==================== regfile_wb_arbiter
==> regfile_wb_arbiter/final_clocks.png <==
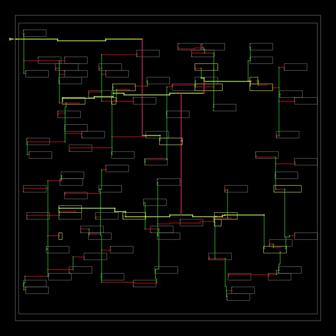

[src/rtl/regfile_pkg.sv]
// Shared types and constants for the register-file write-back arbiter.
// Latency: none (declarations only).
// Backpressure: not applicable.
package regfile_pkg;

  localparam int NUM_REGS = 32;

  typedef logic [4:0]  reg_addr_t;
  typedef logic [31:0] word_t;

  // Identifies which producer owns the write port.
  typedef enum logic {
    WB_EXEC = 1'b0,
    WB_LONG = 1'b1
  } wb_src_e;

  // One write-port transaction.
  typedef struct packed {
    reg_addr_t addr;
    word_t     data;
  } wb_req_t;

endpackage

[src/rtl/wb_grant_logic.sv]
// Grants the single register-file write port to one of two producers.
// Latency: ready is combinational from the valids and current state; state updates on posedge.
// Backpressure: the loser sees ready low; WB_RR_EN selects round-robin instead of priority+starvation.
module wb_grant_logic
  import regfile_pkg::*;
#(
  parameter int STARVE_LIMIT = 4
) (
  input  logic clock,
  input  logic reset,
  input  logic wb0_valid,
  input  logic wb1_valid,
  output logic wb0_ready,
  output logic wb1_ready
);

`ifdef WB_RR_EN
  // Remembers who won last; the other side wins the next contended cycle.
  wb_src_e last_grant;

  // Alternate on contention; a lone requester is always granted.
  always_comb begin
    wb0_ready = reset && wb0_valid && (!wb1_valid || (last_grant == WB_LONG));
    wb1_ready = reset && wb1_valid && (!wb0_valid || (last_grant == WB_EXEC));
  end

  // Record the source of each completed transfer.
  always_ff @(posedge clock or negedge reset) begin
    if (!reset) begin
      last_grant <= WB_LONG;
    end else if (wb0_valid && wb0_ready) begin
      last_grant <= WB_EXEC;
    end else if (wb1_valid && wb1_ready) begin
      last_grant <= WB_LONG;
    end
  end
`else
  localparam int CNT_W = $clog2(STARVE_LIMIT + 1);

  logic [CNT_W-1:0] starve_cnt;
  logic             starved;

  assign starved = (starve_cnt == CNT_W'(STARVE_LIMIT));

  // Execute path wins unless the long-latency unit has waited too long.
  always_comb begin
    wb0_ready = reset && wb0_valid && !(starved && wb1_valid);
    wb1_ready = reset && wb1_valid && (starved || !wb0_valid);
  end

  // Count refused requester-1 cycles, saturating; any requester-1 transfer restarts it.
  always_ff @(posedge clock or negedge reset) begin
    if (!reset) begin
      starve_cnt <= '0;
    end else if (wb1_valid && wb1_ready) begin
      starve_cnt <= '0;
    end else if (wb1_valid && !starved) begin
      starve_cnt <= starve_cnt + 1'b1;
    end
  end
`endif

endmodule

[src/rtl/regfile_wb_arbiter.sv]
// Write-port arbiter and pending-write scoreboard for the 32x32 register file (option WB_RR_EN: round-robin grant).
// Latency: handshake at posedge N drives reg_wr/waddr/wdata from N to N+1; busy updates at N.
// Backpressure: wb0/wb1 valid-ready with one grant per cycle; alloc_ready low while the target is still pending.
module regfile_wb_arbiter
  import regfile_pkg::*;
#(
  parameter int STARVE_LIMIT = 4
) (
  input  logic        clock,
  input  logic        reset,
  input  logic        wb0_valid,
  input  logic [4:0]  wb0_addr,
  input  logic [31:0] wb0_data,
  output logic        wb0_ready,
  input  logic        wb1_valid,
  input  logic [4:0]  wb1_addr,
  input  logic [31:0] wb1_data,
  output logic        wb1_ready,
  input  logic        alloc_valid,
  input  logic [4:0]  alloc_addr,
  output logic        alloc_ready,
  output logic        reg_wr,
  output logic [4:0]  waddr,
  output logic [31:0] wdata,
  output logic [31:0] busy
);

  logic                xfer0;
  logic                xfer1;
  wb_req_t             win;
  logic [NUM_REGS-1:0] busy_q;
  logic [NUM_REGS-1:0] busy_nxt;

  wb_grant_logic #(
    .STARVE_LIMIT (STARVE_LIMIT)
  ) u_grant (
    .clock     (clock),
    .reset     (reset),
    .wb0_valid (wb0_valid),
    .wb1_valid (wb1_valid),
    .wb0_ready (wb0_ready),
    .wb1_ready (wb1_ready)
  );

  // Pick the transferring request; grant logic guarantees at most one.
  always_comb begin
    xfer0 = wb0_valid && wb0_ready;
    xfer1 = wb1_valid && wb1_ready;
    win   = xfer1 ? '{addr: wb1_addr, data: wb1_data}
                  : '{addr: wb0_addr, data: wb0_data};
  end

  // Register the winning write; x0 writes complete the handshake but never enable the file.
  always_ff @(posedge clock or negedge reset) begin
    if (!reset) begin
      reg_wr <= 1'b0;
      waddr  <= '0;
      wdata  <= '0;
    end else if (xfer0 || xfer1) begin
      reg_wr <= (win.addr != '0);
      waddr  <= win.addr;
      wdata  <= win.data;
    end else begin
      reg_wr <= 1'b0;
    end
  end

  // A reservation may reuse a register whose pending write retires this very cycle.
  always_comb begin
    alloc_ready = !busy_q[alloc_addr] || (xfer1 && (wb1_addr == alloc_addr));
  end

  // Requester-1 completion clears first, then a new reservation sets, so set wins.
  always_comb begin
    busy_nxt = busy_q;
    if (xfer1) begin
      busy_nxt[wb1_addr] = 1'b0;
    end
    if (alloc_valid && alloc_ready && (alloc_addr != '0)) begin
      busy_nxt[alloc_addr] = 1'b1;
    end
  end

  // Pending-write scoreboard state.
  always_ff @(posedge clock or negedge reset) begin
    if (!reset) begin
      busy_q <= '0;
    end else begin
      busy_q <= busy_nxt;
    end
  end

  assign busy = busy_q;

endmodule

[config.mk]
export PLATFORM = sky130hd
export DESIGN_NAME = regfile_wb_arbiter
export DESIGN_NICKNAME = d
export VERILOG_FILES = /design/src/rtl/regfile_pkg.sv /design/src/rtl/wb_grant_logic.sv /design/src/rtl/regfile_wb_arbiter.sv
export SDC_FILE = /design/constraint.sdc
export NUM_CORES = 1
export LEC_CHECK = 0
export ABC_AREA = 1
export CELL_PAD_IN_SITES_DETAIL_PLACEMENT = 0
export CELL_PAD_IN_SITES_GLOBAL_PLACEMENT = 1
export CORE_UTILIZATION = 27
export CTS_BUF_LIST = sky130_fd_sc_hd__clkbuf_16
export DETAILED_ROUTE_END_ITERATION = 16
export PLACE_DENSITY_LB_ADDON = 0.1
export RECOVER_POWER = 50
export SYNTH_ARGS = -nofsm -noshare
export SYNTH_HDL_FRONTEND = slang
export SYNTH_SLANG_ARGS = --single-unit
[constraint.sdc]
create_clock -name clock -period 1.45 [get_ports clock]
set_input_delay 0.145 -clock clock [delete_from_list [all_inputs] [get_ports clock]]
set_output_delay 0.145 -clock clock [all_outputs]
set_load 0.005 [all_outputs]
==================== ctrl_pipe_flat
## src/rtl/ctrl_pipe_pkg.sv

```systemverilog
// ctrl_pkg: shared definitions for the control-signal pipeline.
//   - default ALU control width and the ALU control encodings
//   - field order / bit offsets of the E, M and W control bundles
//   - bubble (all-zero) constants for the fixed-width M and W bundles
// The E bundle is {flags, alucontrol}. The flags sit directly above the
// ALU control field, so their absolute position is ALUCTL_W + E_OFS_*.
package ctrl_pkg;

    localparam int ALUCTL_W_DEF = 5;

    typedef enum logic [ALUCTL_W_DEF-1:0] {
        ALU_AND   = 5'b00000,
        ALU_OR    = 5'b00001,
        ALU_ADD   = 5'b00010,
        ALU_SUB   = 5'b00110,
        ALU_SLT   = 5'b00111,
        ALU_MULT  = 5'b01000,
        ALU_MULTU = 5'b01001,
        ALU_DIV   = 5'b01010,
        ALU_DIVU  = 5'b01011
    } aluOp_e;

    // E bundle flag offsets, counted from the bit just above alucontrol.
    localparam int E_FLAGS        = 6;
    localparam int E_OFS_MDU      = 0;
    localparam int E_OFS_REGWRITE = 1;
    localparam int E_OFS_REGDST   = 2;
    localparam int E_OFS_ALUSRC   = 3;
    localparam int E_OFS_MEMWRITE = 4;
    localparam int E_OFS_MEMTOREG = 5;

    // M bundle: {memtoreg, memwrite, regwrite, exc}
    localparam int M_W            = 4;
    localparam int M_OFS_EXC      = 0;
    localparam int M_OFS_REGWRITE = 1;
    localparam int M_OFS_MEMWRITE = 2;
    localparam int M_OFS_MEMTOREG = 3;

    // W bundle: {memtoreg, regwrite}
    localparam int W_W            = 2;
    localparam int W_OFS_REGWRITE = 0;
    localparam int W_OFS_MEMTOREG = 1;

    localparam logic [M_W-1:0] BUBBLE_M = '0;
    localparam logic [W_W-1:0] BUBBLE_W = '0;

    // Total E bundle width for a given ALU control width.
    function automatic int eBundleW(input int aluctlW);
        return aluctlW + E_FLAGS;
    endfunction

endpackage

```

## src/rtl/ctrl_pipe_if.sv

```systemverilog
// ctrl_pipe_if: control-path signals between the decoders / hazard unit
// (master side) and the control pipeline (slave side).
//   D-stage decoded bits, flushE, overflowE   : master -> slave
//   E/M/W control bits, mdu_startE, mdu_stall : slave -> master
interface ctrl_pipe_if #(
    parameter int ALUCTL_W = ctrl_pkg::ALUCTL_W_DEF
) ();
    // D-stage decoded control
    logic                regwriteD;
    logic                regdstD;
    logic                alusrcD;
    logic                memwriteD;
    logic                memtoregD;
    logic                mduD;
    logic [ALUCTL_W-1:0] alucontrolD;
    // hazard / datapath feedback
    logic                flushE;
    logic                overflowE;
    // E stage
    logic                memtoregE;
    logic                alusrcE;
    logic                regdstE;
    logic                regwriteE;
    logic                mduE;
    logic [ALUCTL_W-1:0] alucontrolE;
    logic                mdu_startE;
    logic                mdu_stall;
    // M stage
    logic                memtoregM;
    logic                memwriteM;
    logic                regwriteM;
    logic                excM;
    // W stage
    logic                memtoregW;
    logic                regwriteW;

    modport master (
        output regwriteD, regdstD, alusrcD, memwriteD, memtoregD, mduD,
               alucontrolD, flushE, overflowE,
        input  memtoregE, alusrcE, regdstE, regwriteE, mduE, alucontrolE,
               mdu_startE, mdu_stall, memtoregM, memwriteM, regwriteM, excM,
               memtoregW, regwriteW
    );

    modport slave (
        input  regwriteD, regdstD, alusrcD, memwriteD, memtoregD, mduD,
               alucontrolD, flushE, overflowE,
        output memtoregE, alusrcE, regdstE, regwriteE, mduE, alucontrolE,
               mdu_startE, mdu_stall, memtoregM, memwriteM, regwriteM, excM,
               memtoregW, regwriteW
    );
endinterface

```

## src/rtl/ctrl_pipe_stage_reg.sv

```systemverilog
// pipe_stage_reg: generic pipeline register.
//   clk, rst : clock, synchronous active-high reset
//   en       : load d
//   clr      : load all zeros (bubble)
//   d, q     : WIDTH-bit data in / out
// Priority: rst > clr > en; with none asserted the register holds.
module pipe_stage_reg #(
    parameter int WIDTH = 1
) (
    input  logic             clk,
    input  logic             rst,
    input  logic             en,
    input  logic             clr,
    input  logic [WIDTH-1:0] d,
    output logic [WIDTH-1:0] q
);
    logic [WIDTH-1:0] qReg;

    always_ff @(posedge clk) begin
        if (rst) begin
            qReg <= '0;
        end else if (clr) begin
            qReg <= '0;
        end else if (en) begin
            qReg <= d;
        end
    end

    assign q = qReg;
endmodule

```

## src/rtl/ctrl_pipe.sv

```systemverilog
// ctrl_pipe: decoded-control pipeline D -> E -> M -> W for the 5-stage core.
//   clk, rst  : clock, synchronous active-high reset
//   bus       : ctrl_pipe_if slave port (D inputs, flushE, overflowE in;
//               E/M/W control, mdu_startE, mdu_stall out)
// Parameters:
//   ALUCTL_W  : ALU control width (must match the interface instance)
//   MDU_LAT   : cycles an MDU op occupies E (>=1, 1 = no hold)
// An MDU op holds E for MDU_LAT cycles; during the first MDU_LAT-1 of them
// mdu_stall freezes the front end and M receives bubbles. Overflow in E
// suppresses the register/memory write of that instruction and raises excM.
module ctrl_pipe
    import ctrl_pkg::*;
#(
    parameter int ALUCTL_W = ALUCTL_W_DEF,
    parameter int MDU_LAT  = 4
) (
    input  logic        clk,
    input  logic        rst,
    ctrl_pipe_if.slave  bus
);
    localparam int E_W      = eBundleW(ALUCTL_W);
    // A single-cycle MDU still needs a 1-bit counter to keep the logic legal.
    localparam int CNT_W    = (MDU_LAT > 1) ? $clog2(MDU_LAT) : 1;
    localparam logic [CNT_W-1:0] CNT_LOAD = CNT_W'(MDU_LAT - 1);

    // ---------------- E stage ----------------
    logic [E_FLAGS-1:0] flagsD;
    logic [E_W-1:0]     eNext;
    logic [E_W-1:0]     eQ;
    logic               mduStall;
    logic               enE;
    logic               clrE;
    logic               loadMduE;

    assign flagsD[E_OFS_MDU]      = bus.mduD;
    assign flagsD[E_OFS_REGWRITE] = bus.regwriteD;
    assign flagsD[E_OFS_REGDST]   = bus.regdstD;
    assign flagsD[E_OFS_ALUSRC]   = bus.alusrcD;
    assign flagsD[E_OFS_MEMWRITE] = bus.memwriteD;
    assign flagsD[E_OFS_MEMTOREG] = bus.memtoregD;
    assign eNext = {flagsD, bus.alucontrolD};

    // A hold outranks a flush: the instruction occupying E must not be lost.
    assign enE      = ~mduStall;
    assign clrE     = bus.flushE & ~mduStall;
    assign loadMduE = enE & ~bus.flushE & bus.mduD;

    pipe_stage_reg #(.WIDTH(E_W)) eStage (
        .clk (clk),
        .rst (rst),
        .en  (enE),
        .clr (clrE),
        .d   (eNext),
        .q   (eQ)
    );

    // ---------------- MDU hold counter ----------------
    logic [CNT_W-1:0] cntReg;
    logic [CNT_W-1:0] cntNext;
    logic             startReg;

    always_comb begin
        cntNext = '0;
        if (mduStall) begin
            cntNext = cntReg - CNT_W'(1);
        end else if (loadMduE) begin
            cntNext = CNT_LOAD;
        end
    end

    always_ff @(posedge clk) begin
        if (rst) begin
            cntReg   <= '0;
            startReg <= 1'b0;
        end else begin
            cntReg   <= cntNext;
            startReg <= loadMduE;
        end
    end

    // Purely from registered state, so no D-stage input reaches mdu_stall.
    assign mduStall = eQ[ALUCTL_W + E_OFS_MDU] & (cntReg != '0);

    // ---------------- M stage ----------------
    logic [M_W-1:0] mNext;
    logic [M_W-1:0] mQ;
    logic           regwriteE;
    logic           ovfE;

    assign regwriteE = eQ[ALUCTL_W + E_OFS_REGWRITE];
    assign ovfE      = bus.overflowE;

    // During a hold M is cleared, so overflow seen in hold cycles is dropped.
    assign mNext[M_OFS_MEMTOREG] = eQ[ALUCTL_W + E_OFS_MEMTOREG];
    assign mNext[M_OFS_MEMWRITE] = eQ[ALUCTL_W + E_OFS_MEMWRITE] & ~ovfE;
    assign mNext[M_OFS_REGWRITE] = regwriteE & ~ovfE;
    assign mNext[M_OFS_EXC]      = regwriteE & ovfE;

    pipe_stage_reg #(.WIDTH(M_W)) mStage (
        .clk (clk),
        .rst (rst),
        .en  (1'b1),
        .clr (mduStall),
        .d   (mNext),
        .q   (mQ)
    );

    // ---------------- W stage ----------------
    logic [W_W-1:0] wNext;
    logic [W_W-1:0] wQ;

    assign wNext[W_OFS_MEMTOREG] = mQ[M_OFS_MEMTOREG];
    assign wNext[W_OFS_REGWRITE] = mQ[M_OFS_REGWRITE];

    pipe_stage_reg #(.WIDTH(W_W)) wStage (
        .clk (clk),
        .rst (rst),
        .en  (1'b1),
        .clr (1'b0),
        .d   (wNext),
        .q   (wQ)
    );

    // ---------------- outputs ----------------
    assign bus.alucontrolE = eQ[ALUCTL_W-1:0];
    assign bus.mduE        = eQ[ALUCTL_W + E_OFS_MDU];
    assign bus.regwriteE   = regwriteE;
    assign bus.regdstE     = eQ[ALUCTL_W + E_OFS_REGDST];
    assign bus.alusrcE     = eQ[ALUCTL_W + E_OFS_ALUSRC];
    assign bus.memtoregE   = eQ[ALUCTL_W + E_OFS_MEMTOREG];
    assign bus.mdu_startE  = startReg;
    assign bus.mdu_stall   = mduStall;

    assign bus.memtoregM   = mQ[M_OFS_MEMTOREG];
    assign bus.memwriteM   = mQ[M_OFS_MEMWRITE];
    assign bus.regwriteM   = mQ[M_OFS_REGWRITE];
    assign bus.excM        = mQ[M_OFS_EXC];

    assign bus.memtoregW   = wQ[W_OFS_MEMTOREG];
    assign bus.regwriteW   = wQ[W_OFS_REGWRITE];
endmodule

```

## src/flat_wrapper.sv

```systemverilog
// flat-port wrapper written by rule: the top's interface ports become plain ports
module ctrl_pipe_flat import ctrl_pkg::*;
#(
    parameter int ALUCTL_W = ALUCTL_W_DEF,
    parameter int MDU_LAT  = 4
)
  (clk, rst, bus_regwriteD, bus_regdstD, bus_alusrcD, bus_memwriteD, bus_memtoregD, bus_mduD, bus_alucontrolD, bus_flushE, bus_overflowE, bus_memtoregE, bus_alusrcE, bus_regdstE, bus_regwriteE, bus_mduE, bus_alucontrolE, bus_mdu_startE, bus_mdu_stall, bus_memtoregM, bus_memwriteM, bus_regwriteM, bus_excM, bus_memtoregW, bus_regwriteW);
  ctrl_pipe_if #(.ALUCTL_W(ALUCTL_W)) bus_i ();
  input  logic clk;
  input  logic rst;
  input wire logic [$bits(bus_i.regwriteD)-1:0] bus_regwriteD;
  input wire logic [$bits(bus_i.regdstD)-1:0] bus_regdstD;
  input wire logic [$bits(bus_i.alusrcD)-1:0] bus_alusrcD;
  input wire logic [$bits(bus_i.memwriteD)-1:0] bus_memwriteD;
  input wire logic [$bits(bus_i.memtoregD)-1:0] bus_memtoregD;
  input wire logic [$bits(bus_i.mduD)-1:0] bus_mduD;
  input wire logic [$bits(bus_i.alucontrolD)-1:0] bus_alucontrolD;
  input wire logic [$bits(bus_i.flushE)-1:0] bus_flushE;
  input wire logic [$bits(bus_i.overflowE)-1:0] bus_overflowE;
  output wire logic [$bits(bus_i.memtoregE)-1:0] bus_memtoregE;
  output wire logic [$bits(bus_i.alusrcE)-1:0] bus_alusrcE;
  output wire logic [$bits(bus_i.regdstE)-1:0] bus_regdstE;
  output wire logic [$bits(bus_i.regwriteE)-1:0] bus_regwriteE;
  output wire logic [$bits(bus_i.mduE)-1:0] bus_mduE;
  output wire logic [$bits(bus_i.alucontrolE)-1:0] bus_alucontrolE;
  output wire logic [$bits(bus_i.mdu_startE)-1:0] bus_mdu_startE;
  output wire logic [$bits(bus_i.mdu_stall)-1:0] bus_mdu_stall;
  output wire logic [$bits(bus_i.memtoregM)-1:0] bus_memtoregM;
  output wire logic [$bits(bus_i.memwriteM)-1:0] bus_memwriteM;
  output wire logic [$bits(bus_i.regwriteM)-1:0] bus_regwriteM;
  output wire logic [$bits(bus_i.excM)-1:0] bus_excM;
  output wire logic [$bits(bus_i.memtoregW)-1:0] bus_memtoregW;
  output wire logic [$bits(bus_i.regwriteW)-1:0] bus_regwriteW;
  assign bus_i.regwriteD = bus_regwriteD;
  assign bus_i.regdstD = bus_regdstD;
  assign bus_i.alusrcD = bus_alusrcD;
  assign bus_i.memwriteD = bus_memwriteD;
  assign bus_i.memtoregD = bus_memtoregD;
  assign bus_i.mduD = bus_mduD;
  assign bus_i.alucontrolD = bus_alucontrolD;
  assign bus_i.flushE = bus_flushE;
  assign bus_i.overflowE = bus_overflowE;
  assign bus_memtoregE = bus_i.memtoregE;
  assign bus_alusrcE = bus_i.alusrcE;
  assign bus_regdstE = bus_i.regdstE;
  assign bus_regwriteE = bus_i.regwriteE;
  assign bus_mduE = bus_i.mduE;
  assign bus_alucontrolE = bus_i.alucontrolE;
  assign bus_mdu_startE = bus_i.mdu_startE;
  assign bus_mdu_stall = bus_i.mdu_stall;
  assign bus_memtoregM = bus_i.memtoregM;
  assign bus_memwriteM = bus_i.memwriteM;
  assign bus_regwriteM = bus_i.regwriteM;
  assign bus_excM = bus_i.excM;
  assign bus_memtoregW = bus_i.memtoregW;
  assign bus_regwriteW = bus_i.regwriteW;
  ctrl_pipe #(.ALUCTL_W(ALUCTL_W), .MDU_LAT(MDU_LAT)) u_core (.clk(clk), .rst(rst), .bus(bus_i));
endmodule
```

## config.mk

```make
export PLATFORM = sky130hd
export DESIGN_NAME = ctrl_pipe_flat
export DESIGN_NICKNAME = d
export VERILOG_FILES = /design/src/rtl/ctrl_pipe_pkg.sv /design/src/rtl/ctrl_pipe_if.sv /design/src/rtl/ctrl_pipe_stage_reg.sv /design/src/rtl/ctrl_pipe.sv /design/src/flat_wrapper.sv
export SDC_FILE = /design/constraint.sdc
export NUM_CORES = 1
export LEC_CHECK = 0
export CAP_MARGIN = 20
export CORE_AREA = 2 2 51 53
export CTS_CLUSTER_DIAMETER = 30
export DETAILED_ROUTE_END_ITERATION = 16
export DIE_AREA = 0 0 53 55
export PLACE_DENSITY = 0.76
export REMOVE_ABC_BUFFERS = 1
export SYNTH_ARGS = -nofsm -noshare
export SYNTH_HDL_FRONTEND = slang
export SYNTH_HIERARCHICAL = 1
export SYNTH_SLANG_ARGS = --single-unit
export TNS_END_PERCENT = 100
```

## constraint.sdc

```tcl
create_clock -name clk -period 1.55 [get_ports clk]
set_clock_uncertainty 0.2 [all_clocks]
set_input_delay 0.155 -clock clk [delete_from_list [all_inputs] [get_ports clk]]
set_output_delay 0.155 -clock clk [all_outputs]
set_load 0.01 [all_outputs]
```

==================== arb3_rr
$ cat src/rtl/arb3_rr.sv
// Three-master round-robin arbiter with a bounded hold time.
// A mandatory one-cycle dead gap separates successive owners so two bus drivers are never enabled together.
module arb3_rr #(
  parameter int CNT_W    = 4,
  parameter int HOLD_MAX = 15
) (
  input  logic       CLK,
  input  logic       RST,
  input  logic [2:0] REQ,
  input  logic       DONE,
  output logic [2:0] GNT,
  output logic [1:0] OWNER,
  output logic       BUSY,
  output logic       TMO
);

  typedef enum logic [1:0] {S_IDLE, S_GRANT, S_GAP} state_t;

  localparam logic [CNT_W-1:0] HOLD_C = CNT_W'(HOLD_MAX);

  state_t           state_q;
  logic [1:0]       ptr_q;
  logic [1:0]       own_q;
  logic [CNT_W-1:0] cnt_q;
  logic [2:0]       gnt_q;
  logic [1:0]       owner_q;
  logic             busy_q;
  logic             tmo_q;

  logic             nxt_vld_d;
  logic [1:0]       nxt_own_d;
  logic [1:0]       cand;

  function automatic logic [1:0] inc3(input logic [1:0] v);
    return (v == 2'd2) ? 2'd0 : v + 2'd1;
  endfunction

  // Search PTR, PTR+1, PTR+2 (mod 3); first asserted request wins.
  always_comb begin
    nxt_vld_d = 1'b0;
    nxt_own_d = '0;
    cand      = ptr_q;
    for (int unsigned i = 0; i < 3; i++) begin
      if (!nxt_vld_d && REQ[cand]) begin
        nxt_vld_d = 1'b1;
        nxt_own_d = cand;
      end
      cand = inc3(cand);
    end
  end

  always_ff @(posedge CLK) begin
    if (RST) begin
      state_q <= S_IDLE;
      ptr_q   <= '0;
      own_q   <= '0;
      cnt_q   <= '0;
      gnt_q   <= '0;
      owner_q <= 2'd3;
      busy_q  <= 1'b0;
      tmo_q   <= 1'b0;
    end else begin
      case (state_q)
        S_GRANT: begin
          if (DONE || !REQ[own_q] || cnt_q == HOLD_C) begin
            state_q <= S_GAP;
            ptr_q   <= inc3(own_q);
            gnt_q   <= '0;
            owner_q <= 2'd3;
            busy_q  <= 1'b0;
            // Timeout is flagged only when neither DONE nor a request drop caused the release.
            tmo_q   <= !DONE && REQ[own_q];
          end else begin
            cnt_q <= cnt_q + CNT_W'(1);
          end
        end
        default: begin
          tmo_q <= 1'b0;
          if (nxt_vld_d) begin
            state_q <= S_GRANT;
            own_q   <= nxt_own_d;
            cnt_q   <= CNT_W'(1);
            gnt_q   <= 3'b001 << nxt_own_d;
            owner_q <= nxt_own_d;
            busy_q  <= 1'b1;
          end else begin
            state_q <= S_IDLE;
            gnt_q   <= '0;
            owner_q <= 2'd3;
            busy_q  <= 1'b0;
          end
        end
      endcase
    end
  end

  assign GNT   = gnt_q;
  assign OWNER = owner_q;
  assign BUSY  = busy_q;
  assign TMO   = tmo_q;

endmodule

$ cat config.mk
export PLATFORM = sky130hd
export DESIGN_NAME = arb3_rr
export DESIGN_NICKNAME = d
export VERILOG_FILES = /design/src/rtl/arb3_rr.sv
export SDC_FILE = /design/constraint.sdc
export NUM_CORES = 1
export LEC_CHECK = 0
export CORE_UTILIZATION = 25
export CTS_CLUSTER_SIZE = 25
export DETAILED_ROUTE_END_ITERATION = 10
export REMOVE_ABC_BUFFERS = 1
export SLEW_MARGIN = 20
export SYNTH_ARGS = -nofsm -noshare
export SYNTH_HDL_FRONTEND = slang
export SYNTH_SLANG_ARGS = --single-unit
$ cat constraint.sdc
create_clock -name CLK -period 3.45 [get_ports CLK]
set_input_delay 0.5175 -clock CLK [delete_from_list [all_inputs] [get_ports CLK]]
set_output_delay 0.5175 -clock CLK [all_outputs]
set_load 0.01 [all_outputs]
==> ctrl_pipe_flat/final_clocks.png <==
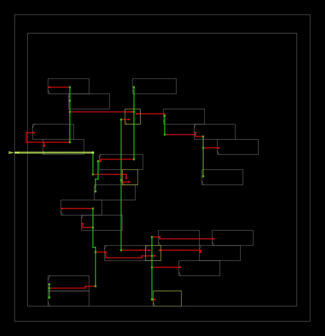
TritonCTS Buffers: 3
clock-net power: 302 µW
Flops: 20
clock buffer count: 4

==> flow_metrics.tcl, ctrl_pipe_flat <==
# implementation run metrics
set metrics [dict create \
    r2r_end "u_core/eStage/q[0]$_SDFFE_PP0P_" \
    swShare 0.2270 \
    antennaDiodeCount 0 \
    postCtsResizedCells 20 \
    biggestCellCategory "flip-flops and latches" \
    ir_drop_mv 0.4649 \
    top_logic_kind "multiplexers" \
    wl_met2_um 858 \
    end_kind "output port" \
    critPathBufInv 3 \
    fmax_mhz 670.7 \
    num_vias 632 \
    run_status "complete, no violations" \
    fp_util 0.3344 \
    placementRows 18 \
    root_buffer "clkbuf_4" \
    hold_path_end "u_core/eStage/q[4]$_SDFFE_PP0P_" \
    yosys.area.top_type "dfxtp_1" \
    syn-cell-area_um2 790.8 \
    ys_chip_area_um2 790.8 \
    endpoint "bus_mdu_stall" \
]
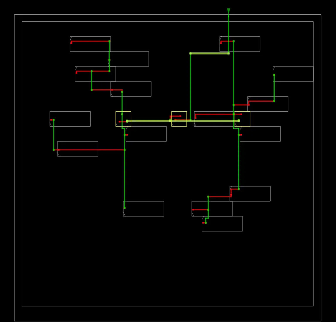
(arb3_rr/final_clocks.png)
Flops: 16
TritonCTS Buffers: 3
clock buffer count: 3
clk_skew: 0.001241 ns
clk latency late pin: 0.28 ns

==> flow_metrics.tcl, arb3_rr <==
# implementation run metrics
set metrics [dict create \
    run_status "complete, no violations" \
    ff2ff_setup_slack_ns 1.86 \
    grt_pass1_wl_um 2477 \
    holdCritPathClass "flop to flop" \
    top_cell "dfxtp_1" \
    ys_chip_area_um2 720.7 \
    async_flop_share 0 \
    routed.top_layer "met3" \
    dp_cells 121 \
    p_seq_frac 0.555 \
    top_logic_kind "simple AND/OR/NAND/NOR gates" \
    synth-simple-area-share 0.2951 \
    drc 0 \
    hold_buffers 0 \
    synthTopCellsByArea "dfxtp_1 44%, nor2_1 5.2%, a21oi_1 4.9%, nand2b_1 3.5%, mux2i_1 2.8%" \
    hold_depth 2 \
    placementRows 19 \
    fin_setup_tns_ns 0 \
    grt.overflow.total 0 \
    cts_tree "done" \
]
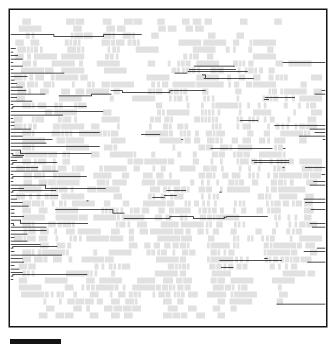
(regfile_wb_arbiter/met3.png)
Bar = 20 µm. Cells faint in the background.
- main direction: horizontal
- share of all routed wire: 7.9%
detailed-route via count: 4634
final WL: 15620 µm
M3 GR Usage: 0.08086

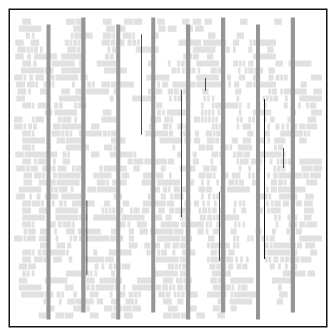
(regfile_wb_arbiter/met4.png)
Supply wires on this layer in grey. Cells faint in the background.
- wire length on this layer: 217 µm
- share of all routed wire: 1.4%
- nets with wire on the layer: 6
- longest straight run: 61.9 µm
- main direction: vertical

About regfile_wb_arbiter/final_clocks.png:
clock sink total: 73
clk latency late pin: 0.34 ns

==> flow_metrics.tcl, regfile_wb_arbiter <==
# implementation run metrics
set metrics [dict create \
    run_status "complete, but fails checks" \
    violations "negative setup slack" \
    vias_per_cell 4.686 \
    grt_use_total 0.2144 \
    start_kind "flop" \
    drt_iter0_markers 186 \
    synthTopCellsByArea "dfrtp_1 46%, nand2_1 17%, o21ai_0 8.3%, nor2_1 7.2%, nand4_1 5.4%" \
    clock_skew_ns 0.008337 \
    taps 180 \
    yosys.area.top_type "dfrtp_1" \
    crit_family "simple AND/OR/NAND/NOR gates" \
    grtUsageMet2 0.3610 \
    ys_cells 551 \
    hold_viol_final 0 \
    internal_power_mw 5.898 \
    critical_path_arrival_ns 1.56 \
    synth_cells 551 \
    grt_max_degree 54 \
    cap_violations 0 \
    critPathBufInv 3 \
    signal_buffers 272 \
    post_drt_wl_per_cell_um 15.79 \
    ys_seq_frac 0.4636 \
    setup_viol 71 \
    top_logic_kind "simple AND/OR/NAND/NOR gates" \
    r2r_start "u_grant.starve_cnt[1]$_DFFE_PN0P_" \
    regArea_um2 1827 \
    place_area_um2 6475 \
    syn_avg_cell_area_um2 7.151 \
    n_all_inverters 31 \
    finalCritPeriodShare 1.179 \
    netlist_top_cells_count "177 x nand2_1, 76 x nor2_1, 73 x dfrtp_1" \
    die_w_um 122.8 \
    fin_setup_tns_ns -10.27 \
    portBuffers 156 \
    antennaDiodeCount 0 \
    path_clk_slew_ns 0.06 \
    die_h_um 122.8 \
    grt_antenna_before_repair 0 \
    ff2ff_setup_slack_ns -0.22 \
    swShare 0.3036 \
    busiest_layer "met2" \
    nNetsFinal 891 \
    ir_drop_mv 0.7717 \
    ys_sh_adder 0.006351 \
    endpoint "alloc_ready" \
    postLayoutCellArea_um2 7183 \
    flops 73 \
    synthXorXnorAreaFrac 0.004446 \
    cts_setup_buffers 10 \
    multiInputGateArea_um2 2135 \
    routabilityCongestion 0.8203 \
    layout_top_cell "nand2_1" \
    hpwl_um 11230 \
    ff_type "dfrtp_1" \
    fin_ws_ns -0.2596 \
    htree_levels 3 \
    top_cell "nand2_1" \
]

## Gallery

Metal 2.
(a)
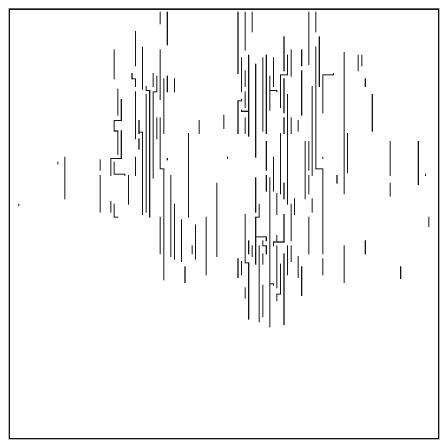
(b)
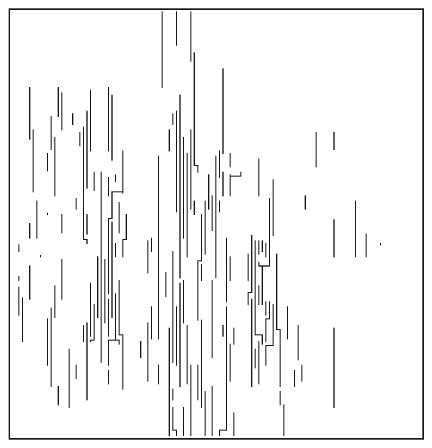
(c)
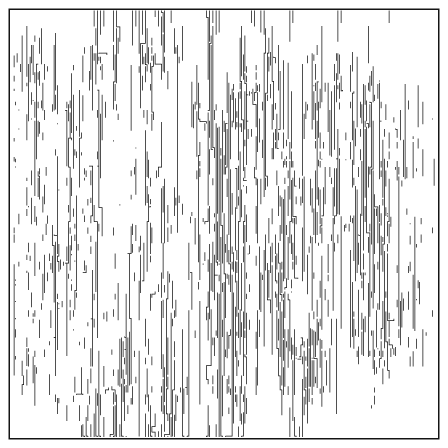
arb3_rr is (a).
ctrl_pipe_flat is (b).
regfile_wb_arbiter is (c).

Key to (a):
- longest straight run: 19.4 µm
- wire length on this layer: 655 µm
- share of all routed wire: 44%


==================== vec_mem_sequencer
==> vec_mem_sequencer/met3.png <==
Bar = 50 µm. Cells faint in the background.
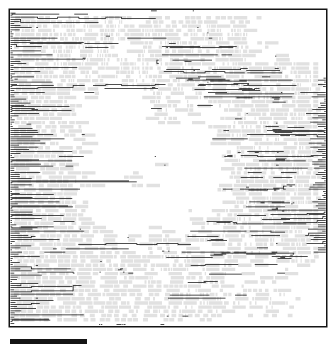

[src/rtl/vec_mem_sequencer.sv]
// Vector load/store sequencer: splits one vector op into LANES scalar beats on the data-memory port.
// Optional ack timeout is enabled by defining VMEM_TIMEOUT_EN.
module vec_mem_sequencer #(
   parameter int LANES       = 4,
   parameter int DW          = 32,
   parameter int AW          = 10,
   parameter int TIMEOUT_CYC = 16
) (
   input  logic                clk,
   input  logic                rst,
   input  logic                issue_valid,
   output logic                issue_ready,
   input  logic                op_load,
   input  logic                op_store,
   input  logic [AW-1:0]       base_addr,
   input  logic [9:0]          offset,
   input  logic [LANES*DW-1:0] st_data,
   input  logic [4:0]          dst_reg,
   output logic                mem_req,
   output logic                mem_we,
   output logic [AW-1:0]       mem_addr,
   output logic [DW-1:0]       mem_wdata,
   input  logic                mem_ack,
   input  logic [DW-1:0]       mem_rdata,
   output logic                wb_valid,
   output logic [4:0]          wb_reg,
   output logic [LANES*DW-1:0] wb_data,
   output logic                done,
   output logic                err
);

   localparam int LW = (LANES > 1) ? $clog2(LANES) : 1;

   localparam logic [1:0] S_IDLE = 2'd0;
   localparam logic [1:0] S_REQ  = 2'd1;
   localparam logic [1:0] S_FIN  = 2'd2;

   logic [1:0]          state_q, state_d;
   logic [LW-1:0]       lane_q, lane_d;
   logic                load_q, load_d;
   logic [AW-1:0]       addr0_q, addr0_d;
   logic [LANES*DW-1:0] sdata_q, sdata_d;
   logic [4:0]          dst_q, dst_d;
   logic [LANES*DW-1:0] rbuf_q, rbuf_d;
   logic [4:0]          wb_reg_q, wb_reg_d;
   logic [LANES*DW-1:0] wb_data_q, wb_data_d;

`ifdef VMEM_TIMEOUT_EN
   localparam int TW = $clog2(TIMEOUT_CYC + 1);
   logic [TW-1:0] tmo_q, tmo_d;
   logic          err_q, err_d;
`endif

   always_comb begin
      // NOTE: every next-state variable gets a default first, so no path leaves one unassigned (no latches).
      state_d   = state_q;
      lane_d    = lane_q;
      load_d    = load_q;
      addr0_d   = addr0_q;
      sdata_d   = sdata_q;
      dst_d     = dst_q;
      rbuf_d    = rbuf_q;
      wb_reg_d  = wb_reg_q;
      wb_data_d = wb_data_q;
`ifdef VMEM_TIMEOUT_EN
      tmo_d     = tmo_q;
      err_d     = 1'b0;
`endif
      case (state_q)
         S_IDLE: begin
            if (issue_valid && (op_load || op_store)) begin
               state_d = S_REQ;
               lane_d  = '0;
               load_d  = op_load;
               addr0_d = base_addr + AW'(offset);
               sdata_d = st_data;
               dst_d   = dst_reg;
            end
         end
         S_REQ: begin
            if (mem_ack) begin
               // NOTE: rbuf_d is written then read below within this block; blocking order is intended here.
               if (load_q) rbuf_d[lane_q*DW +: DW] = mem_rdata;
               if (lane_q == LW'(LANES - 1)) begin
                  state_d = S_FIN;
                  if (load_q) begin
                     wb_data_d = rbuf_d;
                     wb_reg_d  = dst_q;
                  end
               end else begin
                  lane_d = lane_q + LW'(1);
               end
`ifdef VMEM_TIMEOUT_EN
               tmo_d = '0;
            end else if (tmo_q == TW'(TIMEOUT_CYC - 1)) begin
               state_d = S_IDLE;
               lane_d  = '0;
               tmo_d   = '0;
               err_d   = 1'b1;
            end else begin
               tmo_d = tmo_q + TW'(1);
`endif
            end
         end
         S_FIN: begin
            state_d = S_IDLE;
            lane_d  = '0;
         end
         default: state_d = S_IDLE;
      endcase
   end

   // NOTE: sequential state uses non-blocking assignments only; the async reset clears the readback buffer too.
   always_ff @(posedge clk or posedge rst) begin
      if (rst) begin
         state_q   <= S_IDLE;
         lane_q    <= '0;
         load_q    <= 1'b0;
         addr0_q   <= '0;
         sdata_q   <= '0;
         dst_q     <= '0;
         rbuf_q    <= '0;
         wb_reg_q  <= '0;
         wb_data_q <= '0;
      end else begin
         state_q   <= state_d;
         lane_q    <= lane_d;
         load_q    <= load_d;
         addr0_q   <= addr0_d;
         sdata_q   <= sdata_d;
         dst_q     <= dst_d;
         rbuf_q    <= rbuf_d;
         wb_reg_q  <= wb_reg_d;
         wb_data_q <= wb_data_d;
      end
   end

`ifdef VMEM_TIMEOUT_EN
   always_ff @(posedge clk or posedge rst) begin
      if (rst) begin
         tmo_q <= '0;
         err_q <= 1'b0;
      end else begin
         tmo_q <= tmo_d;
         err_q <= err_d;
      end
   end
   assign err = err_q;
`else
   logic unused_cfg;
   assign unused_cfg = ^TIMEOUT_CYC;
   assign err        = 1'b0;
`endif

   // Beat outputs are zero outside REQ so an idle port shows the reset values.
   assign issue_ready = (state_q == S_IDLE);
   assign mem_req     = (state_q == S_REQ);
   assign mem_we      = mem_req & ~load_q;
   assign mem_addr    = mem_req ? (addr0_q + AW'(lane_q)) : '0;
   assign mem_wdata   = mem_req ? sdata_q[lane_q*DW +: DW] : '0;
   assign done        = (state_q == S_FIN);
   assign wb_valid    = done & load_q;
   assign wb_reg      = wb_reg_q;
   assign wb_data     = wb_data_q;

endmodule

[config.mk]
export PLATFORM = sky130hd
export DESIGN_NAME = vec_mem_sequencer
export DESIGN_NICKNAME = d
export VERILOG_FILES = /design/src/rtl/vec_mem_sequencer.sv
export SDC_FILE = /design/constraint.sdc
export NUM_CORES = 1
export LEC_CHECK = 0
export CORE_MARGIN = 2
export CORE_UTILIZATION = 44
export DETAILED_ROUTE_END_ITERATION = 8
export PLACE_DENSITY = 0.79
export RECOVER_POWER = 100
export SYNTH_ARGS = -nofsm -noshare
export SYNTH_HDL_FRONTEND = slang
export SYNTH_SLANG_ARGS = --single-unit
[constraint.sdc]
create_clock -name clk -period 14.9 [get_ports clk]
set_input_delay 1.49 -clock clk [delete_from_list [all_inputs] [get_ports clk]]
set_output_delay 1.49 -clock clk [all_outputs]
set_load 0.01 [all_outputs]
==================== pipe_hazard_ctrl
### src/rtl/pipe_hazard_ctrl_pkg.sv
// Shared types and constants for the pipeline stall/flush sequencer.
package pipe_hazard_ctrl_pkg;

  typedef enum logic [1:0] {
    ST_RUN   = 2'd0,
    ST_DIV   = 2'd1,
    ST_FLUSH = 2'd2
  } state_t;

  localparam int unsigned DIV_CYCLES_DEF = 33;
  localparam int unsigned REG_W          = 5;

endpackage

### src/rtl/pipe_hazard_ctrl_hazard_detect.sv
// Load-use compare: EX load whose destination is a source read by ID.
module hazard_detect
  import pipe_hazard_ctrl_pkg::*;
(
  input  logic [REG_W-1:0] id_rs,
  input  logic [REG_W-1:0] id_rt,
  input  logic             id_rs_used,
  input  logic             id_rt_used,
  input  logic             ex_memread,
  input  logic [REG_W-1:0] ex_wreg,
  output logic             load_use
);

  logic rs_hit;
  logic rt_hit;

  always_comb begin
    rs_hit   = id_rs_used && (id_rs == ex_wreg);
    rt_hit   = id_rt_used && (id_rt == ex_wreg);
    // $0 is hardwired, so a load targeting it never creates a dependency
    load_use = ex_memread && (ex_wreg != '0) && (rs_hit || rt_hit);
  end

endmodule

### src/rtl/pipe_hazard_ctrl.sv
// Stall/flush sequencer for the IF/ID/EX/MEM/WB pipeline.
// Optional performance counters enabled by defining PIPE_CTRL_PERF_EN.
module pipe_hazard_ctrl
  import pipe_hazard_ctrl_pkg::*;
#(
  parameter int unsigned DIV_CYCLES = DIV_CYCLES_DEF,
  parameter int unsigned CNT_W      = 6
) (
  input  logic             clk,
  input  logic             resetn,
  input  logic [REG_W-1:0] id_rs,
  input  logic [REG_W-1:0] id_rt,
  input  logic             id_rs_used,
  input  logic             id_rt_used,
  input  logic             ex_memread,
  input  logic [REG_W-1:0] ex_wreg,
  input  logic             ex_div_start,
  input  logic             if_mem_wait,
  input  logic             mem_mem_wait,
  input  logic             mem_exc,
  input  logic             mem_eret,
  output logic             pc_stall,
  output logic             pc_redirect,
  output logic             if_id_stall,
  output logic             if_id_refresh,
  output logic             id_ex_stall,
  output logic             id_ex_refresh,
  output logic             ex_mem_stall,
  output logic             ex_mem_refresh,
  output logic             mem_wb_stall,
  output logic             mem_wb_refresh,
  output logic             div_busy
`ifdef PIPE_CTRL_PERF_EN
  ,
  output logic [31:0]      perf_stall_cycles,
  output logic [31:0]      perf_flush_cnt
`endif
);

  // The start cycle already stalls and the counter==0 cycle is the completion
  // cycle, so the register only needs to cover the DIV_CYCLES-2 in between.
  localparam logic [CNT_W-1:0] CNT_LOAD = CNT_W'(DIV_CYCLES - 2);

  state_t           state;
  logic [CNT_W-1:0] cnt;
  logic             busy_q;
  logic             load_use;
  logic             flush;
  logic             div_hold;

  logic s_pc, s_if, s_ide, s_exm;
  logic r_if, r_ide, r_exm, r_mw;
  logic redir;

  hazard_detect u_hazard_detect (
    .id_rs      (id_rs),
    .id_rt      (id_rt),
    .id_rs_used (id_rs_used),
    .id_rt_used (id_rt_used),
    .ex_memread (ex_memread),
    .ex_wreg    (ex_wreg),
    .load_use   (load_use)
  );

  always_comb begin
    flush    = mem_exc || mem_eret;
    div_hold = ((state == ST_RUN) && ex_div_start) ||
               ((state == ST_DIV) && (cnt != '0));
  end

  always_ff @(posedge clk) begin
    if (!resetn) begin
      state  <= ST_RUN;
      cnt    <= '0;
      busy_q <= 1'b0;
    end else begin
      case (state)
        ST_RUN: begin
          if (flush) begin
            state <= ST_FLUSH;
          end else if (!mem_mem_wait && ex_div_start) begin
            state  <= ST_DIV;
            cnt    <= CNT_LOAD;
            busy_q <= 1'b1;
          end
        end
        ST_DIV: begin
          if (flush) begin
            state  <= ST_FLUSH;
            cnt    <= '0;
            busy_q <= 1'b0;
          end else if (!mem_mem_wait) begin
            if (cnt != '0) begin
              cnt <= cnt - CNT_W'(1);
            end else begin
              state  <= ST_RUN;
              busy_q <= 1'b0;
            end
          end
        end
        ST_FLUSH: begin
          state <= flush ? ST_FLUSH : ST_RUN;
        end
        default: begin
          state  <= ST_RUN;
          cnt    <= '0;
          busy_q <= 1'b0;
        end
      endcase
    end
  end

  always_comb begin
    s_pc  = 1'b0;
    s_if  = 1'b0;
    s_ide = 1'b0;
    s_exm = 1'b0;
    r_if  = 1'b0;
    r_ide = 1'b0;
    r_exm = 1'b0;
    r_mw  = 1'b0;
    redir = 1'b0;

    if (flush) begin
      redir = 1'b1;
      r_if  = 1'b1;
      r_ide = 1'b1;
      r_exm = 1'b1;
    end else if (mem_mem_wait) begin
      s_pc  = 1'b1;
      s_if  = 1'b1;
      s_ide = 1'b1;
      s_exm = 1'b1;
      r_mw  = 1'b1;
    end else if (div_hold) begin
      s_pc  = 1'b1;
      s_if  = 1'b1;
      s_ide = 1'b1;
      r_exm = 1'b1;
    end else if (if_mem_wait || load_use) begin
      s_pc  = 1'b1;
      s_if  = 1'b1;
      r_ide = 1'b1;
    end

    // Redirected fetch is not valid yet, so IF/ID gets a second bubble
    if (state == ST_FLUSH) begin
      r_if = 1'b1;
    end

    if (!resetn) begin
      s_pc  = 1'b0;
      s_if  = 1'b0;
      s_ide = 1'b0;
      s_exm = 1'b0;
      r_if  = 1'b1;
      r_ide = 1'b1;
      r_exm = 1'b1;
      r_mw  = 1'b1;
      redir = 1'b0;
    end

    pc_stall       = s_pc;
    pc_redirect    = redir;
    if_id_stall    = s_if && !r_if;
    if_id_refresh  = r_if;
    id_ex_stall    = s_ide && !r_ide;
    id_ex_refresh  = r_ide;
    ex_mem_stall   = s_exm && !r_exm;
    ex_mem_refresh = r_exm;
    mem_wb_stall   = 1'b0;
    mem_wb_refresh = r_mw;
    div_busy       = busy_q && resetn;
  end

`ifdef PIPE_CTRL_PERF_EN
  always_ff @(posedge clk) begin
    if (!resetn) begin
      perf_stall_cycles <= '0;
      perf_flush_cnt    <= '0;
    end else begin
      if (pc_stall) begin
        perf_stall_cycles <= perf_stall_cycles + 32'd1;
      end
      if (pc_redirect) begin
        perf_flush_cnt <= perf_flush_cnt + 32'd1;
      end
    end
  end
`endif

endmodule

### config.mk
export PLATFORM = sky130hd
export DESIGN_NAME = pipe_hazard_ctrl
export DESIGN_NICKNAME = d
export VERILOG_FILES = /design/src/rtl/pipe_hazard_ctrl_pkg.sv /design/src/rtl/pipe_hazard_ctrl_hazard_detect.sv /design/src/rtl/pipe_hazard_ctrl.sv
export SDC_FILE = /design/constraint.sdc
export NUM_CORES = 1
export LEC_CHECK = 0
export CORE_MARGIN = 8
export CORE_UTILIZATION = 61
export CTS_BUF_LIST = sky130_fd_sc_hd__clkbuf_16
export CTS_CLUSTER_DIAMETER = 30
export DETAILED_ROUTE_END_ITERATION = 10
export DONT_BUFFER_PORTS = 1
export HOLD_SLACK_MARGIN = 0.02
export MAX_ROUTING_LAYER = met4
export PLACE_DENSITY = 0.85
export SLEW_MARGIN = 20
export SYNTH_ARGS = -nofsm -noshare
export SYNTH_HDL_FRONTEND = slang
export SYNTH_SLANG_ARGS = --single-unit
export TNS_END_PERCENT = 50
### constraint.sdc
create_clock -name clk -period 2.63 [get_ports clk]
set_input_delay 0.526 -clock clk [delete_from_list [all_inputs] [get_ports clk]]
set_output_delay 0.526 -clock clk [all_outputs]
set_load 0.02 [all_outputs]
==================== atsc_rx_agc
## config.mk

```make
export PLATFORM = sky130hd
export DESIGN_NAME = atsc_rx_agc
export DESIGN_NICKNAME = d
export VERILOG_FILES = /design/src/rtl/atsc_rx_pkg.sv /design/src/rtl/atsc_rx_agc_level.sv /design/src/rtl/atsc_rx_agc.sv
export SDC_FILE = /design/constraint.sdc
export NUM_CORES = 2
export LEC_CHECK = 0
export ABC_AREA = 1
export CAP_MARGIN = 10
export CORE_ASPECT_RATIO = 0.5
export CORE_MARGIN = 2
export CORE_UTILIZATION = 45
export CTS_BUF_LIST = sky130_fd_sc_hd__clkbuf_8 sky130_fd_sc_hd__clkbuf_16
export DETAILED_ROUTE_END_ITERATION = 7
export GPL_ROUTABILITY_DRIVEN = 1
export SLEW_MARGIN = 20
export SYNTH_ARGS = -nofsm -noshare
export SYNTH_HDL_FRONTEND = slang
export SYNTH_SLANG_ARGS = --single-unit
```

## constraint.sdc

```tcl
create_clock -name ce_clk -period 12 [get_ports ce_clk]
set_input_delay 2.4 -clock ce_clk [delete_from_list [all_inputs] [get_ports ce_clk]]
set_output_delay 2.4 -clock ce_clk [all_outputs]
set_load 0.03 [all_outputs]
```

## src/rtl/atsc_rx_pkg.sv

```systemverilog
// Shared constants, types and arithmetic helpers for the ATSC RX AGC stage.
package atsc_rx_pkg;

    // Sample packing: I in the upper half-word, Q in the lower half-word.
    localparam int I_MSB  = 31;
    localparam int Q_MSB  = 15;
    localparam int SAMP_W = 16;

    // Gain format is unsigned Q4.12.
    localparam int                 GAIN_FRAC  = 12;
    localparam logic [15:0]        GAIN_ONE   = 16'h1000;
    localparam logic signed [32:0] ROUND_HALF = 33'sd2048;

    typedef enum logic {
        LVL_ACCUM  = 1'b0,
        LVL_UPDATE = 1'b1
    } lvl_state_t;

    // Signed sample times unsigned gain, rounded half-up, back to integer scale.
    function automatic logic signed [32:0] scale_round(
        input logic signed [SAMP_W-1:0] samp,
        input logic        [15:0]       gain
    );
        logic signed [32:0] prod;
        prod = $signed({{17{samp[SAMP_W-1]}}, samp}) * $signed({17'd0, gain});
        return (prod + ROUND_HALF) >>> GAIN_FRAC;
    endfunction

    // Clip a wide signed value into the sc16 range.
    function automatic logic [SAMP_W-1:0] sat16(input logic signed [32:0] x);
        logic [SAMP_W-1:0] r;
        if (x > 33'sd32767) begin
            r = 16'h7FFF;
        end else if (x < -33'sd32768) begin
            r = 16'h8000;
        end else begin
            r = x[SAMP_W-1:0];
        end
        return r;
    endfunction

    // Magnitude of a signed 16-bit value; 17 bits so that |-32768| is exact.
    function automatic logic [16:0] abs17(input logic [SAMP_W-1:0] v);
        logic [16:0] r;
        if (v[SAMP_W-1]) begin
            r = ~{v[SAMP_W-1], v} + 17'd1;
        end else begin
            r = {1'b0, v};
        end
        return r;
    endfunction

endpackage

```

## src/rtl/atsc_rx_agc_level.sv

```systemverilog
// Output level measurement and gain loop: windowed mean of |I|+|Q|,
// proportional correction towards TARGET, clamped gain register.
module atsc_rx_agc_level
    import atsc_rx_pkg::*;
#(
    parameter int          WIN_LOG2   = 10,
    parameter logic [16:0] TARGET     = 17'd8192,
    parameter logic [15:0] GAIN_INIT  = GAIN_ONE,
    parameter int          STEP_SHIFT = 4,
    parameter logic [15:0] GAIN_MIN   = 16'h0040,
    parameter logic [15:0] GAIN_MAX   = 16'hFFFF
) (
    input  logic              clk_i,
    input  logic              rst_i,
    input  logic              hs_i,
    input  logic [SAMP_W-1:0] i_i,
    input  logic [SAMP_W-1:0] q_i,
    input  logic              freeze_i,
    output logic [15:0]       gain_o,
    output logic [16:0]       mean_o,
    output logic              win_stb_o
);

    localparam int                  ACC_W   = 17 + WIN_LOG2;
    localparam logic [WIN_LOG2-1:0] CNT_MAX = {WIN_LOG2{1'b1}};
    localparam logic [WIN_LOG2-1:0] CNT_ONE = WIN_LOG2'(1);

    lvl_state_t          state_q, state_d;
    logic [ACC_W-1:0]    acc_q, acc_d, acc_sum_s;
    logic [WIN_LOG2-1:0] cnt_q, cnt_d;
    logic [16:0]         mean_q, mean_d, mag_s;
    logic                stb_q, stb_d;
    logic [15:0]         gain_q, gain_d, clamp_s;
    logic                wrap_s;
    logic signed [17:0]  err_s, step_s;
    logic signed [18:0]  cand_s;

    // Magnitude of the handshaken sample, running sum and window-end detect.
    always_comb begin
        mag_s     = abs17(i_i) + abs17(q_i);
        acc_sum_s = acc_q + ACC_W'(mag_s);
        wrap_s    = hs_i & (cnt_q == CNT_MAX);
    end

    // Proportional correction from the latched mean, clamped to the gain range.
    always_comb begin
        err_s  = $signed({1'b0, TARGET}) - $signed({1'b0, mean_q});
        step_s = err_s >>> STEP_SHIFT;
        cand_s = $signed({3'b000, gain_q}) + 19'(step_s);
        if (cand_s < $signed({3'b000, GAIN_MIN})) begin
            clamp_s = GAIN_MIN;
        end else if (cand_s > $signed({3'b000, GAIN_MAX})) begin
            clamp_s = GAIN_MAX;
        end else begin
            clamp_s = cand_s[15:0];
        end
    end

    // Next-state logic for the accumulator, window counter, mean latch and FSM.
    always_comb begin
        state_d = state_q;
        acc_d   = acc_q;
        cnt_d   = cnt_q;
        mean_d  = mean_q;
        stb_d   = 1'b0;
        gain_d  = gain_q;
        if (hs_i) begin
            cnt_d = cnt_q + CNT_ONE;
            if (wrap_s) begin
                acc_d  = {ACC_W{1'b0}};
                mean_d = acc_sum_s[ACC_W-1:WIN_LOG2];
                stb_d  = 1'b1;
            end else begin
                acc_d = acc_sum_s;
            end
        end else begin
            cnt_d = cnt_q;
            acc_d = acc_q;
        end
        case (state_q)
            LVL_ACCUM: begin
                if (wrap_s) begin
                    state_d = LVL_UPDATE;
                end else begin
                    state_d = LVL_ACCUM;
                end
            end
            LVL_UPDATE: begin
                if (!freeze_i) begin
                    gain_d = clamp_s;
                end else begin
                    gain_d = gain_q;
                end
                // A window can only end here when it is a single sample long.
                if (wrap_s) begin
                    state_d = LVL_UPDATE;
                end else begin
                    state_d = LVL_ACCUM;
                end
            end
            default: begin
                state_d = LVL_ACCUM;
            end
        endcase
    end

    // Level-loop state registers.
    always_ff @(posedge clk_i) begin
        if (rst_i) begin
            state_q <= LVL_ACCUM;
            acc_q   <= {ACC_W{1'b0}};
            cnt_q   <= {WIN_LOG2{1'b0}};
            mean_q  <= 17'd0;
            stb_q   <= 1'b0;
            gain_q  <= GAIN_INIT;
        end else begin
            state_q <= state_d;
            acc_q   <= acc_d;
            cnt_q   <= cnt_d;
            mean_q  <= mean_d;
            stb_q   <= stb_d;
            gain_q  <= gain_d;
        end
    end

    assign gain_o    = gain_q;
    assign mean_o    = mean_q;
    assign win_stb_o = stb_q;

endmodule

```

## src/rtl/atsc_rx_agc.sv

```systemverilog
// AGC stage in front of the ATSC RX filter: 3-stage scaling pipeline on an
// AXI-Stream sc16 path, with gain driven by the output level loop.
module atsc_rx_agc
    import atsc_rx_pkg::*;
#(
    parameter int          WIN_LOG2   = 10,
    parameter logic [16:0] TARGET     = 17'd8192,
    parameter logic [15:0] GAIN_INIT  = GAIN_ONE,
    parameter int          STEP_SHIFT = 4,
    parameter logic [15:0] GAIN_MIN   = 16'h0040,
    parameter logic [15:0] GAIN_MAX   = 16'hFFFF
) (
    input  logic        ce_clk,
    input  logic        ce_rst,
    input  logic [31:0] s_axis_tdata,
    input  logic        s_axis_tlast,
    input  logic        s_axis_tvalid,
    output logic        s_axis_tready,
    output logic [31:0] m_axis_tdata,
    output logic        m_axis_tlast,
    output logic        m_axis_tvalid,
    input  logic        m_axis_tready,
    input  logic        cfg_freeze,
    output logic [15:0] gain_out,
    output logic [16:0] mean_out,
    output logic        win_stb
);

    logic               adv_s;
    logic               out_hs_s;
    logic [15:0]        gain_s;

    logic               s1_vld_q, s1_last_q;
    logic [31:0]        s1_data_q;
    logic               s2_vld_q, s2_last_q;
    logic signed [32:0] s2_i_q, s2_q_q, s2_i_d, s2_q_d;
    logic               out_vld_q, out_last_q;
    logic [31:0]        out_data_q, out_data_d;

    // Whole pipeline moves together whenever the output slot is free or draining.
    always_comb begin
        adv_s    = ~out_vld_q | m_axis_tready;
        out_hs_s = out_vld_q & m_axis_tready;
    end

    // Scaling in S2 and saturation in S3.
    always_comb begin
        s2_i_d     = scale_round(s1_data_q[I_MSB -: SAMP_W], gain_s);
        s2_q_d     = scale_round(s1_data_q[Q_MSB -: SAMP_W], gain_s);
        out_data_d = {sat16(s2_i_q), sat16(s2_q_q)};
    end

    // Pipeline registers; bubbles advance like samples so nothing is compressed.
    always_ff @(posedge ce_clk) begin
        if (ce_rst) begin
            s1_vld_q   <= 1'b0;
            s1_last_q  <= 1'b0;
            s1_data_q  <= 32'd0;
            s2_vld_q   <= 1'b0;
            s2_last_q  <= 1'b0;
            s2_i_q     <= 33'sd0;
            s2_q_q     <= 33'sd0;
            out_vld_q  <= 1'b0;
            out_last_q <= 1'b0;
            out_data_q <= 32'd0;
        end else if (adv_s) begin
            s1_vld_q   <= s_axis_tvalid;
            s1_last_q  <= s_axis_tlast;
            s1_data_q  <= s_axis_tdata;
            s2_vld_q   <= s1_vld_q;
            s2_last_q  <= s1_last_q;
            s2_i_q     <= s2_i_d;
            s2_q_q     <= s2_q_d;
            out_vld_q  <= s2_vld_q;
            out_last_q <= s2_last_q;
            out_data_q <= out_data_d;
        end else begin
            s1_vld_q   <= s1_vld_q;
            s1_last_q  <= s1_last_q;
            s1_data_q  <= s1_data_q;
            s2_vld_q   <= s2_vld_q;
            s2_last_q  <= s2_last_q;
            s2_i_q     <= s2_i_q;
            s2_q_q     <= s2_q_q;
            out_vld_q  <= out_vld_q;
            out_last_q <= out_last_q;
            out_data_q <= out_data_q;
        end
    end

    atsc_rx_agc_level #(
        .WIN_LOG2   (WIN_LOG2),
        .TARGET     (TARGET),
        .GAIN_INIT  (GAIN_INIT),
        .STEP_SHIFT (STEP_SHIFT),
        .GAIN_MIN   (GAIN_MIN),
        .GAIN_MAX   (GAIN_MAX)
    ) u_level (
        .clk_i     (ce_clk),
        .rst_i     (ce_rst),
        .hs_i      (out_hs_s),
        .i_i       (out_data_q[I_MSB -: SAMP_W]),
        .q_i       (out_data_q[Q_MSB -: SAMP_W]),
        .freeze_i  (cfg_freeze),
        .gain_o    (gain_s),
        .mean_o    (mean_out),
        .win_stb_o (win_stb)
    );

    assign s_axis_tready = adv_s;
    assign m_axis_tdata  = out_data_q;
    assign m_axis_tlast  = out_last_q;
    assign m_axis_tvalid = out_vld_q;
    assign gain_out      = gain_s;

endmodule

```

==================== ring_sldu_port
### config.mk
export PLATFORM = sky130hd
export DESIGN_NAME = ring_sldu_port
export DESIGN_NICKNAME = d
export VERILOG_FILES = /design/src/rtl/ring_sldu_port.sv
export SDC_FILE = /design/constraint.sdc
export NUM_CORES = 1
export LEC_CHECK = 0
export CORE_AREA = 2 2 224 116
export CTS_CLUSTER_DIAMETER = 60
export DETAILED_ROUTE_END_ITERATION = 10
export DIE_AREA = 0 0 226 118
export PLACE_DENSITY = 0.62
export SYNTH_ARGS = -nofsm -noshare
export SYNTH_HDL_FRONTEND = slang
export SYNTH_SLANG_ARGS = --single-unit
### constraint.sdc
create_clock -name clk_i -period 1.9 [get_ports clk_i]
set_clock_uncertainty 0.15 [all_clocks]
set_input_delay 0.38 -clock clk_i [delete_from_list [all_inputs] [get_ports clk_i]]
set_output_delay 0.38 -clock clk_i [all_outputs]
set_load 0.01 [all_outputs]
### src/rtl/ring_sldu_port.sv
// SLDU-side endpoint of the inter-cluster ring: configures the router, then
// streams len beats out to the ring and collects len beats back into a one-entry buffer.
module ring_sldu_port #(
  parameter int unsigned DataWidth = 64,
  parameter int unsigned CntWidth  = 16
) (
  input  logic                 clk_i,
  input  logic                 rst_ni,
  input  logic                 req_valid_i,
  output logic                 req_ready_o,
  input  logic                 req_dir_i,
  input  logic                 req_bypass_i,
  input  logic [CntWidth-1:0]  req_len_i,
  output logic                 conf_valid_o,
  output logic                 dir_o,
  output logic                 bypass_o,
  input  logic [DataWidth-1:0] tx_data_i,
  input  logic                 tx_valid_i,
  output logic                 tx_ready_o,
  output logic [DataWidth-1:0] ring_data_o,
  output logic                 ring_valid_o,
  input  logic                 ring_ready_i,
  input  logic [DataWidth-1:0] ring_data_i,
  input  logic                 ring_valid_i,
  output logic                 ring_ready_o,
  output logic [DataWidth-1:0] rx_data_o,
  output logic                 rx_valid_o,
  input  logic                 rx_ready_i,
  output logic                 done_o,
  output logic                 busy_o
);

  // state | meaning
  // IDLE  | waiting for a request
  // CONF  | one-cycle router configuration pulse
  // XFER  | streaming tx beats out and rx beats in
  // DONE  | one-cycle completion pulse
  typedef enum logic [1:0] {IDLE, CONF, XFER, DONE} state_e;

  state_e                state_q, state_d;
  logic                  dir_q, bypass_q;
  logic [CntWidth-1:0]   len_q, tx_cnt_q, rx_cnt_q;
  logic [DataWidth-1:0]  rx_q;
  logic                  rx_vq;

  logic in_xfer, tx_active, rx_active, tx_hs, rx_load, req_accept, xfer_done;

  assign in_xfer    = (state_q == XFER);
  assign tx_active  = in_xfer && (tx_cnt_q != len_q);
  assign rx_active  = in_xfer && (rx_cnt_q != len_q);
  assign req_accept = (state_q == IDLE) && req_valid_i;

  assign ring_data_o  = tx_data_i;
  assign ring_valid_o = tx_valid_i && tx_active;
  assign tx_ready_o   = ring_ready_i && tx_active;
  assign ring_ready_o = rx_active && (!rx_vq || rx_ready_i);
  assign rx_valid_o   = rx_vq;
  assign rx_data_o    = rx_q;
  assign dir_o        = dir_q;
  assign bypass_o     = bypass_q;

  assign tx_hs   = ring_valid_o && ring_ready_i;
  assign rx_load = ring_valid_i && ring_ready_o;

  // The last rx beat draining this cycle counts as drained, saving a cycle.
  assign xfer_done = (tx_cnt_q == len_q) && (rx_cnt_q == len_q) && (!rx_vq || rx_ready_i);

  always_ff @(posedge clk_i or negedge rst_ni) begin
    if (!rst_ni) state_q <= IDLE;
    else         state_q <= state_d;
  end

  always_comb begin
    state_d = state_q;
    unique case (state_q)
      IDLE: if (req_valid_i) state_d = CONF;
      CONF: state_d = (bypass_q || (len_q == '0)) ? DONE : XFER;
      XFER: if (xfer_done) state_d = DONE;
      DONE: state_d = IDLE;
      default: state_d = IDLE;
    endcase
  end

  always_comb begin
    req_ready_o  = (state_q == IDLE);
    conf_valid_o = (state_q == CONF);
    done_o       = (state_q == DONE);
    busy_o       = (state_q != IDLE);
  end

  always_ff @(posedge clk_i or negedge rst_ni) begin
    if (!rst_ni) begin
      dir_q    <= 1'b0;
      bypass_q <= 1'b0;
      len_q    <= '0;
      tx_cnt_q <= '0;
      rx_cnt_q <= '0;
      rx_q     <= '0;
      rx_vq    <= 1'b0;
    end else if (req_accept) begin
      dir_q    <= req_dir_i;
      bypass_q <= req_bypass_i;
      len_q    <= req_len_i;
      tx_cnt_q <= '0;
      rx_cnt_q <= '0;
      rx_vq    <= 1'b0;
    end else begin
      if (tx_hs) tx_cnt_q <= tx_cnt_q + CntWidth'(1);
      if (rx_load) begin
        rx_q     <= ring_data_i;
        rx_vq    <= 1'b1;
        rx_cnt_q <= rx_cnt_q + CntWidth'(1);
      end else if (rx_ready_i && rx_vq) begin
        rx_vq <= 1'b0;
      end
    end
  end

endmodule


==> layout pictures side by side <==
Met3 routing.
picture 1
Bar = 20 µm. Cells faint in the background.
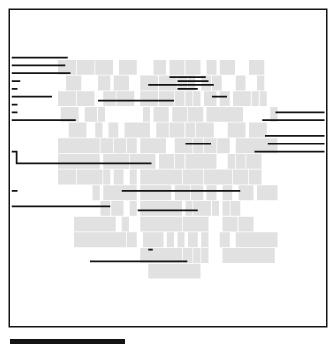
picture 2
Bar = 50 µm. Cells faint in the background.
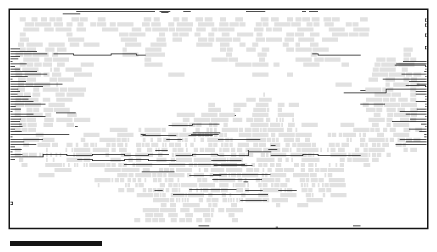
picture 3
Bar = 100 µm. Cells faint in the background.
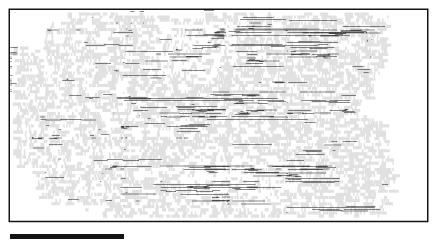
Picture 2 is ring_sldu_port.
Picture 3 is atsc_rx_agc.
Picture 1 is pipe_hazard_ctrl.
Of these, smallest die: picture 1
Of these, largest die: picture 3

==> vec_mem_sequencer/final_clocks.png <==
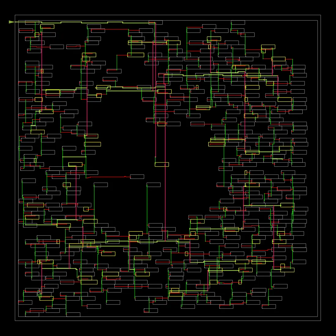
clock buffer count: 63
clk_skew: 0.01008 ns
clock sink total: 409
TritonCTS Buffers: 45

## Picture notes: vec_mem_sequencer/met3.png
- wire length on this layer: 5270 µm
- main direction: horizontal
- share of all routed wire: 11%
- nets with wire on the layer: 310
M3 GR Usage: 0.08097
final WL: 48490 µm
detailed-route via count: 12940

==> flow_metrics.tcl, vec_mem_sequencer <==
# implementation run metrics
set metrics [dict create \
    cp_cell_sequence "dlygate4sd3_1 -> clkinvlp_2 -> clkbuf_1" \
    post_drt_wl_per_cell_um 21.19 \
    die_h_um 204.9 \
    cpPeakStageDelay_ns 3.00 \
    seq-cell-share 0.4429 \
    crit_required_ns 14.64 \
    violations "max-capacitance violations, max-slew violations" \
    r2r_end "wb_reg[0]$_DFFE_PP0P_" \
    cap_violations 16 \
    gr-usage-met1 0.2946 \
    run_status "complete, but fails checks" \
    yosys.area.top_type "dfrtp_1" \
    cts_setup_buffers 0 \
    endpoint "rbuf_q[82]$_DFFE_PP0P_" \
    slew_viol_final 907 \
    fmax_mhz 121.3 \
]
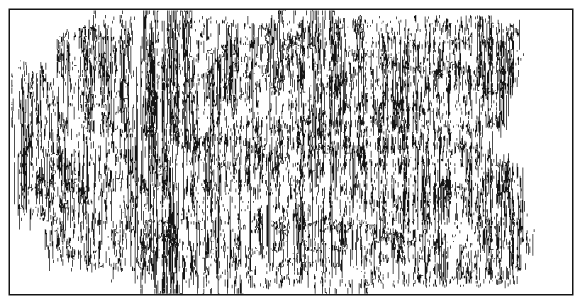
(atsc_rx_agc/met2.png)
- wire length on this layer: 36.3 mm
- share of all routed wire: 44%
final WL: 82940 µm
detailed-route via count: 25360
met2 Use GR: 0.4034

==> flow_metrics.tcl, atsc_rx_agc <==
# implementation run metrics
set metrics [dict create \
    path_clk_slew_ns 0.07 \
    routabilityCongestion 0.9327 \
    postCtsResizedCells 0 \
    ios 107 \
    ys_chip_area_um2 29270 \
    drt_iter0_markers 1945 \
    routed.top_layer "met4" \
    grt.overflow.total 0 \
    yosys.area.top_type "fa_1" \
    ff2ff_setup_slack_ns 5.59 \
    fin_setup_tns_ns 0 \
    comb_area_share 0.6646 \
    grt_antenna_before_repair 0 \
    warning_count 27 \
    cp_slowest_cell "clkdlybuf4s50_1" \
    crit_required_ns 9.60 \
    taps 884 \
    worstHoldStart "s2_vld_q$_SDFFE_PP0P_" \
    clk-insertion-delay-late_ns 0.47 \
    dr_wl_met3_um 5343 \
    endpoint "s_axis_tready" \
    antennaDiodeCount 0 \
    nNetsFinal 4831 \
    critPathMaxFanout 44 \
    power.share.clock 0.294 \
    hold_viol_final 0 \
    rsz0062_at_grt "no" \
    fillerInstances 6580 \
    synthXorXnorAreaFrac 0.01885 \
    place_area_um2 30970 \
    fp_util 0.4526 \
    post_drt_wl_per_cell_um 16.55 \
    top_cell_area_share 0.2674 \
    run_status "complete, no violations" \
    grt_max_degree 88 \
    synth_cells 4138 \
    start_kind "input port" \
    synthMuxAreaShare 0 \
    cp_cell_sequence "clkdlybuf4s50_1 -> nor2_4 -> clkinv_2 -> clkdlybuf4s50_1" \
    biggestCellCategory "logic gates" \
    path_class "input port to output port" \
    regArea_um2 3684 \
    ys.flops 184 \
    cap_violations 0 \
]
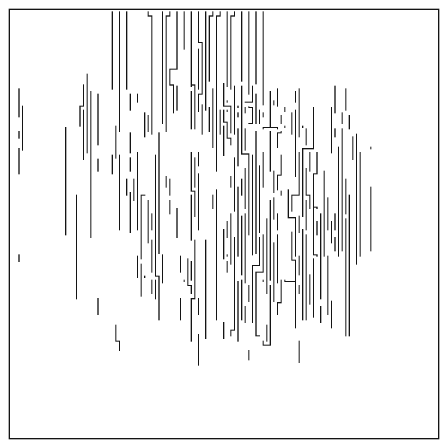
(pipe_hazard_ctrl/met2.png)
- main direction: vertical
- share of all routed wire: 49%
met2 Use GR: 0.2811
detailed-route via count: 905
final WL: 2411 µm

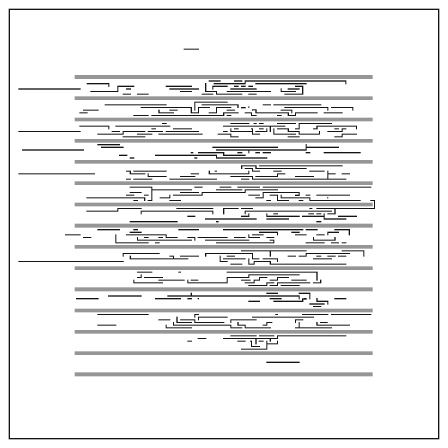
(pipe_hazard_ctrl/met1.png)
Supply wires on this layer in grey.
- longest straight run: 16.8 µm
- share of all routed wire: 41%
- wire length on this layer: 979 µm
- main direction: horizontal
- nets with wire on the layer: 138
grt met1 use: 0.2114

==> flow_metrics.tcl, pipe_hazard_ctrl <==
# implementation run metrics
set metrics [dict create \
    run_status "complete, no violations" \
    busiest_layer "met2" \
    synth_cells 119 \
    p_seq_frac 0.282 \
    holdCritPathClass "input port to flop" \
    cts_buffer_depth 2 \
    synthXorXnorAreaFrac 0.09524 \
    ys_chip_area_um2 919.6 \
    period_needed_ns 2.434 \
    dp_cells 134 \
    top_logic_kind "AND-OR/OR-AND gates" \
    p_comb_frac 0.255 \
    internal_power_uw 416.1 \
    ys_types 46 \
    cpPeakStageDelay_ns 0.50 \
    hpwl_um 1923 \
    cts_setup_buffers 0 \
    comb.multi_input.count 96 \
    grt_antenna_before_repair 0 \
    die_w_um 54.83 \
    grt_pass1_vias 921 \
    worstHoldStart "resetn" \
    dp_slack_ns 0.2577 \
    setup_viol 0 \
    p_total_uw 583.9 \
    netlist_top_cells_count "9 x a21oi_1, 9 x dfxtp_1, 9 x inv_1" \
    edf_count 0 \
    syn-cell-area_um2 919.6 \
    fmax_mhz 410.9 \
]
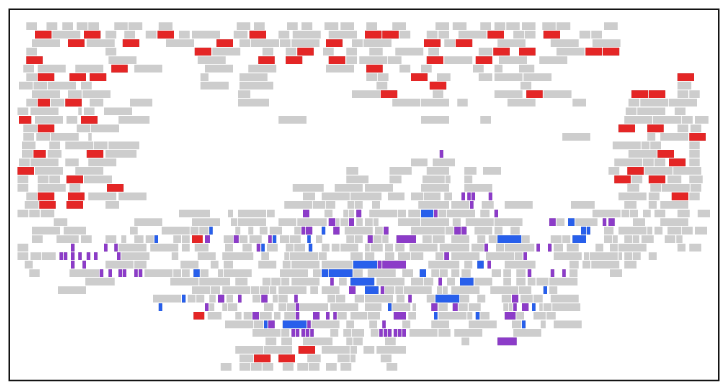
(ring_sldu_port/gate_families.png)
- NOR gates: blue (cells 33; most used nor2_1)
- NAND gates: purple (cells 94; most used nand2_1)
- multiplexers: red (cells 66; most used mux2_4)
final std cells w/o fill: 1123
most numerous logic cell after layout: dfrtp_1
Comb/total area: 0.2985

==> flow_metrics.tcl, ring_sldu_port <==
# implementation run metrics
set metrics [dict create \
    run_status "complete, but fails checks" \
    violations "negative setup slack" \
    ios 291 \
    swShare 0.3294 \
    setup_viol 101 \
    fin_ws_ns -0.5356 \
    die-area_um2 26670 \
    comb.multi_input.count 321 \
    vias_per_cell 4.229 \
    edf_count 0 \
    cp_slowest_cell "dfrtp_1" \
    crit_required_ns 2.06 \
    busiest_layer "met1" \
    die_h_um 118 \
    synth-simple-area-share 0.1329 \
    ys_types 40 \
    grt_antenna_before_repair 0 \
    internal_power_mw 9.945 \
    place_area_um2 8267 \
    yosys.area.top_type "dfrtp_1" \
]


==> screenshots <==
Selected gate families.
panel A
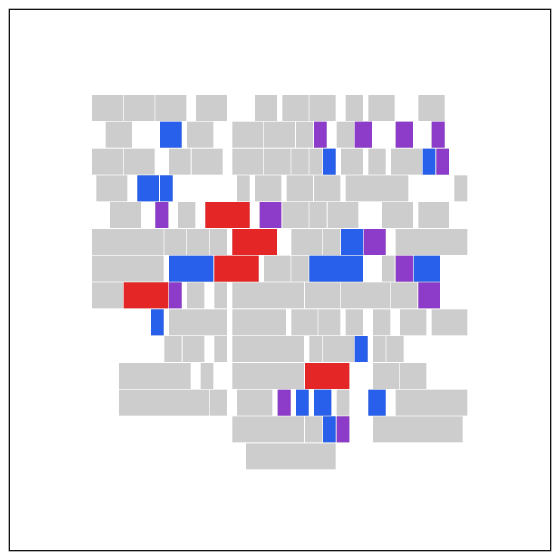
panel B
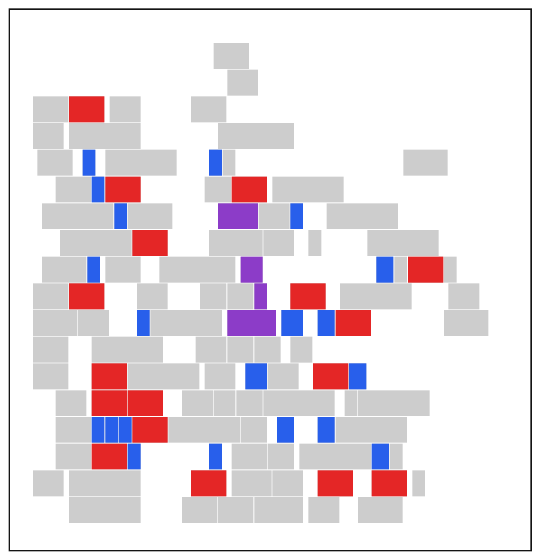
panel C
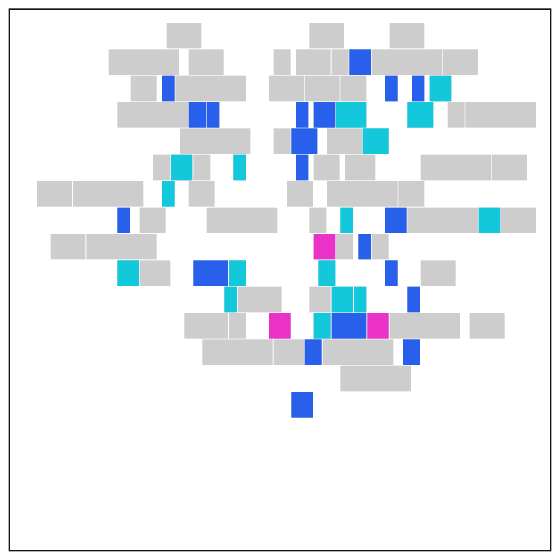
- pipe_hazard_ctrl = panel A
- ctrl_pipe_flat = panel B
- arb3_rr = panel C


==> layout pictures side by side <==
M1 wires.
Supply wires on this layer in grey.
shot_01.png
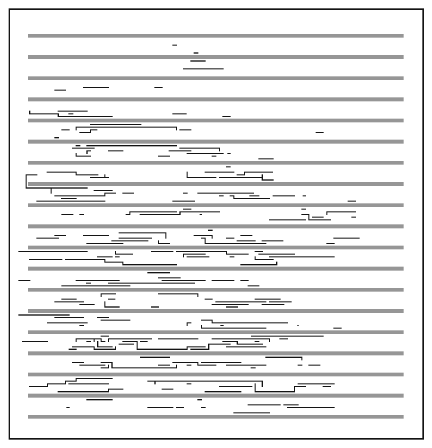
shot_02.png
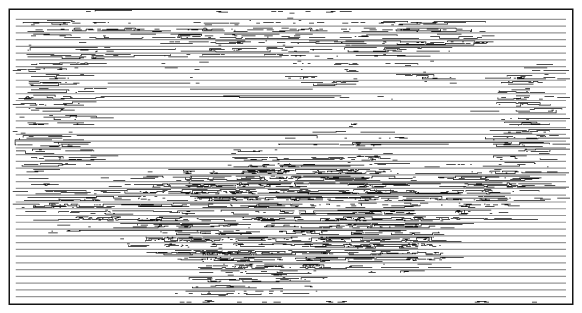
shot_03.png
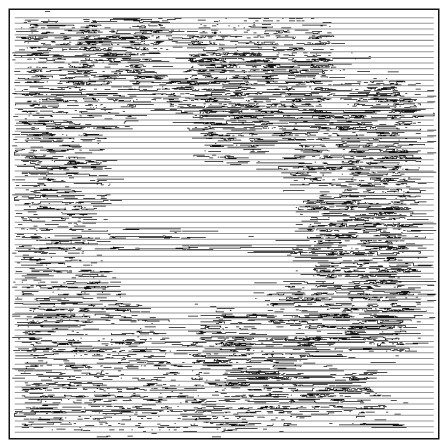
shot_04.png
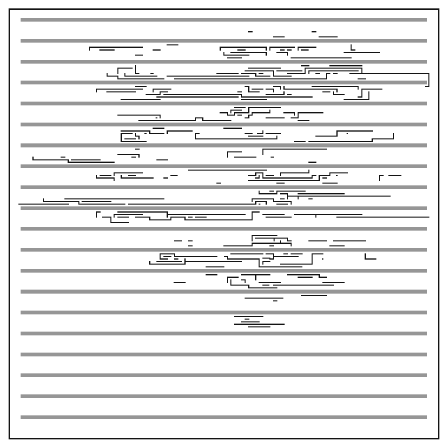
shot_05.png
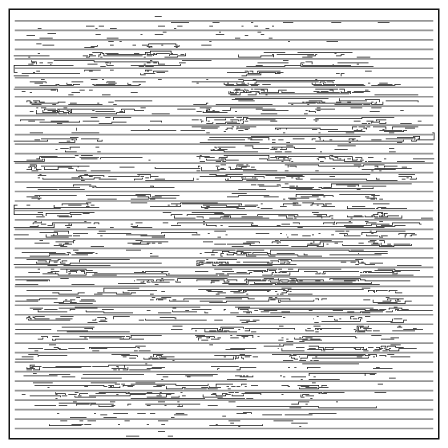
shot_06.png
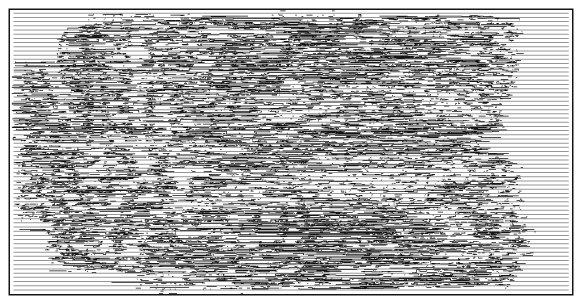
shot_01.png is ctrl_pipe_flat.
shot_04.png is arb3_rr.
shot_05.png is regfile_wb_arbiter.
shot_06.png is atsc_rx_agc.
shot_03.png is vec_mem_sequencer.
shot_02.png is ring_sldu_port.

Power figures rest on the tool's default switching activity, not on a simulated workload.
